==================== design 1
### Cell placement, design 1

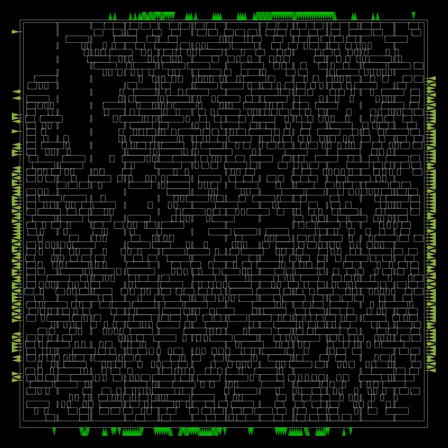

[src/rtl/div_hilo_ctrl.sv]
// HI/LO register file and launch/collect controller for an iterative multi-cycle divider.
// Divide-by-zero skips the divider and writes DIV0_LO / the dividend in one cycle.
module div_hilo_ctrl #(
  parameter logic [31:0] DIV0_LO = 32'hFFFF_FFFF
) (
  input  logic        clk,
  input  logic        resetn,
  input  logic        i_req_valid,
  input  logic [31:0] i_dividend,
  input  logic [31:0] i_divisor,
  input  logic        i_is_unsigned,
  output logic        o_req_ready,
  input  logic        i_flush,
  input  logic        i_mthi,
  input  logic        i_mtlo,
  input  logic [31:0] i_mt_data,
  input  logic        i_hilo_read,
  output logic [31:0] o_hi,
  output logic [31:0] o_lo,
  output logic        o_stall,
  output logic        o_done,
  output logic        o_div_start,
  output logic        o_div_unsigned,
  output logic [31:0] o_div_dividend,
  output logic [31:0] o_div_divisor,
  input  logic [31:0] i_div_quotient,
  input  logic [31:0] i_div_remainder,
  input  logic        i_div_busy
);

  typedef enum logic [2:0] {StIdle, StStart, StWait, StDrain, StZero} state_e;

  state_e      r_state;
  state_e      w_state_next;
  logic        w_accept;
  logic        w_div_zero;
  logic        w_wr_div;
  logic        w_wr_zero;
  logic [31:0] r_hi;
  logic [31:0] r_lo;
  logic [31:0] r_zero_hi;
  logic [31:0] r_div_dividend;
  logic [31:0] r_div_divisor;
  logic        r_div_unsigned;
  logic        r_div_start;

  always_comb begin
    w_state_next = r_state;
    w_wr_div     = 1'b0;
    w_wr_zero    = 1'b0;
    w_div_zero   = (i_divisor == '0);
    w_accept     = (r_state == StIdle) && i_req_valid && !i_flush;
    unique case (r_state)
      StIdle: begin
        if (w_accept) w_state_next = w_div_zero ? StZero : StStart;
      end
      StStart: w_state_next = i_flush ? StDrain : StWait;
      StWait: begin
        // Divider already finished: a flush here only suppresses the write.
        if (!i_div_busy) begin
          w_wr_div     = !i_flush;
          w_state_next = StIdle;
        end else if (i_flush) begin
          w_state_next = StDrain;
        end
      end
      StDrain: begin
        if (!i_div_busy) w_state_next = StIdle;
      end
      StZero: begin
        w_wr_zero    = !i_flush;
        w_state_next = StIdle;
      end
      default: w_state_next = StIdle;
    endcase
  end

  always_ff @(posedge clk or negedge resetn) begin
    if (!resetn) begin
      r_state     <= StIdle;
      r_div_start <= 1'b0;
    end else begin
      r_state     <= w_state_next;
      r_div_start <= (w_state_next == StStart);
    end
  end

  always_ff @(posedge clk or negedge resetn) begin
    if (!resetn) begin
      r_hi           <= '0;
      r_lo           <= '0;
      r_zero_hi      <= '0;
      r_div_dividend <= '0;
      r_div_divisor  <= '0;
      r_div_unsigned <= 1'b0;
    end else begin
      if (r_state == StIdle) begin
        if (i_mthi) r_hi <= i_mt_data;
        if (i_mtlo) r_lo <= i_mt_data;
      end
      if (w_accept && !w_div_zero) begin
        r_div_dividend <= i_dividend;
        r_div_divisor  <= i_divisor;
        r_div_unsigned <= i_is_unsigned;
      end
      if (w_accept && w_div_zero) r_zero_hi <= i_dividend;
      if (w_wr_div) begin
        r_lo <= i_div_quotient;
        r_hi <= i_div_remainder;
      end
      if (w_wr_zero) begin
        r_lo <= DIV0_LO;
        r_hi <= r_zero_hi;
      end
    end
  end

  assign o_req_ready    = (r_state == StIdle);
  assign o_stall        = (i_hilo_read | i_mthi | i_mtlo | i_req_valid) && (r_state != StIdle);
  assign o_done         = w_wr_div | w_wr_zero;
  assign o_hi           = r_hi;
  assign o_lo           = r_lo;
  assign o_div_start    = r_div_start;
  assign o_div_unsigned = r_div_unsigned;
  assign o_div_dividend = r_div_dividend;
  assign o_div_divisor  = r_div_divisor;

endmodule

[config.mk]
export PLATFORM = sky130hd
export DESIGN_NAME = div_hilo_ctrl
export DESIGN_NICKNAME = d
export VERILOG_FILES = /design/src/rtl/div_hilo_ctrl.sv
export SDC_FILE = /design/constraint.sdc
export NUM_CORES = 1
export LEC_CHECK = 0
export ABC_AREA = 1
export ABC_CLOCK_PERIOD_IN_PS = 1700
export CELL_PAD_IN_SITES_DETAIL_PLACEMENT = 1
export CELL_PAD_IN_SITES_GLOBAL_PLACEMENT = 1
export CORE_UTILIZATION = 28
export CTS_CLUSTER_DIAMETER = 60
export DETAILED_ROUTE_END_ITERATION = 7
export PLACE_DENSITY_LB_ADDON = 0.1
export SYNTH_ARGS = -nofsm -noshare
export SYNTH_HDL_FRONTEND = slang
export SYNTH_SLANG_ARGS = --single-unit
export TNS_END_PERCENT = 50
[constraint.sdc]
create_clock -name clk -period 1.7 [get_ports clk]
set_input_delay 0.17 -clock clk [delete_from_list [all_inputs] [get_ports clk]]
set_output_delay 0.17 -clock clk [all_outputs]
set_load 0.005 [all_outputs]
==================== design 2
## config.mk

```make
export PLATFORM = sky130hd
export DESIGN_NAME = ncl_add_sequencer
export DESIGN_NICKNAME = d
export VERILOG_FILES = /design/src/rtl/ncl_add_sequencer.sv
export SDC_FILE = /design/constraint.sdc
export NUM_CORES = 1
export LEC_CHECK = 0
export CORE_MARGIN = 10
export CORE_UTILIZATION = 45
export CTS_CLUSTER_SIZE = 28
export DETAILED_ROUTE_END_ITERATION = 7
export HOLD_SLACK_MARGIN = 0.06
export PLACE_DENSITY = 0.8
export SETUP_SLACK_MARGIN = 0.02
export SLEW_MARGIN = 20
export SYNTH_ARGS = -nofsm -noshare
export SYNTH_HDL_FRONTEND = slang
export SYNTH_SLANG_ARGS = --single-unit
```

## constraint.sdc

```tcl
create_clock -name clk -period 2.9 [get_ports clk]
set_clock_uncertainty 0.05 [all_clocks]
set_input_delay 0.435 -clock clk [delete_from_list [all_inputs] [get_ports clk]]
set_output_delay 0.435 -clock clk [all_outputs]
set_load 0.01 [all_outputs]
```

## src/rtl/ncl_add_sequencer.sv

```systemverilog
// Clocked sequencer that feeds binary operands to an NCL dual-rail adder array,
// walks it through DATA/NULL wavefronts and returns the captured binary result.
module ncl_add_sequencer #(
  parameter int WIDTH   = 4,
  parameter int TIMEOUT = 255
) (
  input  logic               clk,
  input  logic               init,
  input  logic               in_valid,
  output logic               in_ready,
  input  logic [WIDTH-1:0]   a,
  input  logic [WIDTH-1:0]   b,
  input  logic               cin,
  output logic [2*WIDTH-1:0] A_dr,
  output logic [2*WIDTH-1:0] B_dr,
  output logic [1:0]         cin_dr,
  input  logic [2*WIDTH-1:0] sum_dr,
  input  logic [1:0]         cout_dr,
  input  logic               ack_comp,
  output logic [1:0]         rx_comp,
  output logic               out_valid,
  input  logic               out_ready,
  output logic [WIDTH-1:0]   sum,
  output logic               cout,
  output logic [1:0]         err
);

  typedef enum logic [2:0] {IDLE, DDATA, WDATA, DNULL, WNULL, OUT, ERR} state_t;

  state_t             state;
  logic [WIDTH-1:0]   a_reg, b_reg;
  logic               cin_reg;
  logic               ack_s1, ack_s2;
  logic [2*WIDTH-1:0] sum_s1, sum_s2;
  logic [1:0]         cout_s1, cout_s2;
  logic [15:0]        cnt_reg;

  logic [WIDTH-1:0]   dig_data, dig_null, dig_ill, sum_rail1;
  logic [2*WIDTH-1:0] a_enc, b_enc;
  logic               all_data, all_null, any_ill, tmo_hit;

  // Per-digit classification of the synchronized sum and dual-rail operand encoding
  generate
    for (genvar gi = 0; gi < WIDTH; gi++) begin : g_digit
      assign dig_data[gi]    = sum_s2[2*gi+1] ^ sum_s2[2*gi];
      assign dig_null[gi]    = ~(sum_s2[2*gi+1] | sum_s2[2*gi]);
      assign dig_ill[gi]     = sum_s2[2*gi+1] & sum_s2[2*gi];
      assign sum_rail1[gi]   = sum_s2[2*gi+1];
      assign a_enc[2*gi+1]   = a_reg[gi];
      assign a_enc[2*gi]     = ~a_reg[gi];
      assign b_enc[2*gi+1]   = b_reg[gi];
      assign b_enc[2*gi]     = ~b_reg[gi];
    end
  endgenerate

  assign all_data = (&dig_data) & (cout_s2[1] ^ cout_s2[0]);
  assign all_null = (&dig_null) & ~(cout_s2[1] | cout_s2[0]);
  assign any_ill  = (|dig_ill) | (&cout_s2);
  assign tmo_hit  = (cnt_reg == 16'(TIMEOUT - 1));

  always_ff @(posedge clk or negedge init) begin
    if (!init) begin
      ack_s1  <= 1'b0;
      ack_s2  <= 1'b0;
      sum_s1  <= '0;
      sum_s2  <= '0;
      cout_s1 <= '0;
      cout_s2 <= '0;
    end else begin
      ack_s1  <= ack_comp;
      ack_s2  <= ack_s1;
      sum_s1  <= sum_dr;
      sum_s2  <= sum_s1;
      cout_s1 <= cout_dr;
      cout_s2 <= cout_s1;
    end
  end

  always_ff @(posedge clk or negedge init) begin
    if (!init) begin
      state     <= IDLE;
      a_reg     <= '0;
      b_reg     <= '0;
      cin_reg   <= 1'b0;
      A_dr      <= '0;
      B_dr      <= '0;
      cin_dr    <= '0;
      rx_comp   <= '0;
      in_ready  <= 1'b0;
      out_valid <= 1'b0;
      sum       <= '0;
      cout      <= 1'b0;
      err       <= '0;
      cnt_reg   <= '0;
    end else begin
      case (state)
        IDLE: begin
          in_ready <= 1'b1;
          if (in_valid && in_ready) begin
            a_reg    <= a;
            b_reg    <= b;
            cin_reg  <= cin;
            in_ready <= 1'b0;
            state    <= DDATA;
          end
        end
        DDATA: begin
          A_dr    <= a_enc;
          B_dr    <= b_enc;
          cin_dr  <= {cin_reg, ~cin_reg};
          cnt_reg <= '0;
          state   <= WDATA;
        end
        WDATA, WNULL: begin
          // Errors take priority over a completion seen in the same cycle
          if (any_ill || tmo_hit) begin
            err     <= err | {any_ill, tmo_hit};
            A_dr    <= '0;
            B_dr    <= '0;
            cin_dr  <= '0;
            rx_comp <= 2'b11;
            state   <= ERR;
          end else if (state == WDATA && ack_s2 && all_data) begin
            sum   <= sum_rail1;
            cout  <= cout_s2[1];
            state <= DNULL;
          end else if (state == WNULL && !ack_s2 && all_null) begin
            rx_comp   <= 2'b00;
            out_valid <= 1'b1;
            state     <= OUT;
          end else begin
            cnt_reg <= cnt_reg + 16'd1;
          end
        end
        DNULL: begin
          A_dr    <= '0;
          B_dr    <= '0;
          cin_dr  <= '0;
          rx_comp <= 2'b11;
          cnt_reg <= '0;
          state   <= WNULL;
        end
        OUT: begin
          if (out_ready) begin
            out_valid <= 1'b0;
            state     <= IDLE;
          end
        end
        ERR: begin
          A_dr      <= '0;
          B_dr      <= '0;
          cin_dr    <= '0;
          rx_comp   <= 2'b11;
          in_ready  <= 1'b0;
          out_valid <= 1'b0;
        end
        default: state <= IDLE;
      endcase
    end
  end

endmodule

```

==================== design 3
<file path="config.mk">
export PLATFORM = sky130hd
export DESIGN_NAME = host_clause_loader_flat
export DESIGN_NICKNAME = d
export VERILOG_FILES = /design/src/rtl/host_clause_loader_pkg.sv /design/src/rtl/host_clause_loader_if.sv /design/src/rtl/host_clause_loader_lit_validator.sv /design/src/rtl/host_clause_loader.sv /design/src/flat_wrapper.sv
export SDC_FILE = /design/constraint.sdc
export NUM_CORES = 1
export LEC_CHECK = 0
export ABC_AREA = 0
export CELL_PAD_IN_SITES_DETAIL_PLACEMENT = 0
export CELL_PAD_IN_SITES_GLOBAL_PLACEMENT = 1
export CORE_MARGIN = 8
export CORE_UTILIZATION = 44
export CTS_BUF_LIST = sky130_fd_sc_hd__clkbuf_2 sky130_fd_sc_hd__clkbuf_4 sky130_fd_sc_hd__clkbuf_8
export DETAILED_ROUTE_END_ITERATION = 16
export PLACE_DENSITY = 0.93
export SYNTH_ARGS = -nofsm -noshare
export SYNTH_HDL_FRONTEND = slang
export SYNTH_SLANG_ARGS = --single-unit
</file>
<file path="constraint.sdc">
create_clock -name clk -period 8.8 [get_ports clk]
set_clock_uncertainty 0.15 [all_clocks]
set_input_delay 1.76 -clock clk [delete_from_list [all_inputs] [get_ports clk]]
set_output_delay 1.76 -clock clk [all_outputs]
set_load 0.03 [all_outputs]
</file>
<file path="src/rtl/host_clause_loader_pkg.sv">
// Shared types for the host literal-load path: literal encoding, clause descriptors,
// error codes and loader FSM states, plus the literal check/encode helper.
// Pure declarations; no ports, no latency, no backpressure.
// Widths below describe the default build (128 vars / 128 clauses / 512 literals / len 16).
package satswarm_load_pkg;

    localparam int DEF_MAX_VARS       = 128;
    localparam int DEF_MAX_CLAUSES    = 128;
    localparam int DEF_MAX_LITS       = 512;
    localparam int DEF_MAX_CLAUSE_LEN = 16;

    localparam int DEF_VAR_W     = $clog2(DEF_MAX_VARS + 1);
    localparam int DEF_LIT_PTR_W = $clog2(DEF_MAX_LITS);
    localparam int DEF_LEN_W     = $clog2(DEF_MAX_CLAUSE_LEN + 1);

    // Literal as stored: sign (1 = negated) above the variable index.
    typedef struct packed {
        logic                 neg;
        logic [DEF_VAR_W-1:0] var_idx;
    } lit_enc_t;

    // Clause descriptor: first literal's store address and literal count.
    typedef struct packed {
        logic [DEF_LIT_PTR_W-1:0] start_ptr;
        logic [DEF_LEN_W-1:0]     len;
    } clause_desc_t;

    typedef enum logic [2:0] {
        ERR_NONE      = 3'd0,
        ERR_ZERO_LIT  = 3'd1,
        ERR_VAR_RANGE = 3'd2,
        ERR_LIT_OVF   = 3'd3,
        ERR_CLS_OVF   = 3'd4,
        ERR_CLS_LONG  = 3'd5,
        ERR_START_MID = 3'd6
    } load_err_e;

    typedef enum logic [1:0] {
        ST_LOAD  = 2'd0,
        ST_DONE  = 2'd1,
        ST_ERROR = 2'd2
    } load_state_e;

    // Result of checking one signed DIMACS literal.
    typedef struct packed {
        logic        zero;
        logic        out_of_range;
        logic        neg;
        logic [31:0] mag;
    } lit_chk_t;

    // Magnitude is taken in unsigned arithmetic, so -2^31 yields 2^31 and
    // is therefore always reported out of range.
    function automatic lit_chk_t encode_lit(input logic signed [31:0] lit,
                                            input logic [31:0]        max_vars);
        lit_chk_t r;
        r.zero         = (lit == 32'sd0);
        r.neg          = lit[31];
        r.mag          = lit[31] ? (~lit + 32'd1) : lit;
        r.out_of_range = (r.mag > max_vars);
        return r;
    endfunction

endpackage

</file>
<file path="src/rtl/host_clause_loader_if.sv">
// Host literal-load stream: one signed literal per beat, clause_end marks the last
// literal of a clause. Transfer happens when valid && ready at a clock edge.
// Ports: master (host) drives valid/literal/clause_end; slave (loader) drives ready.
interface host_clause_loader_if;
    logic               valid;
    logic signed [31:0] literal;
    logic               clause_end;
    logic               ready;

    modport master (output valid, output literal, output clause_end, input ready);
    modport slave  (input valid, input literal, input clause_end, output ready);
endinterface

</file>
<file path="src/rtl/host_clause_loader_lit_validator.sv">
// Combinational zero/range check and {sign, var} encode of one DIMACS literal.
// Latency: zero cycles. No backpressure.
// Ports: literal in; zero_err, range_err, enc out. Also used by clause-memory debug checks.
module lit_validator
    import satswarm_load_pkg::*;
#(
    parameter  int MAX_VARS = 128,
    localparam int VAR_W    = $clog2(MAX_VARS + 1)
) (
    input  logic signed [31:0] literal,
    output logic               zero_err,
    output logic               range_err,
    output logic [VAR_W:0]     enc
);

    lit_chk_t chk;

    always_comb begin
        chk       = encode_lit(literal, 32'(MAX_VARS));
        zero_err  = chk.zero;
        // Bits above VAR_W are dropped from enc; flagging them here guarantees a
        // truncated encoding can never alias a legal variable.
        range_err = chk.out_of_range | (|chk.mag[31:VAR_W]);
        enc       = {chk.neg, chk.mag[VAR_W-1:0]};
    end

endmodule

</file>
<file path="src/rtl/host_clause_loader.sv">
// Packs host literals into a literal store and a clause descriptor table; tracks counts,
// max variable, and flags malformed input. Writes appear one cycle after the accepted beat.
// Backpressure: ready drops when the store or table fills, or once DONE/ERROR is reached.
// Ports: clk, rst (async active-high), host_load (slave stream), host_start, lit_wr_*,
// cls_wr_*, num_clauses, num_lits, max_var, load_done, load_error, error_code.
// Optional HOST_LOADER_STATS_EN adds unit_clauses and max_clause_len outputs.
module host_clause_loader
    import satswarm_load_pkg::*;
#(
    parameter  int MAX_VARS       = 128,
    parameter  int MAX_CLAUSES    = 128,
    parameter  int MAX_LITS       = 512,
    parameter  int MAX_CLAUSE_LEN = 16,
    localparam int VAR_W          = $clog2(MAX_VARS + 1),
    localparam int LIT_PTR_W      = $clog2(MAX_LITS),
    localparam int CLS_PTR_W      = $clog2(MAX_CLAUSES),
    localparam int LEN_W          = $clog2(MAX_CLAUSE_LEN + 1),
    localparam int NLIT_W         = $clog2(MAX_LITS + 1),
    localparam int NCLS_W         = $clog2(MAX_CLAUSES + 1)
) (
    input  logic                       clk,
    input  logic                       rst,
    host_clause_loader_if.slave        host_load,
    input  logic                       host_start,
    output logic                       lit_wr_en,
    output logic [LIT_PTR_W-1:0]       lit_wr_addr,
    output logic [VAR_W:0]             lit_wr_data,
    output logic                       cls_wr_en,
    output logic [CLS_PTR_W-1:0]       cls_wr_addr,
    output logic [LIT_PTR_W+LEN_W-1:0] cls_wr_data,
    output logic [NCLS_W-1:0]          num_clauses,
    output logic [NLIT_W-1:0]          num_lits,
    output logic [VAR_W-1:0]           max_var,
    output logic                       load_done,
    output logic                       load_error,
    output logic [2:0]                 error_code
`ifdef HOST_LOADER_STATS_EN
    ,
    output logic [NCLS_W-1:0]          unit_clauses,
    output logic [LEN_W-1:0]           max_clause_len
`endif
);

    localparam logic [NLIT_W-1:0] LITS_FULL = NLIT_W'(MAX_LITS);
    localparam logic [NCLS_W-1:0] CLS_FULL  = NCLS_W'(MAX_CLAUSES);
    localparam logic [LEN_W-1:0]  LEN_FULL  = LEN_W'(MAX_CLAUSE_LEN);

    load_state_e          state;
    logic                 ready_q;
    logic [LEN_W-1:0]     clause_len;   // literals already taken for the open clause
    logic [LIT_PTR_W-1:0] start_ptr;    // store address of the open clause's first literal

    logic                 zero_err;
    logic                 range_err;
    logic [VAR_W:0]       enc;

    logic                 accept;
    logic                 take;
    logic                 commit;
    load_err_e            beat_err;
    logic [NLIT_W-1:0]    lits_nxt;
    logic [NCLS_W-1:0]    cls_nxt;
    logic [LEN_W-1:0]     len_inc;
    logic [LEN_W-1:0]     len_nxt;

    assign host_load.ready = ready_q;

    lit_validator #(
        .MAX_VARS (MAX_VARS)
    ) u_lit_validator (
        .literal   (host_load.literal),
        .zero_err  (zero_err),
        .range_err (range_err),
        .enc       (enc)
    );

    always_comb begin
        accept   = host_load.valid & ready_q;
        beat_err = ERR_NONE;
        if (zero_err)                    beat_err = ERR_ZERO_LIT;
        else if (range_err)              beat_err = ERR_VAR_RANGE;
        else if (num_lits >= LITS_FULL)  beat_err = ERR_LIT_OVF;
        else if (num_clauses >= CLS_FULL) beat_err = ERR_CLS_OVF;
        else if (clause_len >= LEN_FULL) beat_err = ERR_CLS_LONG;

        take     = accept & (beat_err == ERR_NONE);
        commit   = take & host_load.clause_end;
        lits_nxt = num_lits + NLIT_W'(take);
        cls_nxt  = num_clauses + NCLS_W'(commit);
        len_inc  = clause_len + LEN_W'(1);
        len_nxt  = commit ? '0 : (take ? len_inc : clause_len);
    end

    always_ff @(posedge clk or posedge rst) begin
        if (rst) begin
            state          <= ST_LOAD;
            ready_q        <= 1'b0;
            clause_len     <= '0;
            start_ptr      <= '0;
            lit_wr_en      <= 1'b0;
            lit_wr_addr    <= '0;
            lit_wr_data    <= '0;
            cls_wr_en      <= 1'b0;
            cls_wr_addr    <= '0;
            cls_wr_data    <= '0;
            num_clauses    <= '0;
            num_lits       <= '0;
            max_var        <= '0;
            load_done      <= 1'b0;
            load_error     <= 1'b0;
            error_code     <= ERR_NONE;
`ifdef HOST_LOADER_STATS_EN
            unit_clauses   <= '0;
            max_clause_len <= '0;
`endif
        end else begin
            lit_wr_en <= 1'b0;
            cls_wr_en <= 1'b0;
            case (state)
                ST_LOAD: begin
                    if (accept && beat_err != ERR_NONE) begin
                        // A bad beat writes nothing and freezes the tables.
                        state      <= ST_ERROR;
                        ready_q    <= 1'b0;
                        load_error <= 1'b1;
                        error_code <= beat_err;
                    end else begin
                        if (take) begin
                            lit_wr_en   <= 1'b1;
                            lit_wr_addr <= num_lits[LIT_PTR_W-1:0];
                            lit_wr_data <= enc;
                            num_lits    <= lits_nxt;
                            clause_len  <= len_nxt;
                            if (enc[VAR_W-1:0] > max_var)
                                max_var <= enc[VAR_W-1:0];
                        end
                        if (commit) begin
                            cls_wr_en   <= 1'b1;
                            cls_wr_addr <= num_clauses[CLS_PTR_W-1:0];
                            cls_wr_data <= {start_ptr, len_inc};
                            num_clauses <= cls_nxt;
                            // Wraps to 0 only when the store is full, after which
                            // no further clause can start.
                            start_ptr   <= lits_nxt[LIT_PTR_W-1:0];
`ifdef HOST_LOADER_STATS_EN
                            if (clause_len == '0)
                                unit_clauses <= unit_clauses + NCLS_W'(1);
                            if (len_inc > max_clause_len)
                                max_clause_len <= len_inc;
`endif
                        end
                        // Judged on the post-beat length so a clause closed on the
                        // same edge as host_start still counts as complete.
                        if (host_start) begin
                            ready_q <= 1'b0;
                            if (len_nxt != '0) begin
                                state      <= ST_ERROR;
                                load_error <= 1'b1;
                                error_code <= ERR_START_MID;
                            end else begin
                                state     <= ST_DONE;
                                load_done <= 1'b1;
                            end
                        end else begin
                            // A full store with an open clause leaves the host stalled;
                            // only rst recovers from that.
                            ready_q <= (lits_nxt < LITS_FULL) && (cls_nxt < CLS_FULL);
                        end
                    end
                end
                default: begin
                    // DONE and ERROR hold until rst; host_start is ignored here.
                    ready_q <= 1'b0;
                end
            endcase
        end
    end

endmodule
</file>
<file path="src/flat_wrapper.sv">
// flat-port wrapper written by rule: the top's interface ports become plain ports
module host_clause_loader_flat import satswarm_load_pkg::*;
#(
    parameter  int MAX_VARS       = 128,
    parameter  int MAX_CLAUSES    = 128,
    parameter  int MAX_LITS       = 512,
    parameter  int MAX_CLAUSE_LEN = 16,
    localparam int VAR_W          = $clog2(MAX_VARS + 1),
    localparam int LIT_PTR_W      = $clog2(MAX_LITS),
    localparam int CLS_PTR_W      = $clog2(MAX_CLAUSES),
    localparam int LEN_W          = $clog2(MAX_CLAUSE_LEN + 1),
    localparam int NLIT_W         = $clog2(MAX_LITS + 1),
    localparam int NCLS_W         = $clog2(MAX_CLAUSES + 1)
)
  (clk, rst, host_start, lit_wr_en, lit_wr_addr, lit_wr_data, cls_wr_en, cls_wr_addr, cls_wr_data, num_clauses, num_lits, max_var, load_done, load_error, error_code, host_load_valid, host_load_literal, host_load_clause_end, host_load_ready);
  host_clause_loader_if host_load_i ();
  input  logic clk;
  input  logic rst;
  input  logic host_start;
  output logic lit_wr_en;
  output logic [LIT_PTR_W-1:0] lit_wr_addr;
  output logic [VAR_W:0] lit_wr_data;
  output logic cls_wr_en;
  output logic [CLS_PTR_W-1:0] cls_wr_addr;
  output logic [LIT_PTR_W+LEN_W-1:0] cls_wr_data;
  output logic [NCLS_W-1:0] num_clauses;
  output logic [NLIT_W-1:0] num_lits;
  output logic [VAR_W-1:0] max_var;
  output logic load_done;
  output logic load_error;
  output logic [2:0] error_code;
  input wire logic [$bits(host_load_i.valid)-1:0] host_load_valid;
  input wire logic [$bits(host_load_i.literal)-1:0] host_load_literal;
  input wire logic [$bits(host_load_i.clause_end)-1:0] host_load_clause_end;
  output wire logic [$bits(host_load_i.ready)-1:0] host_load_ready;
  assign host_load_i.valid = host_load_valid;
  assign host_load_i.literal = host_load_literal;
  assign host_load_i.clause_end = host_load_clause_end;
  assign host_load_ready = host_load_i.ready;
  host_clause_loader #(.MAX_VARS(MAX_VARS), .MAX_CLAUSES(MAX_CLAUSES), .MAX_LITS(MAX_LITS), .MAX_CLAUSE_LEN(MAX_CLAUSE_LEN)) u_core (.clk(clk), .rst(rst), .host_load(host_load_i), .host_start(host_start), .lit_wr_en(lit_wr_en), .lit_wr_addr(lit_wr_addr), .lit_wr_data(lit_wr_data), .cls_wr_en(cls_wr_en), .cls_wr_addr(cls_wr_addr), .cls_wr_data(cls_wr_data), .num_clauses(num_clauses), .num_lits(num_lits), .max_var(max_var), .load_done(load_done), .load_error(load_error), .error_code(error_code));
endmodule
</file>

==> layout pictures side by side <==
Routed metal, one colour a layer.
(a)
(3 px per µm) Only two layers are drawn.
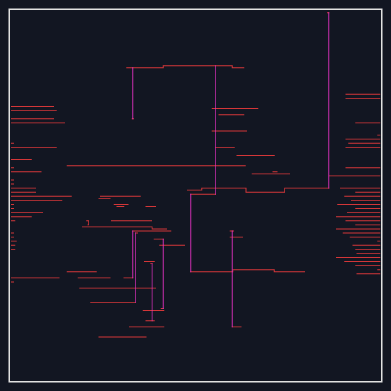
(b)
(2 px per µm) Only two layers are drawn.
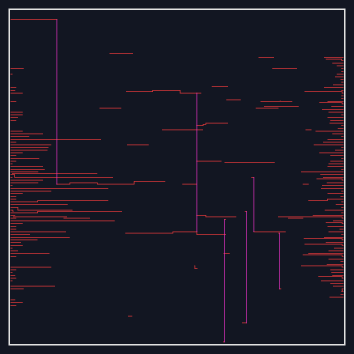
(c)
(3 px per µm) Only two layers are drawn.
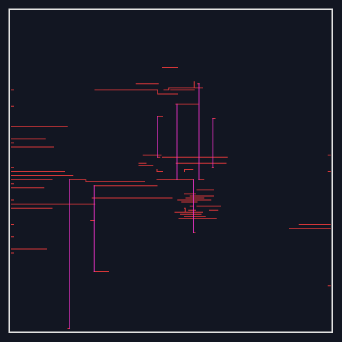
(c) comes from design 2.
(a) comes from design 3.
(b) comes from design 1.
Of these, least wire: (c)

### Supply network, design 3

(3 px per µm) Pins as bars on the die edge.
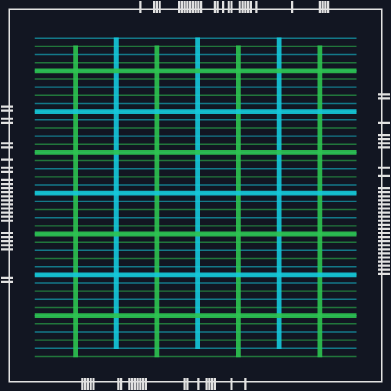
colour	net
cyan	VDD
green	VSS
met1 rails	40
rows	39
met5 straps	7
met4 straps	7
chip height: 124 µm
worst vdd rail ir drop: 115 µV
die width: 124 µm
core region area: 11400 µm²

==> results.toml, design 3 <==
# yosys + openroad results
[status]
outcome = "completed"

[setup_path]
worstSetupStartpointType = "input port"
worstPathArrival_ns = 6.35
r2r_end = "u_core.host_load.ready"
crit_chain = "clkdlybuf4s50_1, inv_1, ha_1, nand2b_1, xnor2_1, or4_1, o41ai_2, and4_1, nand4_2, or3_1, nor2_1, ha_1, nand3_1, nor2_1, and3_1, and3_1, xnor2_1, nand4b_1, nor2_1"
worst_r2r_startpoint = "u_core.clause_len[4]"

[synthesis]
synth-xor-area-share = 0.0498
netlist_top_cells_area = "dfrtp_1 44%, mux2_2 7.1%, mux2_4 5.0%, ha_1 3.7%, xnor2_1 3.1%"
synthDominantCellAreaShare = 0.437
ys_area_um2 = 5100
async_reset_ff_frac = 1.00
top_cell = "dfrtp_1"
edf_count = 0
flop_cell = "dfrtp_1"

[min_path]
worstHoldStart = "u_core.load_error"

[final_layout]
lay_top_cells = "109 x clkdlybuf4s50_1, 89 x dfrtp_1, 38 x nand2_1, 37 x nor2_1, 32 x mux2_2"
design_area_um2 = 6550

[floorplanning]
chipArea_um2 = 15300
initCoreUtil = 0.448

[clock_tree]
clk-insertion-delay-late_ns = 0.37
cts.sinks = 89
cts_buffer_depth = 2
post_cts_buffers = 0

[global_route]
antenna_found_initial = 0
grt_pass1_wl_mm = 22.3

[final_timing]
slew_headroom = 0.384
rsz0062_at_grt = "no"

[flow_run]
maxCapViolCount = 0
warnings = 28

[power]
pg_comb_mw = 0.0855
total_power_mw = 0.822
p_sw_frac = 0.258
p_comb_frac = 0.104
power_per_cell_area_nw_per_um2 = 125

[detailed_routing]
vias_per_cell = 5.58
avgRoutedWirePerCell_um = 17.9

[place]
post-place-ws_ns = 2.24
dp.cells = 741
placed_area_um2 = 6320
-- design 3: sequential cells by signal (all words and copies together) (netlist names) --
signal,flops
u_core.cls_wr_addr,7
u_core.lit_wr_addr,9
u_core.state,2
u_core.clause_len,5
u_core.cls_wr_data,14
u_core.error_code,3
u_core.max_var,8
u_core.num_lits,10
u_core.host_load.ready,1
u_core.num_clauses,8
u_core.cls_wr_en,1
u_core.start_ptr,9
u_core.lit_wr_data,9
u_core.lit_wr_en,1
u_core.load_error,1
u_core.load_done,1
-- design 3: cell type report --
class | instances | area, µm² | area share
well taps | 143 | 179 | 0.0273
multi-input cells | 371 | 2700 | 0.412
flip-flops and latches | 89 | 2230 | 0.340
clock inverters | 7 | 110 | 0.0168
inverters | 25 | 95.1 | 0.0145
clock buffers | 9 | 124 | 0.0189
repair buffers | 113 | 1120 | 0.171
-- design 3: per-layer routing --
metal,part of all wire,GRT usage,wire length [µm],vias up
met5,0,0,0,-
met4,0.019,0.0685,257,0
met3,0.071,0.0499,967,19
met2,0.48,0.299,6490,133
met1,0.43,0.234,5820,2020
li1,-,-,-,2052
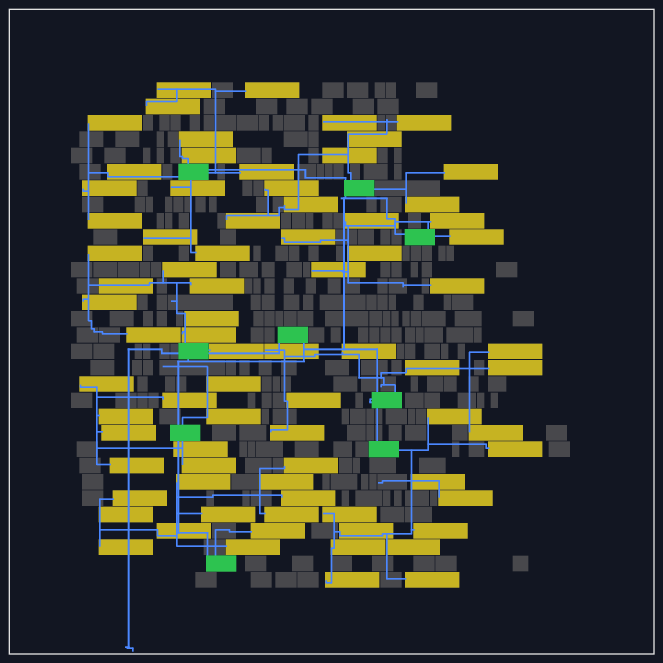
*Clock wires, drivers and flops, design 2*
(6 px per µm)
[yellow] flip-flops | count: 78
[blue] clock wires | length: 920 µm
[green] clock drivers | count: 9
routed clock nets	10
Insertion Delay late pin: 0.35 ns
Clock net power: 0.992 mW
Clock Power Share: 0.355

==> results.toml, design 2 <==
# yosys + openroad results
[status]
outcome = "completed"

[floorplanning]
io_pins = 53
fp.dieW_um = 107

[setup_path]
r2r_setup_slack_ns = 0.40
cp.depth = 5
r2r_end = "cnt_reg[10]"
cp-end-kind = "flop"
crit_family = "AND-OR/OR-AND gates"
crit_fanout = 15
critical_path_class = "reg2reg"
worstPathArrival_ns = 2.72
worstSetupStartpointType = "flop"
cp_slowest_cell = "dfrtp_1"

[detailed_routing]
dr.pass1.iters = 4
avgRoutedWirePerCell_um = 16.5
routed_wl_mm = 7.87
ant_nets = 0

[final_layout]
nets = 410
register_area_um2 = 1950
comb_area_um2 = 1320

[synthesis]
yosys_warnings = 0
netlist_area_um2 = 3420
numSynthFlops = 78
simple_gate_area_frac = 0.147
async_reset_ff_frac = 1.00
edf_count = 0
ys_types = 41
synth_seq_share = 0.570
netlist_top_cells_area = "dfrtp_1 57%, a21oi_1 6.4%, mux2_2 4.6%, ha_1 4.4%, nor3_1 3.5%"
ys_area_um2 = 3420

[global_route]
antenna_found_initial = 0
grt_pass1_wl_mm = 13.1
grt.overflow.total = 0

[final_timing]
setup_tns_ns = 0
max_freq_ghz = 0.400
finalHoldViolations = 0
finalMaxSlewViolations = 0

[place]
gp_congestion = 0.946
hpwl_mm = 5.47
numPortBuffers = 52

[clock_tree]
cts_inserted_buffers = 9
cts_resized = 0
cts_buffer_depth = 2

[min_path]
min_path_type = "in2async"
[design 2: where the power goes]
part / switching [mW] / internal, mW / total [mW]
Clock: 0.395 / 0.597 / 0.992
Combinational: 0.336 / 0.200 / 0.536
Sequential: 0.102 / 1.17 / 1.27
Total: 0.833 / 1.97 / 2.80
[design 2: per-stage QoR]
step / worst slack, ns / power, mW / util / area [µm²] / instances
after floorplan: 0.638 / 1.62 / - / 3420 / 325
after global placement: 0.528 / 1.80 / 0.548 / 4010 / 462
after detailed placement: 0.459 / 1.82 / 0.548 / 4010 / 462
after CTS: 0.427 / 2.81 / 0.581 / 4260 / 478
after global routing: 0.316 / 2.92 / 0.581 / 4260 / 478
final: 0.398 / 2.80 / 0.581 / 4260 / 478
[design 2: area by class of cell]
type	count	area share
inverter	18	0.0159
multi-input combinational	211	0.310
clock buffer	11	0.0332
clock inverter	5	0.0250
tap	99	0.0291
timing repair buffer	56	0.129
sequential	78	0.458
[design 2: routing by layer]
metal | GRT usage | vias up | wire length, µm
li1 | - | 1241 | -
met1 | 0.168 | 1316 | 3280
met2 | 0.234 | 101 | 3900
met3 | 0.0383 | 16 | 508
met4 | 0.0677 | 0 | 182
met5 | 0 | - | 0
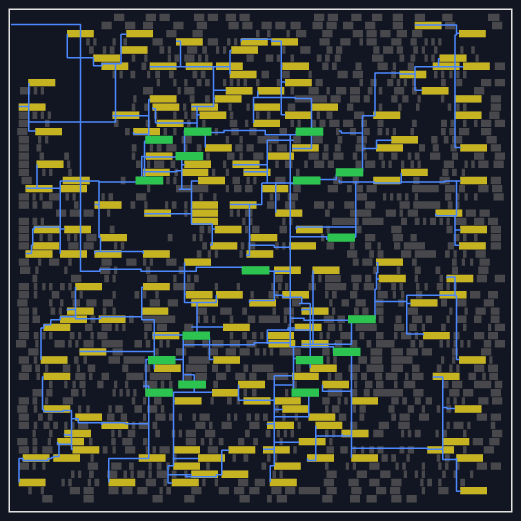
*Clock wires, drivers and flops, design 1*
(3 px per µm)
[green] clock drivers | count: 17
[yellow] flip-flops | count: 165
[blue] clock wires | length: 2410 µm
flops lie	all over the die
Clock Power Share: 0.221
Clock net power: 4.07 mW
Insertion Delay late pin: 0.42 ns
clk_skew: 0.0107 ns

About 'Cell placement' of design 1:
n_taps: 341
Post-Layout Cell Count: 1632

==> results.toml, design 1 <==
# yosys + openroad results
[synthesis]
synthCells = 957
avgSynthCellArea_um2 = 7.97
ys_area_um2 = 7620
yosys_warnings = 0
synthDominantCellAreaShare = 0.542

[floorplanning]
fp.dieW_um = 167

[setup_path]
crit_fanout = 26

[final_timing]
setup_tns_ns = -0.476
finalMaxSlewViolations = 0
worst_slack_ns = -0.0361
rsz0062_at_grt = "yes"
setup_viol = 33

[detailed_routing]
wl_met3_mm = 1.99

[power]
p_leak_nw = 6.04
power_per_cell_area_nw_per_um2 = 1470
p_sw_frac = 0.337
p_switching_mw = 6.21

[final_layout]
register_area_um2 = 4130

[status]
violations = "setup timing"
outcome = "complete, but fails checks"

[min_path]
min_path_type = "in2async"
## design 1: kinds of logic (layout without fill, tap and decap cells)
logic type             Yosys count  count (layout)  synth area share
AND/OR/NAND/NOR                658             658             0.372
flip-flops                     165             165             0.542
other                            0               2                 0
buffers and inverters           91             423            0.0471
AND-OR/OR-AND                   43              43            0.0397
## design 1: cell usage in the layout, fill, tap and decap left out, types with 3 or more instances in the layout
| cell type | netlist | layout |
|---|---|---|
| nand2_2 | 0 | 25 |
| buf_6 | 0 | 8 |
| inv_1 | 15 | 12 |
| inv_2 | 2 | 5 |
| nand3_2 | 0 | 13 |
| bufinv_16 | 0 | 3 |
| clkinvlp_4 | 0 | 3 |
| clkbuf_16 | 0 | 20 |
| nor2_4 | 0 | 3 |
| o21ai_0 | 7 | 7 |
| nand4_1 | 60 | 60 |
| buf_12 | 0 | 19 |
| nand3_1 | 158 | 144 |
| dfrtp_1 | 165 | 165 |
| clkdlybuf4s50_1 | 0 | 297 |
| nand2_1 | 397 | 365 |
| nor2_1 | 41 | 37 |
| buf_4 | 0 | 40 |
| nand2_4 | 0 | 7 |
| o211ai_1 | 32 | 32 |

==================== design 4
### Clock wires, drivers and flops, design 4

(6 px per µm)
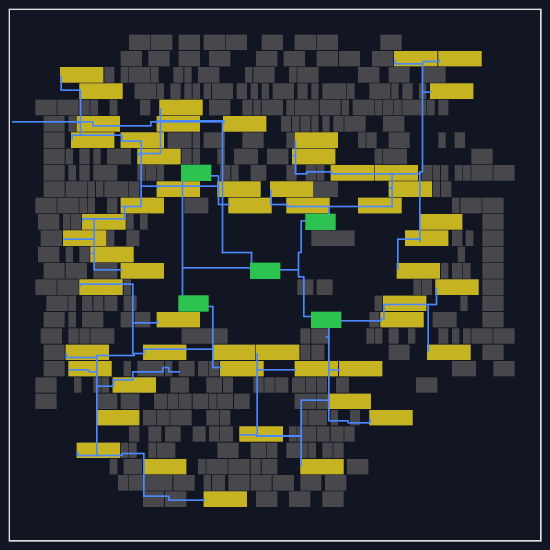

**config.mk**
```make
export PLATFORM = sky130hd
export DESIGN_NAME = mem_wb_stage_flat
export DESIGN_NICKNAME = d
export VERILOG_FILES = /design/src/rtl/mem_wb_stage_pkg.sv /design/src/rtl/mem_wb_stage_if.sv /design/src/rtl/mem_wb_stage_wb_bypass_mux.sv /design/src/rtl/mem_wb_stage.sv /design/src/flat_wrapper.sv
export SDC_FILE = /design/constraint.sdc
export NUM_CORES = 1
export LEC_CHECK = 0
export CAP_MARGIN = 40
export CORE_MARGIN = 4
export CORE_UTILIZATION = 41
export CTS_BUF_LIST = sky130_fd_sc_hd__clkbuf_4 sky130_fd_sc_hd__clkbuf_8
export CTS_CLUSTER_DIAMETER = 40
export DETAILED_ROUTE_END_ITERATION = 7
export GPL_ROUTABILITY_DRIVEN = 0
export HOLD_SLACK_MARGIN = 0.02
export PLACE_DENSITY = 0.95
export SLEW_MARGIN = 30
export SYNTH_ARGS = -nofsm -noshare
export SYNTH_HDL_FRONTEND = slang
export SYNTH_HIERARCHICAL = 1
export SYNTH_SLANG_ARGS = --single-unit
export TNS_END_PERCENT = 50
```
**constraint.sdc**
```tcl
create_clock -name clk -period 2.6 [get_ports clk]
set_clock_uncertainty 0.2 [all_clocks]
set_input_delay 0.26 -clock clk [delete_from_list [all_inputs] [get_ports clk]]
set_output_delay 0.26 -clock clk [all_outputs]
set_load 0.02 [all_outputs]
```
**src/rtl/mem_wb_stage_pkg.sv**
```systemverilog
// Shared widths, writeback-source encoding and stage-register layout for the MEM/WB stage.
package mem_wb_stage_pkg;

  localparam int DATA_W     = 16;
  localparam int NUM_REGS   = 8;
  localparam int REG_ADDR_W = $clog2(NUM_REGS);

  typedef enum logic {
    WB_SRC_ALU = 1'b0,
    WB_SRC_MEM = 1'b1
  } wb_src_e;

  typedef struct packed {
    logic                  wb_valid;
    logic                  wb_reg_write;
    wb_src_e               wb_mem_to_reg;
    logic [REG_ADDR_W-1:0] wb_rd;
    logic [DATA_W-1:0]     wb_alu;
    logic [DATA_W-1:0]     wb_mem;
  } wb_slot_t;

  function automatic logic [DATA_W-1:0] wb_select(
    input wb_src_e           src,
    input logic [DATA_W-1:0] alu,
    input logic [DATA_W-1:0] mem
  );
    return (src == WB_SRC_MEM) ? mem : alu;
  endfunction

endpackage

```
**src/rtl/mem_wb_stage_if.sv**
```systemverilog
// Bundles the memory-stage slot, pipeline controls, register-file write port,
// forwarding tap, retire counter and read-bypass signals of the MEM/WB stage.
interface mem_wb_stage_if;
  import mem_wb_stage_pkg::*;

  logic                  m_valid;
  logic                  m_reg_write;
  logic                  m_mem_to_reg;
  logic [REG_ADDR_W-1:0] m_rd;
  logic [DATA_W-1:0]     m_alu_result;
  logic [DATA_W-1:0]     m_mem_data;
  logic                  stall;
  logic                  flush;

  logic                  write_enable;
  logic [REG_ADDR_W-1:0] write_addr;
  logic [DATA_W-1:0]     write_data;
  logic                  fwd_valid;
  logic [REG_ADDR_W-1:0] fwd_addr;
  logic [DATA_W-1:0]     fwd_data;
  logic [DATA_W-1:0]     retire_count;

  logic [REG_ADDR_W-1:0] rd_addr1;
  logic [REG_ADDR_W-1:0] rd_addr2;
  logic [DATA_W-1:0]     rf_data1;
  logic [DATA_W-1:0]     rf_data2;
  logic [DATA_W-1:0]     bp_data1;
  logic [DATA_W-1:0]     bp_data2;

  // No handshake: the m_* slot is accepted every edge unless stall holds it or flush squashes it.
  modport slave (
    input  m_valid, m_reg_write, m_mem_to_reg, m_rd, m_alu_result, m_mem_data,
    input  stall, flush,
    input  rd_addr1, rd_addr2, rf_data1, rf_data2,
    output write_enable, write_addr, write_data,
    output fwd_valid, fwd_addr, fwd_data, retire_count,
    output bp_data1, bp_data2
  );

  modport master (
    output m_valid, m_reg_write, m_mem_to_reg, m_rd, m_alu_result, m_mem_data,
    output stall, flush,
    output rd_addr1, rd_addr2, rf_data1, rf_data2,
    input  write_enable, write_addr, write_data,
    input  fwd_valid, fwd_addr, fwd_data, retire_count,
    input  bp_data1, bp_data2
  );

endinterface

```
**src/rtl/mem_wb_stage_wb_bypass_mux.sv**
```systemverilog
// Single read-port bypass: returns the in-flight writeback value when it targets the read address.
module wb_bypass_mux
  import mem_wb_stage_pkg::*;
(
  input  logic                  we_i,
  input  logic [REG_ADDR_W-1:0] wr_addr_i,
  input  logic [DATA_W-1:0]     wr_data_i,
  input  logic [REG_ADDR_W-1:0] rd_addr_i,
  input  logic [DATA_W-1:0]     rf_data_i,
  output logic [DATA_W-1:0]     bp_data_o
);

  logic hit;

  assign hit       = we_i && (rd_addr_i == wr_addr_i);
  assign bp_data_o = hit ? wr_data_i : rf_data_i;

endmodule

```
**src/rtl/mem_wb_stage.sv**
```systemverilog
// MEM/WB pipeline register with register-file write port, forwarding tap and retire counter.
// Optional read bypass of the writeback value is built when WB_BYPASS_EN is defined.
module mem_wb_stage
  import mem_wb_stage_pkg::*;
(
  input  logic          clk,
  input  logic          rst,
  mem_wb_stage_if.slave bus
);

  wb_slot_t          slot_q, slot_d;
  logic [DATA_W-1:0] retire_q, retire_d;
  wb_slot_t          incoming;
  logic              slot_leaves;
  logic              wr_en;
  logic [DATA_W-1:0] wr_data;

  always_comb begin
    incoming               = '0;
    incoming.wb_valid      = bus.m_valid;
    incoming.wb_reg_write  = bus.m_reg_write;
    incoming.wb_mem_to_reg = wb_src_e'(bus.m_mem_to_reg);
    incoming.wb_rd         = bus.m_rd;
    incoming.wb_alu        = bus.m_alu_result;
    incoming.wb_mem        = bus.m_mem_data;
  end

  // The WB slot leaves the stage whenever it is not held; flush overrides a stall,
  // so a flush+stall edge also retires the instruction sitting in WB.
  assign slot_leaves = slot_q.wb_valid && (!bus.stall || bus.flush);

  always_comb begin
    slot_d   = slot_q;
    retire_d = retire_q;
    if (bus.flush) begin
      slot_d.wb_valid = 1'b0;
    end else if (!bus.stall) begin
      slot_d = incoming;
    end
    if (slot_leaves) begin
      retire_d = retire_q + 16'd1;
    end
  end

  always_ff @(posedge clk) begin
    if (!rst) begin
      slot_q   <= '0;
      retire_q <= '0;
    end else begin
      slot_q   <= slot_d;
      retire_q <= retire_d;
    end
  end

  assign wr_en   = slot_q.wb_valid && slot_q.wb_reg_write;
  assign wr_data = wb_select(slot_q.wb_mem_to_reg, slot_q.wb_alu, slot_q.wb_mem);

  assign bus.write_enable = wr_en;
  assign bus.write_addr   = slot_q.wb_rd;
  assign bus.write_data   = wr_data;
  assign bus.fwd_valid    = wr_en;
  assign bus.fwd_addr     = slot_q.wb_rd;
  assign bus.fwd_data     = wr_data;
  assign bus.retire_count = retire_q;

`ifdef WB_BYPASS_EN
  wb_bypass_mux u_bypass1 (
    .we_i      (wr_en),
    .wr_addr_i (slot_q.wb_rd),
    .wr_data_i (wr_data),
    .rd_addr_i (bus.rd_addr1),
    .rf_data_i (bus.rf_data1),
    .bp_data_o (bus.bp_data1)
  );

  wb_bypass_mux u_bypass2 (
    .we_i      (wr_en),
    .wr_addr_i (slot_q.wb_rd),
    .wr_data_i (wr_data),
    .rd_addr_i (bus.rd_addr2),
    .rf_data_i (bus.rf_data2),
    .bp_data_o (bus.bp_data2)
  );
`else
  logic unused_rd_addr;

  assign unused_rd_addr = ^{bus.rd_addr1, bus.rd_addr2};
  assign bus.bp_data1   = bus.rf_data1;
  assign bus.bp_data2   = bus.rf_data2;
`endif

endmodule

```
**src/flat_wrapper.sv**
```systemverilog
// flat-port wrapper written by rule: the top's interface ports become plain ports
module mem_wb_stage_flat import mem_wb_stage_pkg::*;
  (clk, rst, bus_m_valid, bus_m_reg_write, bus_m_mem_to_reg, bus_m_rd, bus_m_alu_result, bus_m_mem_data, bus_stall, bus_flush, bus_rd_addr1, bus_rd_addr2, bus_rf_data1, bus_rf_data2, bus_write_enable, bus_write_addr, bus_write_data, bus_fwd_valid, bus_fwd_addr, bus_fwd_data, bus_retire_count, bus_bp_data1, bus_bp_data2);
  mem_wb_stage_if bus_i ();
  input  logic clk;
  input  logic rst;
  input wire logic [$bits(bus_i.m_valid)-1:0] bus_m_valid;
  input wire logic [$bits(bus_i.m_reg_write)-1:0] bus_m_reg_write;
  input wire logic [$bits(bus_i.m_mem_to_reg)-1:0] bus_m_mem_to_reg;
  input wire logic [$bits(bus_i.m_rd)-1:0] bus_m_rd;
  input wire logic [$bits(bus_i.m_alu_result)-1:0] bus_m_alu_result;
  input wire logic [$bits(bus_i.m_mem_data)-1:0] bus_m_mem_data;
  input wire logic [$bits(bus_i.stall)-1:0] bus_stall;
  input wire logic [$bits(bus_i.flush)-1:0] bus_flush;
  input wire logic [$bits(bus_i.rd_addr1)-1:0] bus_rd_addr1;
  input wire logic [$bits(bus_i.rd_addr2)-1:0] bus_rd_addr2;
  input wire logic [$bits(bus_i.rf_data1)-1:0] bus_rf_data1;
  input wire logic [$bits(bus_i.rf_data2)-1:0] bus_rf_data2;
  output wire logic [$bits(bus_i.write_enable)-1:0] bus_write_enable;
  output wire logic [$bits(bus_i.write_addr)-1:0] bus_write_addr;
  output wire logic [$bits(bus_i.write_data)-1:0] bus_write_data;
  output wire logic [$bits(bus_i.fwd_valid)-1:0] bus_fwd_valid;
  output wire logic [$bits(bus_i.fwd_addr)-1:0] bus_fwd_addr;
  output wire logic [$bits(bus_i.fwd_data)-1:0] bus_fwd_data;
  output wire logic [$bits(bus_i.retire_count)-1:0] bus_retire_count;
  output wire logic [$bits(bus_i.bp_data1)-1:0] bus_bp_data1;
  output wire logic [$bits(bus_i.bp_data2)-1:0] bus_bp_data2;
  assign bus_i.m_valid = bus_m_valid;
  assign bus_i.m_reg_write = bus_m_reg_write;
  assign bus_i.m_mem_to_reg = bus_m_mem_to_reg;
  assign bus_i.m_rd = bus_m_rd;
  assign bus_i.m_alu_result = bus_m_alu_result;
  assign bus_i.m_mem_data = bus_m_mem_data;
  assign bus_i.stall = bus_stall;
  assign bus_i.flush = bus_flush;
  assign bus_i.rd_addr1 = bus_rd_addr1;
  assign bus_i.rd_addr2 = bus_rd_addr2;
  assign bus_i.rf_data1 = bus_rf_data1;
  assign bus_i.rf_data2 = bus_rf_data2;
  assign bus_write_enable = bus_i.write_enable;
  assign bus_write_addr = bus_i.write_addr;
  assign bus_write_data = bus_i.write_data;
  assign bus_fwd_valid = bus_i.fwd_valid;
  assign bus_fwd_addr = bus_i.fwd_addr;
  assign bus_fwd_data = bus_i.fwd_data;
  assign bus_retire_count = bus_i.retire_count;
  assign bus_bp_data1 = bus_i.bp_data1;
  assign bus_bp_data2 = bus_i.bp_data2;
  mem_wb_stage u_core (.clk(clk), .rst(rst), .bus(bus_i));
endmodule
```
==================== design 5
<file path="src/rtl/lru_age_eviction_engine.sv">
// lru_age_eviction_engine: multi-set true-LRU age store with a victim-request handshake.
// Ages per set are a permutation of 0..NUM_WAYS-1 (0 = MRU, NUM_WAYS-1 = LRU).
// Optional feature macro: LRU_LOCK_EN adds lock_mask / rsp_none (ways excluded from eviction).
module lru_age_eviction_engine #(
    parameter int NUM_WAYS = 8,
    parameter int NUM_SETS = 64,
    localparam int WAY_W = $clog2(NUM_WAYS),
    localparam int SET_W = (NUM_SETS > 1) ? $clog2(NUM_SETS) : 1
) (
    input  logic                clk,
    input  logic                reset,
    output logic                init_busy,
    input  logic                access_valid,
    input  logic [SET_W-1:0]    access_set,
    input  logic [WAY_W-1:0]    access_way,
    input  logic                req_valid,
    output logic                req_ready,
    input  logic [SET_W-1:0]    req_set,
    input  logic [NUM_WAYS-1:0] req_way_valid,
    output logic                rsp_valid,
    input  logic                rsp_ready,
    output logic [WAY_W-1:0]    rsp_way,
    output logic                rsp_none
`ifdef LRU_LOCK_EN
    ,
    input  logic [NUM_WAYS-1:0] lock_mask
`endif
);

    localparam int AGE_W = WAY_W;

    typedef enum logic [1:0] {INIT, IDLE, LOOKUP, RESP} stateT;

    stateT               state;
    stateT               stateNext;
    logic [SET_W-1:0]    initPtr;
    logic [AGE_W-1:0]    age [NUM_SETS][NUM_WAYS];
    logic [SET_W-1:0]    reqSetQ;
    logic [NUM_WAYS-1:0] reqValidQ;
    logic [NUM_WAYS-1:0] eligQ;
    logic [WAY_W-1:0]    rspWayQ;
    logic [WAY_W-1:0]    victimWay;
    logic                victimNone;
    logic                foundInvalid;
    logic [AGE_W-1:0]    bestAge;
    logic [AGE_W-1:0]    accessAge;
    logic                accept;
    logic                accessEn;
    logic                wayInRange;
    logic                setInRange;

    // Out-of-range indices are only possible when the count is not a power of two
    if ((1 << WAY_W) == NUM_WAYS) begin : gWayFull
        assign wayInRange = 1'b1;
    end else begin : gWayPart
        assign wayInRange = (access_way < WAY_W'(NUM_WAYS));
    end

    if ((1 << SET_W) == NUM_SETS) begin : gSetFull
        assign setInRange = 1'b1;
    end else begin : gSetPart
        assign setInRange = (access_set < SET_W'(NUM_SETS));
    end

    assign accept    = (state == IDLE) && req_valid;
    assign accessEn  = access_valid && wayInRange && setInRange && (state != INIT);
    assign accessAge = age[access_set][access_way];

    // State register
    always_ff @(posedge clk) begin
        if (reset) begin
            state <= INIT;
        end else begin
            state <= stateNext;
        end
    end

    // Next-state logic
    always_comb begin
        stateNext = state;
        case (state)
            INIT:    if (initPtr == SET_W'(NUM_SETS - 1)) stateNext = IDLE;
            IDLE:    if (req_valid) stateNext = LOOKUP;
            LOOKUP:  stateNext = RESP;
            RESP:    if (rsp_ready) stateNext = IDLE;
            default: stateNext = INIT;
        endcase
    end

    // Outputs decoded from state and the registered response
    always_comb begin
        init_busy = (state == INIT);
        req_ready = (state == IDLE);
        rsp_valid = (state == RESP);
        rsp_way   = rspWayQ;
    end

    // Init pointer, request capture and response registers
    always_ff @(posedge clk) begin
        if (reset) begin
            initPtr   <= '0;
            reqSetQ   <= '0;
            reqValidQ <= '0;
            rspWayQ   <= '0;
        end else begin
            if (state == INIT) initPtr <= initPtr + 1'b1;
            if (accept) begin
                reqSetQ   <= req_set;
                reqValidQ <= req_way_valid;
            end
            if (state == LOOKUP) rspWayQ <= victimWay;
        end
    end

`ifdef LRU_LOCK_EN
    logic rspNoneQ;

    // Lock mask is captured with the request; rsp_none registered in LOOKUP
    always_ff @(posedge clk) begin
        if (reset) begin
            eligQ    <= '0;
            rspNoneQ <= 1'b0;
        end else begin
            if (accept) eligQ <= ~lock_mask;
            if (state == LOOKUP) rspNoneQ <= victimNone;
        end
    end

    assign rsp_none = rspNoneQ;
`else
    assign eligQ    = '1;
    assign rsp_none = 1'b0;
`endif

    // Age array: per-set initialisation during INIT, LRU promotion on access otherwise
    always_ff @(posedge clk) begin
        if (!reset) begin
            if (state == INIT) begin
                for (int unsigned w = 0; w < NUM_WAYS; w++) begin
                    age[initPtr][w] <= AGE_W'(w);
                end
            end else if (accessEn) begin
                for (int unsigned w = 0; w < NUM_WAYS; w++) begin
                    if (WAY_W'(w) == access_way) begin
                        age[access_set][w] <= '0;
                    end else if (age[access_set][w] < accessAge) begin
                        age[access_set][w] <= age[access_set][w] + 1'b1;
                    end
                end
            end
        end
    end

    // Victim selection: lowest-index invalid eligible way, else oldest eligible way
    always_comb begin
        victimWay    = '0;
        victimNone   = 1'b1;
        foundInvalid = 1'b0;
        bestAge      = '0;
        for (int unsigned w = 0; w < NUM_WAYS; w++) begin
            if (eligQ[w] && !reqValidQ[w] && !foundInvalid) begin
                victimWay    = WAY_W'(w);
                victimNone   = 1'b0;
                foundInvalid = 1'b1;
            end
        end
        if (!foundInvalid) begin
            for (int unsigned w = 0; w < NUM_WAYS; w++) begin
                if (eligQ[w] && (victimNone || (age[reqSetQ][w] > bestAge))) begin
                    victimWay  = WAY_W'(w);
                    bestAge    = age[reqSetQ][w];
                    victimNone = 1'b0;
                end
            end
        end
    end

endmodule

</file>
<file path="config.mk">
export PLATFORM = sky130hd
export DESIGN_NAME = lru_age_eviction_engine
export DESIGN_NICKNAME = d
export VERILOG_FILES = /design/src/rtl/lru_age_eviction_engine.sv
export SDC_FILE = /design/constraint.sdc
export NUM_CORES = 2
export LEC_CHECK = 0
export ABC_CLOCK_PERIOD_IN_PS = 16300
export CORE_MARGIN = 4
export CORE_UTILIZATION = 30
export DETAILED_ROUTE_END_ITERATION = 7
export GPL_TIMING_DRIVEN = 1
export MAX_ROUTING_LAYER = met4
export PLACE_DENSITY = 0.54
export SLEW_MARGIN = 10
export SYNTH_ARGS = -nofsm -noshare
export SYNTH_HDL_FRONTEND = slang
export SYNTH_SLANG_ARGS = --single-unit
</file>
<file path="constraint.sdc">
create_clock -name clk -period 16.3 [get_ports clk]
set_input_delay 4.89 -clock clk [delete_from_list [all_inputs] [get_ports clk]]
set_output_delay 4.89 -clock clk [all_outputs]
set_load 0.005 [all_outputs]
</file>
### Supply network, design 4

(4 px per µm) Pins as bars on the die edge.
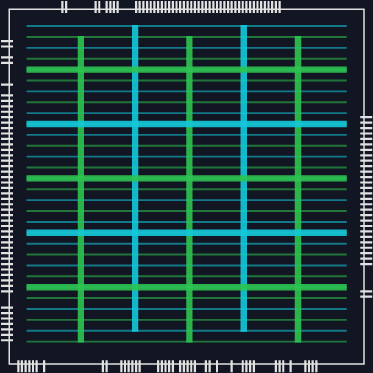
colour	net
cyan	VDD
green	VSS
rows	29
met4 straps	5
met1 rails	30
signal pins	168
die width: 88.3 µm
core region area: 6310 µm²

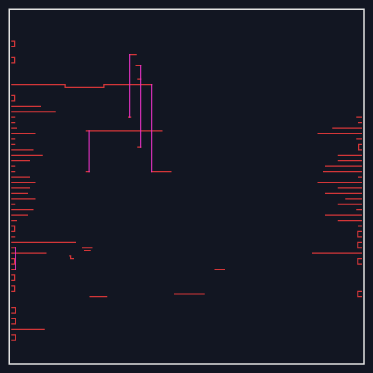
*Routed metal, one colour a layer, design 4*
(4 px per µm) Only two layers are drawn.
colour	layer	wire length
red	metal 3	360 µm
magenta	metal 4	73.4 µm
GRT Overall Usage: 0.155
routed len/inst: 13.8 µm
final WL: 6.10 mm
via count: 2190

About 'Clock wires, drivers and flops' of design 4:
[green] clock drivers | count: 5
[yellow] flip-flops | count: 54
[blue] clock wires | length: 587 µm
routed clock nets	6
Clock net power: 0.459 mW
Insertion Delay late pin: 0.30 ns
Clock Power Share: 0.287

==> results.toml, design 4 <==
# yosys + openroad results
[final_timing]
setup_viol = 0
period_used_share = 0.873
worst_pin_slew_ns = 0.494
finalHoldViolations = 0
worst_slack_ns = 0.331

[status]
outcome = "completed"

[clock_tree]
root_buffer = "clkbuf_8"
cts_inserted_buffers = 5

[synthesis]
ys_sh_mux = 0.0757
async_reset_ff_frac = 0
ys_top_logic_family = "simple AND/OR/NAND/NOR gates"
synthDominantCellAreaShare = 0.409

[global_route]
grt_pass1_wl_mm = 9.69
grt.overflow.total = 0

[power]
p_seq_frac = 0.544
vdd_drop_max_uv = 243

[final_layout]
diodes = 0
lay_top_count = "clkdlybuf4s50_1"

[place]
placed_area_um2 = 3310
hpwl_mm = 4.64
dp.cells = 433

[flow_run]
maxCapViolCount = 0

[setup_path]
worstSetupStartpointType = "flop"
[design 4: stage by stage]
stage | total power, mW | hold slack (ns)
after global routing | 1.68 | 0.284
after CTS | 1.62 | 0.261
after floorplan | 1.10 | 0.139
after detailed placement | 1.16 | 0.247
final | 1.60 | 0.258
after global placement | 1.15 | 0.239
[design 4: metal layers]
metal  GRT usage  part of all wire  routed length [µm]  vias up
met2       0.275              0.53                3210       68
met3      0.0419             0.059                 360       11
met5           0                 0                   0        -
met4      0.0508             0.012                  73        0
li1            -                 -                   -     1106
met1       0.180              0.40                2450     1005
[design 4: state kept, by name (all words and copies together), names as in the netlist]
| name | cells |
|---|---|
| u_core/bus.retire_count | 16 |
| u_core/slot_q | 35 |
| u_core/bus.fwd_addr | 3 |
[design 4: final cells by class]
class | count | area [µm²]
flip-flops and latches | 54 | 1080
clock buffers | 5 | 68.8
clock inverters | 3 | 21.3
well taps | 77 | 96.3
multi-input cells | 196 | 1080
fillers | 586 | 2920
inverters | 3 | 11.3
repair buffers | 103 | 1040
[design 4: worst max-delay path, stage by stage, from the launching register on]
cell and delay [ns]:
dfxtp_1 0.32, buf_4 0.25, mux2_2 0.39, clkdlybuf4s50_1 0.56
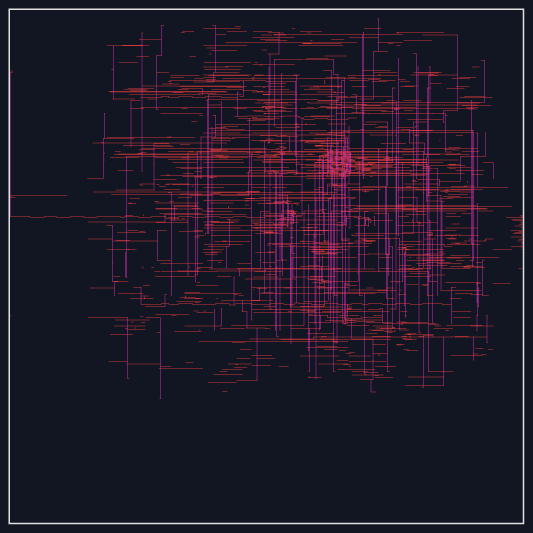
*Routed metal, one colour a layer, design 5*
(1 px per µm) Only two layers are drawn.
colour	layer	wire length
red	metal 3	26.1 mm
magenta	metal 4	13000 µm
via count: 43.8k
final WL: 260 mm

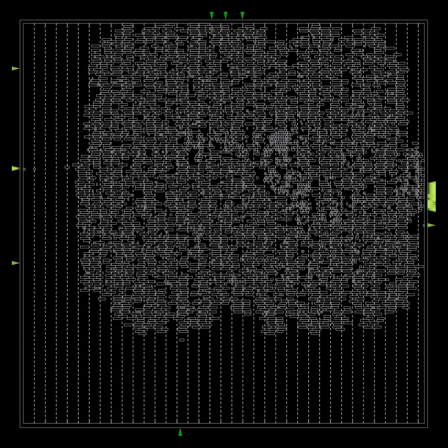
*Cell placement, design 5*
flop share of the area: 0.544
Layout fillers: 23.8k
Post-Layout Cell Count: 7641

==> results.toml, design 5 <==
# yosys + openroad results
[setup_path]
critPathBufInv = 4
critical_path_class = "reg2reg"
worstPathArrival_ns = 14.35
cp_slowest_cell = "dfxtp_4"
crit_fanout = 90

[synthesis]
avgSynthCellArea_um2 = 18.6
synth_top_cell_by_area = "edfxtp_1"
floorplan.nets = 4193
ys_types = 80
flop_cell = "edfxtp_1"
synth-xor-area-share = 0.00137
edf_count = 1536
netlist_top_cells_area = "edfxtp_1 60%, mux4_2 27%, nor2_1 2.8%, mux2i_1 1.2%, nand2_1 0.96%"

[final_layout]
nClkBuffers = 208
drive_gt1_frac = 0.329
signal_buffers = 120
comb_area_um2 = 28300
design_area_um2 = 85900
area_growth_pct = 12.3
register_area_um2 = 46800
num-nonclk-inverters = 34

[detailed_routing]
drc = 0
dr.pass1.iters = 5
wl_met3_mm = 26.1

[power]
vdd_drop_max_uv = 110
total_power_mw = 8.66
p_comb_frac = 0.061
p_leak_nw = 28.0
p_sw_frac = 0.229
p_int_mw = 6.68

[floorplanning]
io_pins = 35
fp.dieW_um = 513

[global_route]
grt_pass1_vias = 44300

[final_timing]
worst_pin_slew_ns = 1.19
holdWs_ns = 0.455
slew_headroom = 0.204
setup_tns_ns = 0

[clock_tree]
cts_resized = 0
cts_tree = "yes"

[place]
numPortBuffers = 33
dp.cells = 7297

[status]
outcome = "completed"
## design 5: worst register-to-register path, delay by kind of cell, from the launching register on
family | cells | cell delay [ns]
compound gates | 27 | 5.97
fa+ha+maj | 8 | 2.59
buf+inv | 4 | 0.97
flops | 1 | 0.96
mux | 2 | 0.54
simple gates | 16 | 2.50
## design 5: how the worst max path moves through the flow
stage | start | to | slack, ns | depth (start not counted)
after floorplan | access_set[0] | age[0][12] | 3.16 | 15
after global placement | flop | rsp_way[0] | 3.05 | 57
after detailed placement | flop | rsp_way[0] | 2.88 | 57
after CTS | flop | rsp_way[0] | 2.77 | 57
after global routing | flop | rsp_way[0] | 1.69 | 57
final | flop | rsp_way[0] | 2.64 | 57
## design 5: power by group through the flow
stage          Sequential, mW  Combinational (mW)  Clock [mW]
2_1_floorplan            4.46               0.355           0
4_1_cts                  4.38               0.522        3.81
3_5_place_dp             4.47               0.520           0
5_1_grt                  4.38               0.555        3.98
3_3_place_gp             4.47               0.517           0
6_report                 4.38               0.525        3.76
## design 5: registers in the layout, summed over array words and instances, names as in the netlist, named ones only
register	cells
age	1536
state	2
rsp_way	3
initPtr	6
reqValidQ	8
reqSetQ	6

==================== design 6
### Supply network, design 6

(1.5 px per µm) Pins as bars on the die edge.
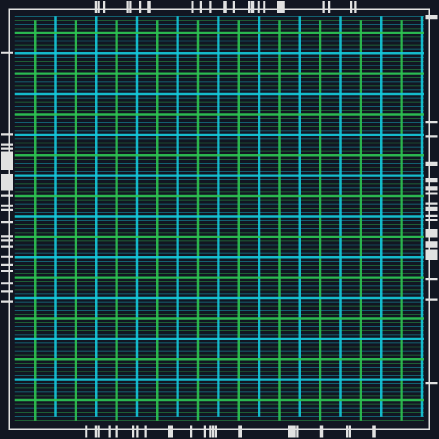

<file path="src/rtl/feature_map_collect.sv">
// Reassembles a serialized feature-map stream into parallel vectors and queues them in a FIFO.
// Optional macro FEATURE_COLLECT_RELU_EN clamps negative channel values to zero at capture.
module feature_map_collect #(
    parameter int unsigned FEATURE_WIDTH = 16,
    parameter int unsigned FEATURE_DEPTH = 6,
    parameter int unsigned FIFO_DEPTH    = 4
) (
    input  logic                                   i_clk,
    input  logic                                   i_rst_n,
    input  logic                                   i_feature_valid,
    input  logic                                   i_feature_first,
    input  logic [FEATURE_WIDTH-1:0]               i_feature,
    output logic                                   o_feature_ready,
    output logic                                   o_features_valid,
    output logic [FEATURE_DEPTH*FEATURE_WIDTH-1:0] o_features,
    input  logic                                   i_features_ready,
    output logic                                   o_sync_err,
    output logic [$clog2(FIFO_DEPTH+1)-1:0]        o_fifo_count
);

    localparam int unsigned ChW  = (FEATURE_DEPTH > 1) ? $clog2(FEATURE_DEPTH) : 1;
    localparam int unsigned PtrW = $clog2(FIFO_DEPTH);
    localparam int unsigned CntW = $clog2(FIFO_DEPTH + 1);
    localparam int unsigned VecW = FEATURE_DEPTH * FEATURE_WIDTH;

    localparam logic [ChW-1:0]  LastCh  = ChW'(FEATURE_DEPTH - 1);
    localparam logic [CntW-1:0] FullCnt = CntW'(FIFO_DEPTH);

    typedef enum logic [0:0] {StIdle, StCollect} state_e;

    state_e                   state_q, state_d;
    logic [ChW-1:0]           ch_q, ch_d;
    logic                     sync_err_q, sync_err_d;
    logic [FEATURE_WIDTH-1:0] slot_q [FEATURE_DEPTH];
    logic [VecW-1:0]          mem_q [FIFO_DEPTH];
    logic [PtrW-1:0]          wr_ptr_q, rd_ptr_q;
    logic [CntW-1:0]          count_q, count_d;

    logic                     beat_acc;
    logic                     slot_we;
    logic [ChW-1:0]           wr_idx;
    logic [FEATURE_WIDTH-1:0] cap_val;
    logic [VecW-1:0]          push_vec;
    logic                     push;
    logic                     pop;

`ifdef FEATURE_COLLECT_RELU_EN
    assign cap_val = i_feature[FEATURE_WIDTH-1] ? '0 : i_feature;
`else
    assign cap_val = i_feature;
`endif

    // Only the completing beat is gated by FIFO space; partial collection never stalls.
    assign o_feature_ready  = (ch_q != LastCh) || (count_q < FullCnt);
    assign beat_acc         = i_feature_valid & o_feature_ready;
    assign pop              = (count_q != '0) & i_features_ready;
    assign o_features_valid = (count_q != '0);
    assign o_features       = (count_q != '0) ? mem_q[rd_ptr_q] : '0;
    assign o_fifo_count     = count_q;
    assign o_sync_err       = sync_err_q;

    always_comb begin
        state_d    = state_q;
        ch_d       = ch_q;
        sync_err_d = 1'b0;
        slot_we    = 1'b0;
        push       = 1'b0;
        wr_idx     = ch_q;
        if (beat_acc) begin
            unique case (state_q)
                StIdle: begin
                    if (i_feature_first) begin
                        wr_idx  = '0;
                        slot_we = 1'b1;
                        if (FEATURE_DEPTH == 1) begin
                            push = 1'b1;
                        end else begin
                            ch_d    = ChW'(1);
                            state_d = StCollect;
                        end
                    end else begin
                        sync_err_d = 1'b1;
                    end
                end
                StCollect: begin
                    if (i_feature_first) begin
                        // Restart: the partial vector is abandoned, this beat becomes channel 0.
                        sync_err_d = 1'b1;
                        wr_idx     = '0;
                        slot_we    = 1'b1;
                        ch_d       = ChW'(1);
                    end else begin
                        slot_we = 1'b1;
                        if (ch_q == LastCh) begin
                            push    = 1'b1;
                            ch_d    = '0;
                            state_d = StIdle;
                        end else begin
                            ch_d = ch_q + ChW'(1);
                        end
                    end
                end
                default: begin
                    state_d = StIdle;
                    ch_d    = '0;
                end
            endcase
        end
    end

    // The completing beat bypasses the slot registers so the vector is pushed on the same edge.
    always_comb begin
        push_vec = '0;
        for (int c = 0; c < FEATURE_DEPTH; c++) begin
            push_vec[c*FEATURE_WIDTH +: FEATURE_WIDTH] =
                (ChW'(c) == wr_idx) ? cap_val : slot_q[c];
        end
    end

    always_comb begin
        count_d = count_q;
        case ({push, pop})
            2'b10:   count_d = count_q + CntW'(1);
            2'b01:   count_d = count_q - CntW'(1);
            default: count_d = count_q;
        endcase
    end

    always_ff @(posedge i_clk or negedge i_rst_n) begin
        if (!i_rst_n) begin
            state_q    <= StIdle;
            ch_q       <= '0;
            sync_err_q <= 1'b0;
        end else begin
            state_q    <= state_d;
            ch_q       <= ch_d;
            sync_err_q <= sync_err_d;
        end
    end

    always_ff @(posedge i_clk or negedge i_rst_n) begin
        if (!i_rst_n) begin
            for (int c = 0; c < FEATURE_DEPTH; c++) begin
                slot_q[c] <= '0;
            end
        end else begin
            for (int c = 0; c < FEATURE_DEPTH; c++) begin
                if (slot_we && (wr_idx == ChW'(c))) begin
                    slot_q[c] <= cap_val;
                end
            end
        end
    end

    always_ff @(posedge i_clk or negedge i_rst_n) begin
        if (!i_rst_n) begin
            for (int e = 0; e < FIFO_DEPTH; e++) begin
                mem_q[e] <= '0;
            end
            wr_ptr_q <= '0;
            rd_ptr_q <= '0;
            count_q  <= '0;
        end else begin
            if (push) begin
                mem_q[wr_ptr_q] <= push_vec;
                wr_ptr_q        <= wr_ptr_q + PtrW'(1);
            end
            if (pop) begin
                rd_ptr_q <= rd_ptr_q + PtrW'(1);
            end
            count_q <= count_d;
        end
    end

endmodule

</file>
<file path="config.mk">
export PLATFORM = sky130hd
export DESIGN_NAME = feature_map_collect
export DESIGN_NICKNAME = d
export VERILOG_FILES = /design/src/rtl/feature_map_collect.sv
export SDC_FILE = /design/constraint.sdc
export NUM_CORES = 1
export LEC_CHECK = 0
export CORE_MARGIN = 3
export CORE_UTILIZATION = 30
export DETAILED_ROUTE_END_ITERATION = 16
export PLACE_DENSITY = 0.48
export RECOVER_POWER = 50
export SYNTH_ARGS = -nofsm -noshare
export SYNTH_HDL_FRONTEND = slang
export SYNTH_SLANG_ARGS = --single-unit
</file>
<file path="constraint.sdc">
create_clock -name i_clk -period 2.5 [get_ports i_clk]
set_input_delay 0.25 -clock i_clk [delete_from_list [all_inputs] [get_ports i_clk]]
set_output_delay 0.25 -clock i_clk [all_outputs]
set_load 0.005 [all_outputs]
</file>
==================== design 7
$ cat config.mk
export PLATFORM = sky130hd
export DESIGN_NAME = ddr_burst_arbiter
export DESIGN_NICKNAME = d
export VERILOG_FILES = /design/src/rtl/ddr_arb_pkg.sv /design/src/rtl/rr_arbiter.sv /design/src/rtl/ddr_burst_arbiter.sv
export SDC_FILE = /design/constraint.sdc
export NUM_CORES = 1
export LEC_CHECK = 0
export CORE_AREA = 5 5 377 379
export DETAILED_ROUTE_END_ITERATION = 10
export DIE_AREA = 0 0 382 384
export DONT_BUFFER_PORTS = 1
export GPL_ROUTABILITY_DRIVEN = 0
export SLEW_MARGIN = 20
export SYNTH_ARGS = -nofsm -noshare
export SYNTH_HDL_FRONTEND = slang
export SYNTH_SLANG_ARGS = --single-unit
$ cat constraint.sdc
create_clock -name clk -period 6.75 [get_ports clk]
set_input_delay 0.675 -clock clk [delete_from_list [all_inputs] [get_ports clk]]
set_output_delay 0.675 -clock clk [all_outputs]
set_load 0.01 [all_outputs]
$ cat src/rtl/ddr_arb_pkg.sv
// Shared types, default widths and packed-vector helpers for the DDR burst arbiter.
package ddr_arb_pkg;

  typedef enum logic [1:0] {
    IDLE = 2'd0,
    RD   = 2'd1,
    WR   = 2'd2,
    DONE = 2'd3
  } arb_state_t;

  localparam int DEF_NUM_CH     = 3;
  localparam int DEF_ADDR_WIDTH = 28;
  localparam int DEF_DATA_WIDTH = 128;
  localparam int DEF_LEN_WIDTH  = 10;

  localparam int FIELD_MAX = 256;
  localparam int VEC_MAX   = 2048;

  // Extracts field idx of the given width from a packed per-channel vector.
  function automatic logic [FIELD_MAX-1:0] unpack_field(input logic [VEC_MAX-1:0] vec,
                                                        input int idx, input int width);
    logic [FIELD_MAX-1:0] mask;
    mask = (FIELD_MAX'(1) << width) - FIELD_MAX'(1);
    return FIELD_MAX'(vec >> (idx * width)) & mask;
  endfunction

  function automatic int onehot_index(input logic [63:0] onehot);
    int idx;
    idx = 0;
    for (int i = 0; i < 64; i++) begin
      if (onehot[i]) idx = i;
    end
    return idx;
  endfunction

endpackage

$ cat src/rtl/rr_arbiter.sv
// Combinational rotating-priority picker: the search starts at ptr and wraps.
module rr_arbiter #(
  parameter int NUM_CH = 3,
  parameter int PTR_W  = 2
) (
  input  logic [NUM_CH-1:0] req,
  input  logic [PTR_W-1:0]  ptr,
  output logic [NUM_CH-1:0] grant
);

  logic [NUM_CH-1:0] rot;
  logic [NUM_CH-1:0] rot_pick;

  // Rotate so ptr lands at bit 0, isolate the lowest set bit, rotate back.
  assign rot      = NUM_CH'({req, req} >> ptr);
  assign rot_pick = rot & (-rot);
  assign grant    = NUM_CH'(({rot_pick, rot_pick} << ptr) >> NUM_CH);

endmodule

$ cat src/rtl/ddr_burst_arbiter.sv
// Multi-channel DDR burst arbiter: grants one channel a whole read or write burst.
// state | meaning: IDLE arbitrate | RD read burst open | WR write burst open | DONE ch_done pulse
module ddr_burst_arbiter
  import ddr_arb_pkg::*;
#(
  parameter int NUM_CH         = DEF_NUM_CH,
  parameter int DDR_ADDR_WIDTH = DEF_ADDR_WIDTH,
  parameter int DDR_DATA_WIDTH = DEF_DATA_WIDTH,
  parameter int LEN_WIDTH      = DEF_LEN_WIDTH,
  parameter int RR_EN          = 1
) (
  input  logic                               clk,
  input  logic                               rst_n,
  input  logic [NUM_CH-1:0]                  ch_rd_req,
  input  logic [NUM_CH-1:0]                  ch_wr_req,
  input  logic [NUM_CH*LEN_WIDTH-1:0]        ch_len,
  input  logic [NUM_CH*DDR_ADDR_WIDTH-1:0]   ch_addr,
  input  logic [NUM_CH*DDR_DATA_WIDTH-1:0]   ch_wr_data,
  output logic [NUM_CH-1:0]                  ch_grant,
  output logic [NUM_CH-1:0]                  ch_rd_valid,
  output logic [NUM_CH-1:0]                  ch_wr_data_req,
  output logic [NUM_CH-1:0]                  ch_done,
  output logic [DDR_DATA_WIDTH-1:0]          rd_data,
  output logic                               rd_burst_req,
  output logic                               wr_burst_req,
  output logic [LEN_WIDTH-1:0]               rd_burst_len,
  output logic [LEN_WIDTH-1:0]               wr_burst_len,
  output logic [DDR_ADDR_WIDTH-1:0]          rd_burst_addr,
  output logic [DDR_ADDR_WIDTH-1:0]          wr_burst_addr,
  output logic [DDR_DATA_WIDTH-1:0]          wr_burst_data,
  input  logic [DDR_DATA_WIDTH-1:0]          rd_burst_data,
  input  logic                               rd_burst_data_valid,
  input  logic                               wr_burst_data_req,
  input  logic                               rd_burst_finish,
  input  logic                               wr_burst_finish,
  input  logic                               init_calib_complete,
  output logic                               busy,
  output logic                               len_err
);

  localparam int PTR_W = (NUM_CH > 1) ? $clog2(NUM_CH) : 1;

  arb_state_t                state, state_nx;
  logic [NUM_CH-1:0]         owner, owner_nx;
  logic [PTR_W-1:0]          owner_idx, owner_idx_nx;
  logic [PTR_W-1:0]          ptr, ptr_nx, arb_ptr, win_idx;
  logic [LEN_WIDTH-1:0]      len_q, len_nx, win_len, beat_cnt, cnt_nx, cnt_inc;
  logic [DDR_ADDR_WIDTH-1:0] addr_q, addr_nx, win_addr;
  logic [DDR_DATA_WIDTH-1:0] owner_data;
  logic [NUM_CH-1:0]         req_any, win;
  logic                      err_nx, beat, fin;

  assign req_any = ch_rd_req | ch_wr_req;
  assign arb_ptr = (RR_EN != 0) ? ptr : '0;

  rr_arbiter #(.NUM_CH(NUM_CH), .PTR_W(PTR_W)) u_rr (
    .req   (req_any),
    .ptr   (arb_ptr),
    .grant (win)
  );

  assign win_idx    = PTR_W'(onehot_index(64'(win)));
  assign win_len    = LEN_WIDTH'(unpack_field(VEC_MAX'(ch_len), int'(win_idx), LEN_WIDTH));
  assign win_addr   = DDR_ADDR_WIDTH'(unpack_field(VEC_MAX'(ch_addr), int'(win_idx),
                                                   DDR_ADDR_WIDTH));
  assign owner_data = DDR_DATA_WIDTH'(unpack_field(VEC_MAX'(ch_wr_data), int'(owner_idx),
                                                   DDR_DATA_WIDTH));

  // Only the open burst's direction counts beats or accepts a finish.
  assign beat    = (state == RD && rd_burst_data_valid) || (state == WR && wr_burst_data_req);
  assign fin     = (state == RD && rd_burst_finish) || (state == WR && wr_burst_finish);
  assign cnt_inc = beat_cnt + LEN_WIDTH'(beat);

  always_ff @(posedge clk or negedge rst_n) begin
    if (!rst_n) begin
      state     <= IDLE;
      owner     <= '0;
      owner_idx <= '0;
      ptr       <= '0;
      len_q     <= '0;
      addr_q    <= '0;
      beat_cnt  <= '0;
      len_err   <= 1'b0;
    end else begin
      state     <= state_nx;
      owner     <= owner_nx;
      owner_idx <= owner_idx_nx;
      ptr       <= ptr_nx;
      len_q     <= len_nx;
      addr_q    <= addr_nx;
      beat_cnt  <= cnt_nx;
      len_err   <= err_nx;
    end
  end

  always_comb begin
    state_nx     = state;
    owner_nx     = owner;
    owner_idx_nx = owner_idx;
    ptr_nx       = ptr;
    len_nx       = len_q;
    addr_nx      = addr_q;
    cnt_nx       = beat_cnt;
    err_nx       = len_err;
    case (state)
      IDLE: begin
        if (init_calib_complete && (|req_any)) begin
          owner_nx     = win;
          owner_idx_nx = win_idx;
          len_nx       = win_len;
          addr_nx      = win_addr;
          cnt_nx       = '0;
          if (win_len == '0)            state_nx = DONE;
          else if (|(ch_rd_req & win))  state_nx = RD;
          else                          state_nx = WR;
        end
      end
      RD, WR: begin
        cnt_nx = cnt_inc;
        if (fin) begin
          state_nx = DONE;
          if (cnt_inc != len_q) err_nx = 1'b1;
        end
      end
      DONE: begin
        state_nx = IDLE;
        if (RR_EN != 0)
          ptr_nx = (owner_idx == PTR_W'(NUM_CH - 1)) ? '0 : owner_idx + PTR_W'(1);
      end
      default: state_nx = IDLE;
    endcase
  end

  assign ch_grant       = (state != IDLE) ? owner : '0;
  assign ch_done        = (state == DONE) ? owner : '0;
  assign busy           = (state == RD) || (state == WR);
  assign ch_rd_valid    = {NUM_CH{rd_burst_data_valid}} & ch_grant;
  assign ch_wr_data_req = {NUM_CH{wr_burst_data_req}} & ch_grant;
  assign rd_data        = rd_burst_data;
  assign rd_burst_req   = (state == RD);
  assign wr_burst_req   = (state == WR);
  assign rd_burst_len   = (state == RD) ? len_q : '0;
  assign wr_burst_len   = (state == WR) ? len_q : '0;
  assign rd_burst_addr  = (state == RD) ? addr_q : '0;
  assign wr_burst_addr  = (state == WR) ? addr_q : '0;
  assign wr_burst_data  = (state != IDLE) ? owner_data : '0;

endmodule
==================== design 8
<file path="src/rtl/id_hazard_forward_unit_pkg.sv">
// Shared forwarding-select encodings and the in-flight destination slot record
// used by the ID hazard/forward unit.
package id_hazard_forward_unit_pkg;

  typedef enum logic [1:0] {
    FWD_REG = 2'd0,
    FWD_ALU = 2'd1,
    FWD_MEM = 2'd2
  } fwd_sel_e;

  typedef struct packed {
    logic       valid;
    logic [4:0] dst;
    logic       wr;
    logic       load;
  } slot_t;

  localparam slot_t SLOT_BUBBLE = '0;

endpackage

</file>
<file path="src/rtl/id_hazard_forward_unit_src_match.sv">
// Compares one ID source register against the EXE (S1) and MEM (S2) shadow
// slots and picks the youngest producer.
module hfu_src_match
  import id_hazard_forward_unit_pkg::*;
(
  input  logic [4:0] src,
  input  logic       need,
  input  slot_t      s1,
  input  slot_t      s2,
  output fwd_sel_e   sel,
  output logic       load_hit,
  output logic       exe_hit
);

  logic s1_hit;
  logic s2_hit;

  always_comb begin
    s1_hit   = need & s1.valid & s1.wr & (s1.dst == src);
    s2_hit   = need & s2.valid & s2.wr & (s2.dst == src);
    load_hit = s1_hit & s1.load;
    exe_hit  = s1_hit & ~s1.load;
    sel      = FWD_REG;
    if (exe_hit)
      sel = FWD_ALU;
    else if (s2_hit)
      sel = FWD_MEM;
  end

endmodule

</file>
<file path="src/rtl/id_hazard_forward_unit.sv">
// ID-stage hazard detection and branch/JR operand forwarding, answering in the
// same cycle from a two-slot shadow of the EXE and MEM destinations.
module id_hazard_forward_unit
  import id_hazard_forward_unit_pkg::*;
#(
  parameter int unsigned BRANCH_EXE_STALL = 0,
  parameter int unsigned STALL_CNT_W      = 16
) (
  input  logic                   CLK,
  input  logic                   RESET,
  input  logic [31:0]            Instr1_IN,
  input  logic                   id_valid,
  input  logic                   id_freeze,
  input  logic                   reg_write,
  input  logic                   link_out,
  input  logic                   branch_out,
  input  logic                   jump_out,
  input  logic                   jump_reg_out,
  input  logic                   use_rd,
  input  logic                   mem_read,
  input  logic                   mem_write,
  output logic [1:0]             Branch_JR_select_A_FU,
  output logic [1:0]             Branch_JR_select_B_FU,
  output logic                   stall,
  output logic [STALL_CNT_W-1:0] stall_count
);

  localparam logic [STALL_CNT_W-1:0] CNT_ONE = STALL_CNT_W'(1);

  logic [5:0] opcode;
  logic [4:0] rs, rt, rd, dst;
  logic       wr, need_a, need_b, is_br, issue;
  logic       load_a, load_b, exe_a, exe_b;
  logic       unused_instr;
  fwd_sel_e   sel_a, sel_b;
  slot_t      s1, s2, entry;

  assign unused_instr = ^Instr1_IN[10:0];

  always_comb begin
    opcode = Instr1_IN[31:26];
    rs     = Instr1_IN[25:21];
    rt     = Instr1_IN[20:16];
    rd     = Instr1_IN[15:11];
    dst    = use_rd ? rd : (link_out ? 5'd31 : rt);
    wr     = reg_write & (dst != 5'd0);
    need_a = (rs != 5'd0) & ~(jump_out & ~jump_reg_out) & ~(link_out & ~branch_out);
    need_b = (rt != 5'd0) &
             (use_rd | mem_write | (branch_out & ((opcode == 6'd4) | (opcode == 6'd5))));
    is_br  = branch_out | jump_reg_out;
    entry  = '{valid: 1'b1, dst: dst, wr: wr, load: mem_read};
  end

  hfu_src_match u_match_a (
    .src      (rs),
    .need     (need_a),
    .s1       (s1),
    .s2       (s2),
    .sel      (sel_a),
    .load_hit (load_a),
    .exe_hit  (exe_a)
  );

  hfu_src_match u_match_b (
    .src      (rt),
    .need     (need_b),
    .s1       (s1),
    .s2       (s2),
    .sel      (sel_b),
    .load_hit (load_b),
    .exe_hit  (exe_b)
  );

  always_comb begin
    stall = load_a | load_b |
            ((BRANCH_EXE_STALL != 0) & is_br & (exe_a | exe_b));
    issue = id_valid & ~stall & ~id_freeze;
    Branch_JR_select_A_FU = stall ? FWD_REG : sel_a;
    Branch_JR_select_B_FU = stall ? FWD_REG : sel_b;
  end

  always_ff @(posedge CLK) begin
    if (!RESET) begin
      s1          <= SLOT_BUBBLE;
      s2          <= SLOT_BUBBLE;
      stall_count <= '0;
    end else begin
      s2 <= s1;
      s1 <= issue ? entry : SLOT_BUBBLE;
      if (stall && (stall_count != '1))
        stall_count <= stall_count + CNT_ONE;
    end
  end

endmodule

</file>
<file path="config.mk">
export PLATFORM = sky130hd
export DESIGN_NAME = id_hazard_forward_unit
export DESIGN_NICKNAME = d
export VERILOG_FILES = /design/src/rtl/id_hazard_forward_unit_pkg.sv /design/src/rtl/id_hazard_forward_unit_src_match.sv /design/src/rtl/id_hazard_forward_unit.sv
export SDC_FILE = /design/constraint.sdc
export NUM_CORES = 1
export LEC_CHECK = 0
export ABC_AREA = 1
export CAP_MARGIN = 20
export CELL_PAD_IN_SITES_DETAIL_PLACEMENT = 0
export CELL_PAD_IN_SITES_GLOBAL_PLACEMENT = 1
export CORE_MARGIN = 10
export CORE_UTILIZATION = 25
export DETAILED_ROUTE_END_ITERATION = 7
export PLACE_DENSITY_LB_ADDON = 0.08
export SLEW_MARGIN = 20
export SYNTH_ARGS = -nofsm -noshare
export SYNTH_HDL_FRONTEND = slang
export SYNTH_HIERARCHICAL = 1
export SYNTH_SLANG_ARGS = --single-unit
export TNS_END_PERCENT = 100
</file>
<file path="constraint.sdc">
create_clock -name CLK -period 2.4 [get_ports CLK]
set_input_delay 0.6 -clock CLK [delete_from_list [all_inputs] [get_ports CLK]]
set_output_delay 0.6 -clock CLK [all_outputs]
set_load 0.1 [all_outputs]
</file>
### Supply network, design 8

(3 px per µm) Pins as bars on the die edge.
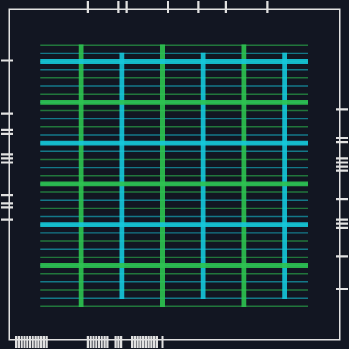
colour	net
cyan	VDD
green	VSS
rows	32
signal pins	65
met1 rails	33
met5 straps	6
met4 straps	6
worst vdd rail ir drop: 241 µV
core region area: 7770 µm²
die width: 110 µm

==> results.toml, design 8 <==
# yosys + openroad results
[setup_path]
worst_r2r_startpoint = "s1[4]"
r2r_cells = 15
worstPathArrival_ns = 1.96
r2r_setup_slack_ns = 0.41

[clock_tree]
root_buffer = "clkbuf_8"
cts_resized = 64
clk_pin_slew_ns = 0.07
cts.sinks = 31

[global_route]
grt_use_met2 = 0.164
top_usage_layer = "met2"
grt_pass1_wl_mm = 10.4
antenna_found_initial = 0
grt.overflow.total = 0
grt_pass1_vias = 2049

[synthesis]
floorplan.nets = 375
yosys_warnings = 6
avgSynthCellArea_um2 = 6.09

[detailed_routing]
top_layer_used = "met4"
avgRoutedWirePerCell_um = 12.5
num_vias = 2159
first_iter_violations = 116
met2RoutedLength_mm = 2.70
wl_met1_mm = 3.31
vias_per_cell = 4.24
ant_nets = 0

[power]
p_leak_nw = 1.32
total_power_mw = 1.16

[min_path]
min_path_cells = 2
hold_path_end = "s2[1]"

[place]
dp.cells = 498
post-place-ws_ns = -0.691
numPortBuffers = 52
hpwl_mm = 5.19

[floorplanning]
chipArea_um2 = 12000
initCoreUtil = 0.259

[status]
outcome = "complete, but fails checks"
violations = "setup timing"

[final_timing]
worst_slack_ns = -0.164
fin_crit_ns = 2.56
period_used_share = 1.07
setup_viol = 5

[final_layout]
nets = 451
final_core_util = 0.382
fill_cells = 852
stdcell_count = 509
area_growth_pct = 47.6

[flow_run]
maxCapViolCount = 0
-- design 8: cell type report --
type | count | area share
multi-input combinational | 234 | 0.411
timing repair buffer | 77 | 0.229
sequential | 31 | 0.209
inverter | 57 | 0.0738
tap | 102 | 0.0430
clock buffer | 8 | 0.0337
-- design 8: layout by cell type (no fill, tap or decap), drive strengths merged --
cell,instances
a21oi,13
nand3,30
ha,1
nand2,88
inv,55
nor3,3
o21a,1
dfxtp,31
nor2,78
a22oi,1
clkdlybuf4s50,10
clkinv,2
clkbuf,14
dlygate4sd2,2
clkdlybuf4s15,2
nand4,2
o21ai,9
xor2,2
o22ai,6
buf,57
-- design 8: flip-flops by register name (all words and copies together), names as in the netlist --
signal       flops
s1               8
stall_count     16
s2               7
-- design 8: worst max-delay path: stages --
cell     delay [ns]
buf_6          0.09
nor2_2         0.08
nand4_1        0.11
a22oi_2        0.17
nand3_1        0.12
nor2_2         0.15
nand3_2        0.10
buf_6          0.13
nor2_4         0.08
nor2_1         0.04
inv_1          0.08
nor2_4         0.05
buf_12         0.16
-- design 8: power breakdown --
group          switching [mW]  internal (mW)
Sequential            0.00870          0.521
Combinational          0.0756         0.0798
Clock                   0.208          0.262
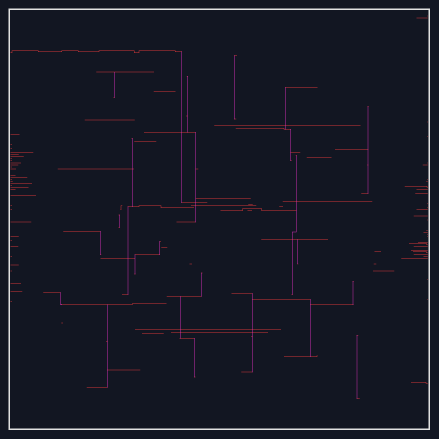
*Routed metal, one colour a layer, design 6*
(1.5 px per µm) Only two layers are drawn.
colour	layer	wire length
red	metal 3	1690 µm
magenta	metal 4	907 µm
final WL: 59.4 mm
GRT Overall Usage: 0.156
routed len/inst: 22.6 µm

## Picture notes: 'Supply network' of design 6
colour	net
cyan	VDD
green	VSS
rows	99
signal pins	123
met1 rails	100
worst vdd rail ir drop: 541 µV
core region area: 73500 µm²
chip height: 279 µm

==> results.toml, design 6 <==
# yosys + openroad results
[status]
outcome = "complete, but fails checks"
violations = "capacitance limit, slew limit, setup timing"

[setup_path]
r2r_setup_slack_ns = 0.31
cp.depth = 7
cp-startpoint = "rd_ptr_q[0]"
cpMostUsedCell = "buf_12"
r2r_cells = 8

[power]
p_clk_frac = 0.302
p_seq_frac = 0.371

[synthesis]
yosys_warnings = 0
fa_ha_area_frac = 0.00425
simple_gate_area_frac = 0.0379
synth_seq_share = 0.548
ys_area_um2 = 22400
flop_cell = "dfrtp_1"
edf_count = 0
floorplan.nets = 1442
synthCells = 1414

[final_layout]
largest_reg_flops = 384
diodes = 3
seq_cells = 490
num-nonclk-inverters = 10
regMostFlops = "mem_q"

[global_route]
grt_use_met2 = 0.261
grt_max_degree = 74
antenna_found_initial = 3

[flow_run]
warnings = 31
maxCapViolCount = 1

[final_timing]
holdWs_ns = 0.421
max_freq_ghz = 0.370
worst_slack_ns = -0.199
finalMaxSlewViolations = 74
setup_viol = 84
fin_crit_ns = 2.70
worst_pin_slew_ns = 1.89
period_used_share = 1.08

[floorplanning]
chipArea_um2 = 77900

[detailed_routing]
first_iter_violations = 432
dr.pass1.iters = 4
num_vias = 12600

[clock_tree]
htree_levels = 2

[min_path]
worstHoldStart = "i_feature_valid"

[place]
hpwl_mm = 36.6
design 6: cell usage after synthesis (2+ instances only):
| library cell | n | area share |
|---|---|---|
| xnor2_1 | 3 | 0.0012 |
| nand3_2 | 2 | 0.00089 |
| nand2_1 | 9 | 0.0015 |
| and4b_1 | 2 | 0.00089 |
| clkbuf_1 | 52 | 0.0087 |
| ha_1 | 6 | 0.0034 |
| nor2_1 | 4 | 0.00067 |
| o21ai_0 | 4 | 0.00089 |
| mux2_2 | 540 | 0.27 |
| mux2_1 | 12 | 0.0060 |
| nor2_2 | 3 | 0.00084 |
| buf_4 | 12 | 0.0040 |
| buf_2 | 22 | 0.0049 |
| and2_1 | 98 | 0.027 |
| mux4_2 | 96 | 0.097 |
| buf_6 | 17 | 0.0086 |
| a21oi_1 | 2 | 0.00045 |
| inv_1 | 10 | 0.0017 |
| buf_1 | 2 | 0.00034 |
| dfrtp_1 | 490 | 0.55 |
| nand2_2 | 6 | 0.0017 |
| xor2_1 | 3 | 0.0012 |
| mux2i_1 | 3 | 0.0013 |
design 6: tightest hold or removal path: stages:
cell             delay [ns]
clkdlybuf4s50_1        0.51
nand2_1                0.10
nor2_1                 0.08
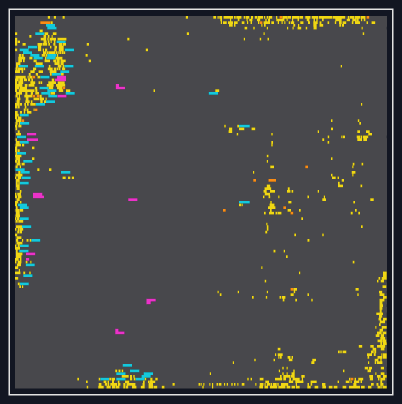
*Cells coloured by class, design 7*
(1 px per µm) Fill, decap, tap and diode cells in grey.
colour	class	cells
orange	other buffers and delay cells	18
yellow	combinational and other logic	976
cyan	flops	57
magenta	clock drivers and dummy loads	16
post-route core utilization: 0.0710
design area: 9830 µm²

==> results.toml, design 7 <==
# yosys + openroad results
[status]
outcome = "completed"

[global_route]
track_usage = 0.127
top_usage_layer = "met2"

[synthesis]
yosys_warnings = 0
edf_count = 0
avgSynthCellArea_um2 = 6.56
async_reset_ff_frac = 1.00
flop_cell = "dfrtp_1"
synth-xor-area-share = 0.0148
ys_area_um2 = 8260

[final_layout]
area_growth_pct = 19.0
drive_gt1_frac = 0.0534

[clock_tree]
cts_inserted_buffers = 9

[power]
p_leak_nw = 3.21

[flow_run]
maxCapViolCount = 0

[floorplanning]
die_y_um = 384
## design 7: final cells by class
| cell class | count | area (µm²) | area share |
|---|---|---|---|
| Timing Repair Buffer | 18 | 168 | 0.0171 |
| Sequential cell | 57 | 1430 | 0.146 |
| Tap cell | 1807 | 2260 | 0.230 |
| Antenna cell | 31 | 77.6 | 0.00789 |
| Multi-Input combinational cell | 969 | 5510 | 0.561 |
| Clock buffer | 9 | 225 | 0.0229 |
| Clock inverter | 7 | 128 | 0.0130 |
| Inverter | 7 | 26.3 | 0.00267 |
## design 7: worst max-delay path: stages (launching register included)
cell	delay [ns]
dfrtp_1	0.44
inv_1	0.18
ha_4	0.78
buf_4	0.86
nor2_1	0.49
## design 7: power breakdown
part | total, mW | switching [mW] | internal [mW]
Clock | 0.598 | 0.233 | 0.365
Sequential | 0.718 | 0.241 | 0.477
Combinational | 3.97 | 3.02 | 0.944
## design 7: logic make-up (layout without fill, tap and decap cells)
logic type                 Yosys count  in the layout
AOI/OAI and AO/OA                  304            304
xor gates and xnor gates            14             14
adders and majority gates            7              7
buffers and inverters              233             41
DFF                                 57             57
muxes                              131            131
other                                0             31
and+or+nand+nor                    513            513

==================== design 9
### Routed metal, one colour a layer, design 9

(6 px per µm) Only two layers are drawn.
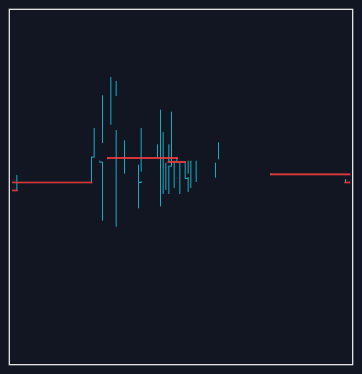

<file path="config.mk">
export PLATFORM = sky130hd
export DESIGN_NAME = lab3_converter_structure
export DESIGN_NICKNAME = d
export VERILOG_FILES = /design/src/rtl/lab3_converter_pkg.sv /design/src/rtl/lab3_converter_structure_dff.sv /design/src/rtl/lab3_converter_structure.sv
export SDC_FILE = /design/constraint.sdc
export NUM_CORES = 1
export LEC_CHECK = 0
export CORE_AREA = 10 10 47 49
export DETAILED_ROUTE_END_ITERATION = 16
export DIE_AREA = 0 0 57 59
export GPL_TIMING_DRIVEN = 0
export PLACE_DENSITY = 0.34
export SYNTH_ARGS = -nofsm -noshare
export SYNTH_HDL_FRONTEND = slang
export SYNTH_SLANG_ARGS = --single-unit
</file>
<file path="constraint.sdc">
create_clock -name Clk -period 1.4 [get_ports Clk]
set_clock_uncertainty 0.1 [all_clocks]
set_input_delay 0.28 -clock Clk [delete_from_list [all_inputs] [get_ports Clk]]
set_output_delay 0.28 -clock Clk [all_outputs]
set_load 0.02 [all_outputs]
</file>
<file path="src/rtl/lab3_converter_pkg.sv">
// Shared definitions for the serial Excess-3 to BCD converter:
// state-register width and the 3-bit state encoding.
package lab3_converter_pkg;

    localparam int unsigned STATE_W = 3;

    // Bit position within a frame, with or without a pending borrow.
    // Encoding 3'b111 is unused and recovers to S0.
    typedef enum logic [STATE_W-1:0] {
        S0  = 3'b000,
        S1N = 3'b001,
        S1B = 3'b010,
        S2N = 3'b011,
        S2B = 3'b100,
        S3N = 3'b101,
        S3B = 3'b110
    } state_t;

endpackage

</file>
<file path="src/rtl/lab3_converter_structure_dff.sv">
// converter_dff: 1-bit D flip-flop with asynchronous active-low clear.
// Used as one bit of the converter's state register.
module converter_dff (
    input  logic i_d,
    input  logic Clk,
    input  logic Rst,
    output logic o_q
);

    logic r_q;

    // Capture D on the rising edge; clear immediately when Rst is low.
    always_ff @(posedge Clk or negedge Rst) begin
        if (!Rst) begin
            r_q <= 1'b0;
        end else begin
            r_q <= i_d;
        end
    end

    assign o_q = r_q;

endmodule

</file>
<file path="src/rtl/lab3_converter_structure.sv">
// lab3_converter_structure: bit-serial Excess-3 to BCD converter (Mealy FSM).
// Each 4-bit digit arrives LSB first on X; Z carries (digit - 3) mod 16 in the
// same cycle. The state register is three converter_dff instances, and the
// next-state/output logic is a set of sum-of-products equations.
// Optional build macro CONV_DIGIT_LAST_EN adds port Last, high on bit 3 of a frame.
module lab3_converter_structure
    import lab3_converter_pkg::*;
(
    input  logic X,
    input  logic Clk,
    input  logic Rst,
    output logic Z
`ifdef CONV_DIGIT_LAST_EN
    ,
    output logic Last
`endif
);

    logic [STATE_W-1:0] r_q;
    logic [STATE_W-1:0] w_d;
    logic               w_z;

    logic w_s0;
    logic w_s1n;
    logic w_s1b;
    logic w_s2n;
    logic w_s2b;
    logic w_s3n;

    converter_dff u_dff0 (
        .i_d (w_d[0]),
        .Clk (Clk),
        .Rst (Rst),
        .o_q (r_q[0])
    );

    converter_dff u_dff1 (
        .i_d (w_d[1]),
        .Clk (Clk),
        .Rst (Rst),
        .o_q (r_q[1])
    );

    converter_dff u_dff2 (
        .i_d (w_d[2]),
        .Clk (Clk),
        .Rst (Rst),
        .o_q (r_q[2])
    );

    // State decode, next-state and output equations. S3B and the unused code
    // contribute no product terms, so both fall to S0 with Z = ~X.
    always_comb begin
        w_s0  = (r_q == S0);
        w_s1n = (r_q == S1N);
        w_s1b = (r_q == S1B);
        w_s2n = (r_q == S2N);
        w_s2b = (r_q == S2B);
        w_s3n = (r_q == S3N);

        w_d = '0;
        w_z = ~X;

        w_d[2] = w_s1b | w_s2n | (w_s1n & ~X) | w_s2b;
        w_d[1] = (w_s0 & ~X) | (w_s1n & X) | (w_s2b & ~X);
        w_d[0] = (w_s0 & X) | (w_s1n & X) | w_s2n | (w_s2b & X);

        // X passes through where the borrow-in and subtrahend bit cancel,
        // otherwise it is inverted.
        w_z = X ^ ~(w_s1b | w_s2n | w_s3n);
    end

    assign Z = w_z;

`ifdef CONV_DIGIT_LAST_EN
    assign Last = (r_q == S3N) | (r_q == S3B);
`endif

endmodule

</file>
==================== design 10
===== src/rtl/pipe_stage_skid.sv =====
// Elastic pipeline-stage register: valid/ready payload stage with a 2-entry skid
// buffer, global halt, synchronous flush and saturating back-pressure counters.
module pipe_stage_skid #(
  parameter int WIDTH = 32,
  parameter int CNT_W = 16
) (
  input  logic             clk,
  input  logic             rst,
  input  logic             halt_sys,
  input  logic             flush,
  input  logic             in_valid,
  output logic             in_ready,
  input  logic [WIDTH-1:0] in_data,
  output logic             out_valid,
  input  logic             out_ready,
  output logic [WIDTH-1:0] out_data,
  output logic [1:0]       occupancy,
  output logic [CNT_W-1:0] out_stall_cnt,
  output logic [CNT_W-1:0] in_stall_cnt
);

  // Handshake: a beat moves across a port on a rising edge where valid and
  // ready are both high at that edge; valid never depends on ready on the same
  // port, and in_ready never depends on out_ready.
  typedef enum logic [1:0] {
    EMPTY = 2'd0,
    ONE   = 2'd1,
    FULL  = 2'd2
  } state_t;

  localparam logic [CNT_W-1:0] CNT_MAX = '1;
  localparam logic [CNT_W-1:0] CNT_ONE = {{(CNT_W-1){1'b0}}, 1'b1};

  state_t           state_q, state_d;
  logic [WIDTH-1:0] main_q, main_d;
  logic [WIDTH-1:0] skid_q, skid_d;
  logic [CNT_W-1:0] out_stall_cnt_q, out_stall_cnt_d;
  logic [CNT_W-1:0] in_stall_cnt_q, in_stall_cnt_d;
  logic             acc;
  logic             emit;

  assign in_ready      = (state_q != FULL) && !halt_sys && !flush;
  assign out_valid     = (state_q != EMPTY) && !halt_sys;
  assign acc           = in_valid && in_ready;
  assign emit          = out_valid && out_ready;
  assign out_data      = main_q;
  assign occupancy     = state_q;
  assign out_stall_cnt = out_stall_cnt_q;
  assign in_stall_cnt  = in_stall_cnt_q;

  always_comb begin
    state_d = state_q;
    main_d  = main_q;
    skid_d  = skid_q;
    // Flush only drops the state; the data registers keep stale contents.
    if (!halt_sys) begin
      if (flush) begin
        state_d = EMPTY;
      end else begin
        case (state_q)
          EMPTY: begin
            if (acc) begin
              state_d = ONE;
              main_d  = in_data;
            end
          end
          ONE: begin
            if (acc && !emit) begin
              state_d = FULL;
              skid_d  = in_data;
            end else if (emit && !acc) begin
              state_d = EMPTY;
            end else if (acc && emit) begin
              main_d = in_data;
            end
          end
          FULL: begin
            if (emit) begin
              state_d = ONE;
              main_d  = skid_q;
            end
          end
          default: state_d = EMPTY;
        endcase
      end
    end
  end

  always_comb begin
    out_stall_cnt_d = out_stall_cnt_q;
    in_stall_cnt_d  = in_stall_cnt_q;
    if (out_valid && !out_ready && (out_stall_cnt_q != CNT_MAX)) begin
      out_stall_cnt_d = out_stall_cnt_q + CNT_ONE;
    end
    if (in_valid && !in_ready && !halt_sys && (in_stall_cnt_q != CNT_MAX)) begin
      in_stall_cnt_d = in_stall_cnt_q + CNT_ONE;
    end
  end

  always_ff @(posedge clk or posedge rst) begin
    if (rst) begin
      state_q         <= EMPTY;
      main_q          <= '0;
      skid_q          <= '0;
      out_stall_cnt_q <= '0;
      in_stall_cnt_q  <= '0;
    end else begin
      state_q         <= state_d;
      main_q          <= main_d;
      skid_q          <= skid_d;
      out_stall_cnt_q <= out_stall_cnt_d;
      in_stall_cnt_q  <= in_stall_cnt_d;
    end
  end

endmodule


===== config.mk =====
export PLATFORM = sky130hd
export DESIGN_NAME = pipe_stage_skid
export DESIGN_NICKNAME = d
export VERILOG_FILES = /design/src/rtl/pipe_stage_skid.sv
export SDC_FILE = /design/constraint.sdc
export NUM_CORES = 1
export LEC_CHECK = 0
export ABC_AREA = 0
export CAP_MARGIN = 10
export CORE_MARGIN = 5
export CORE_UTILIZATION = 44
export CTS_CLUSTER_DIAMETER = 50
export CTS_CLUSTER_SIZE = 30
export DETAILED_ROUTE_END_ITERATION = 8
export PLACE_DENSITY = 0.74
export SYNTH_ARGS = -nofsm -noshare
export SYNTH_HDL_FRONTEND = slang
export SYNTH_SLANG_ARGS = --single-unit

===== constraint.sdc =====
create_clock -name clk -period 2.66 [get_ports clk]
set_clock_uncertainty 0.05 [all_clocks]
set_input_delay 0.266 -clock clk [delete_from_list [all_inputs] [get_ports clk]]
set_output_delay 0.266 -clock clk [all_outputs]
set_load 0.02 [all_outputs]


==> gallery <==
Clock wires, drivers and flops.
picture 1
(4 px per µm)
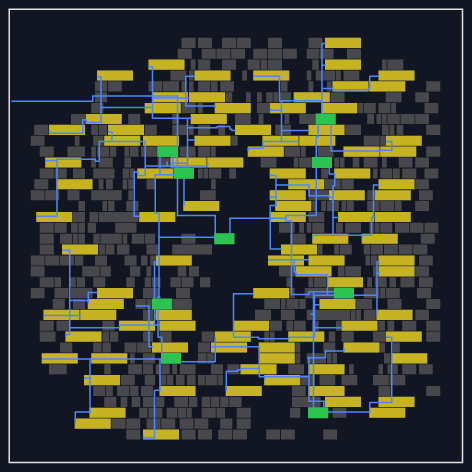
picture 2
(10 px per µm)
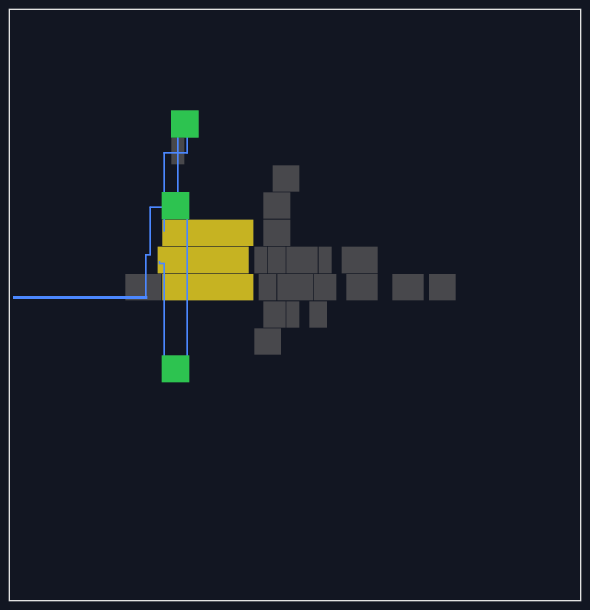
The one with the largest die is picture 1.
The one with the most sequential cells is picture 1.
Picture 2 is design 9.
Picture 1 is design 10.

### Cells coloured by class, design 10

(2 px per µm) Fill, decap, tap and diode cells in grey.
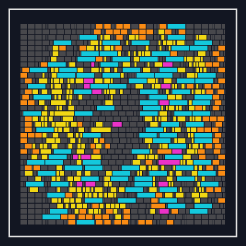
colour	class	cells
cyan	flops	98
orange	other buffers and delay cells	111
magenta	clock drivers and dummy loads	16
yellow	combinational and other logic	298
flop share of the area: 0.406
design area: 6040 µm²
post-route core utilization: 0.585
core region area: 10300 µm²
FP Rows: 37

==> results.toml, design 10 <==
# yosys + openroad results
[final_timing]
worst_pin_slew_ns = 0.700
setup_viol = 0
finalMaxSlewViolations = 0
period_used_share = 0.862
setup_tns_ns = 0
max_freq_ghz = 0.436

[power]
vdd_drop_max_uv = 511
p_switching_mw = 1.48
p_int_mw = 3.04
p_seq_frac = 0.473
p_comb_frac = 0.304

[clock_tree]
htree_levels = 3
cts_buffer_depth = 2
cts_tree = "yes"
cts_resized = 0
cts.sinks = 98

[place]
hpwl_mm = 7.39

[global_route]
grt.overflow.total = 0
top_usage_layer = "met2"
grt_pass1_wl_mm = 18.2

[synthesis]
synth_top_cell_by_area = "dfrtp_1"
post_synth_most_frequent_cells = "98 x dfrtp_1, 75 x nand2_1, 35 x a21oi_1"
synthDominantCellAreaShare = 0.526
flop_cell = "dfrtp_1"
ys_top_logic_family = "simple AND/OR/NAND/NOR gates"

[detailed_routing]
first_iter_violations = 248
routed_wl_mm = 11.1
vias_per_cell = 5.61

[setup_path]
cp-end-kind = "output pin"
worstPathRequired_ns = 2.34
critical_path_class = "reg2out"

[final_layout]
register_area_um2 = 2450
largest_class = "flip-flops and latches"
fill_cells = 868
comb_area_share = 0.342

[status]
outcome = "completed"

[floorplanning]
nWellTaps = 136

[flow_run]
warnings = 26
-- design 10: critical path: stages, from the launching register on --
cell	delay [ns]
dfrtp_1	0.53
nor2b_2	0.26
nor3_1	0.19
clkdlybuf4s50_1	0.65
-- design 10: routing by layer --
metal / routed length [µm] / part of all wire
met5: 0 / 0
met1: 5040 / 0.46
met2: 5270 / 0.48
met3: 559 / 0.050
met4: 201 / 0.018
-- design 10: cells in the final DEF, fill, tap and decap left out, types with 2 or more instances in the layout --
master           count
nand2b_1             2
clkdlybuf4s50_1    105
nor4_1               2
clkbuf_8            11
buf_4                4
and4_1               4
and3_1               3
clkinvlp_4           2
nor3_1               8
o21a_1               2
nand2_1             75
a21oi_1             35
buf_12               2
mux2_2              34
a41oi_1             34
nand3_1             13
nand4b_1             3
xnor2_1             14
inv_1                3
nor2b_1              3
dfrtp_1             98
nor3_2               2
nand4_1             13
nor3b_1              2
mux2_4               2
nor2_1               5
ha_1                 2
xor2_1              11
-- design 10: sequential cells by signal, indices dropped and copies added (netlist names) --
name,flops
out_data,32
occupancy,2
in_stall_cnt,16
out_stall_cnt,16
skid_q,32
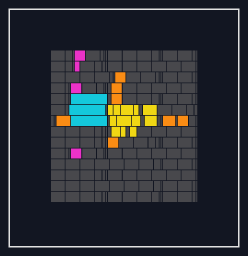
*Cells coloured by class, design 9*
(4 px per µm) Fill, decap, tap and diode cells in grey.
colour	class	cells
magenta	clock drivers and dummy loads	4
cyan	flops	3
orange	other buffers and delay cells	7
yellow	combinational and other logic	12
design area: 254 µm²
core region area: 1400 µm²
flop share of the area: 0.296

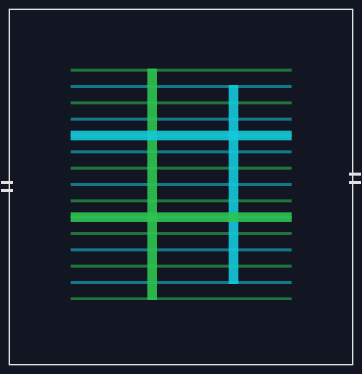
*Supply network, design 9*
(6 px per µm) Pins as bars on the die edge.
colour	net
green	VSS
cyan	VDD
signal pins	4
met5 straps	2
met1 rails	15
rows	14
die width: 57 µm
worst vdd rail ir drop: 584 µV

## Picture notes: 'Routed metal, one colour a layer' of design 9
colour	layer	wire length
cyan	metal 2	158 µm
red	metal 3	41.9 µm
via count: 142
routed len/inst: 8.81 µm
final WL: 370 µm

==> results.toml, design 9 <==
# yosys + openroad results
[setup_path]
endpoint = "Z"
cp-startpoint = "u_dff2.o_q"
worstPathRequired_ns = 1.02
worstSetupStartpointType = "flop"
worstPathArrival_ns = 1.11
critical_path_class = "reg2out"
critPathBufInv = 1
cp.depth = 4

[global_route]
grt_pass1_wl_um = 496
grt.overflow.total = 0
track_usage = 0.0220

[detailed_routing]
ant_nets = 0

[final_timing]
fin_crit_ns = 1.49
setup_viol = 1
slew_headroom = 0.894
finalHoldViolations = 0
worst_slack_ns = -0.0904
holdWs_ns = 0.130

[floorplanning]
nWellTaps = 16
io_pins = 4
rows = 14

[synthesis]
floorplan.nets = 18
synthCells = 15
aoi_share = 0.157
netlist_area_um2 = 151
ys_area_um2 = 151
synthDominantCellAreaShare = 0.496
fa_ha_area_frac = 0
ys_cells = 15
synth_seq_share = 0.496
ys_types = 9

[final_layout]
clock_tree_area_fraction = 0.103
logic_gate_count = 12
largest_class = "multi-input combinational cells"
lay_top_count = "buf_4"
diodes = 0

[power]
p_switching_mw = 0.213
p_seq_frac = 0.260
p_sw_frac = 0.339

[clock_tree]
cts_resized = 7
clk-insertion-delay-late_ns = 0.23
cts_inserted_buffers = 3
holdBufCountCts = 0

[min_path]
min_path_type = "in2async"

[status]
outcome = "complete, but fails checks"
violations = "setup timing"
[design 9: layer usage]
metal  GRT usage  up-vias  share of wire
met3      0.0150        0           0.11
li1            -       75              -
met2      0.0202        8           0.42
met1      0.0225       59           0.46
met5           0        -              0
met4      0.0403        0              0
[design 9: flip-flops by register name, indices dropped and copies added, names as in the netlist]
signal,flops
u_dff0.o_q,1
u_dff1.o_q,1
u_dff2.o_q,1
[design 9: stage by stage]
step	setup WS, ns	total power [mW]	utilization	TNS, ns	instances
floorplan	0.0870	0.324	-	0	15
global placement	-0.568	0.393	0.144	-0.568	34
detailed placement	-0.582	0.401	0.144	-0.582	34
CTS	-0.105	0.613	0.176	-0.105	41
global route	-0.153	0.672	0.181	-0.153	42
finish	-0.0904	0.628	0.181	-0.0904	42
[design 9: power groups by stage]
stage                     clock network (mW)  registers (mW)  logic (mW)
after floorplan                            0           0.181       0.143
after global placement                     0           0.188       0.206
after detailed placement                   0           0.193       0.209
after CTS                              0.159           0.159       0.295
after global routing                   0.157           0.166       0.350
final                                  0.147           0.164       0.318
[design 9: cell usage after synthesis (all sizes together)]
cell and number:
a21oi 2, dfrtp 3, mux2i 2, nand2 1
nor2 2, nor2b 2, o21ai 1, o31a 1
xnor2 1


==> notes/layouts.md <==
Pictures saved along the way, in no particular order.

Routed metal, one colour a layer.
Plate I
(1 px per µm) Only two layers are drawn.
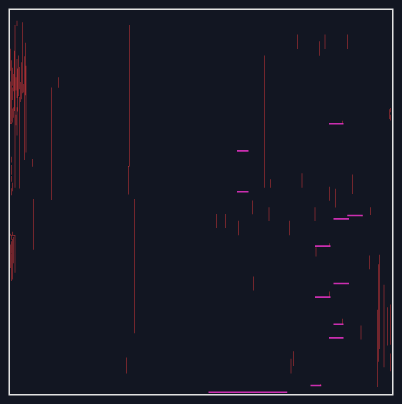
Plate II
(3 px per µm) Only two layers are drawn.
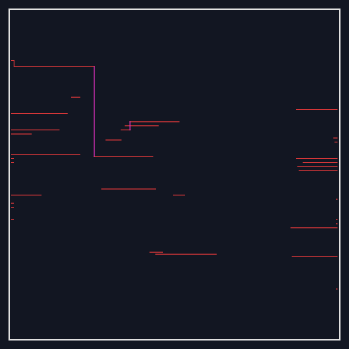
Plate III
(3 px per µm) Only two layers are drawn.
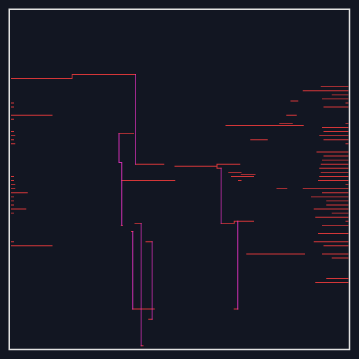
The one with the largest die is Plate I.
For design 10, see Plate III.
For design 8, see Plate II.
For design 7, see Plate I.


==> layout pictures side by side <==
Cell placement.
image #1
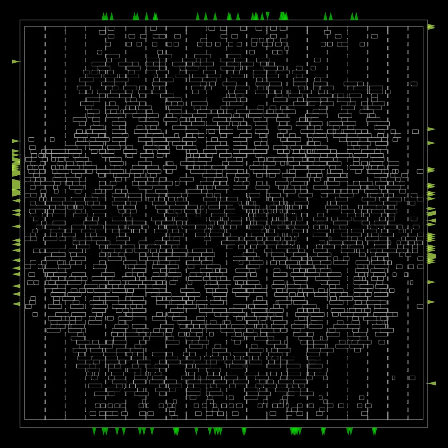
image #2
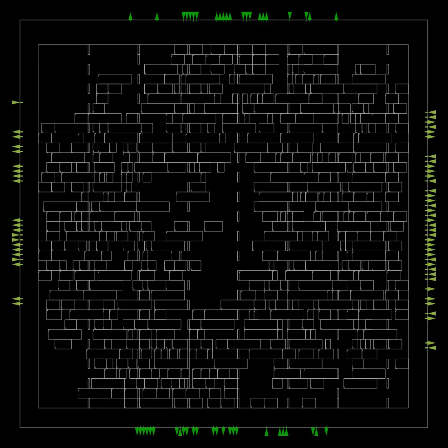
image #3
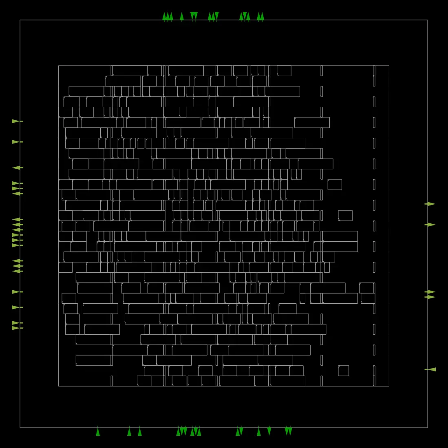
image #4
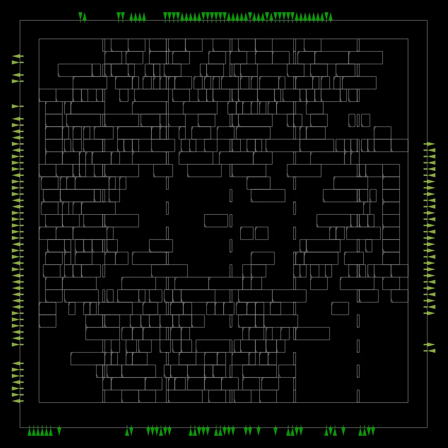
image #5
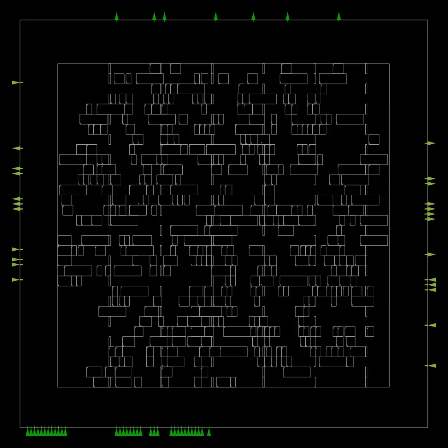
image #6
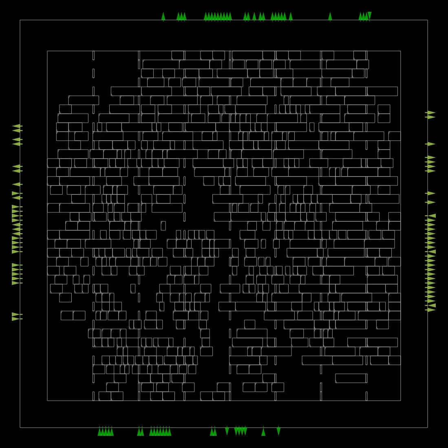
Of these, most cells: image #1
| picture | from |
|---|---|
| image #2 | design 10 |
| image #4 | design 4 |
| image #3 | design 2 |
| image #6 | design 3 |
| image #5 | design 8 |
| image #1 | design 6 |

Power figures rest on the tool's default switching activity, not on a simulated workload.
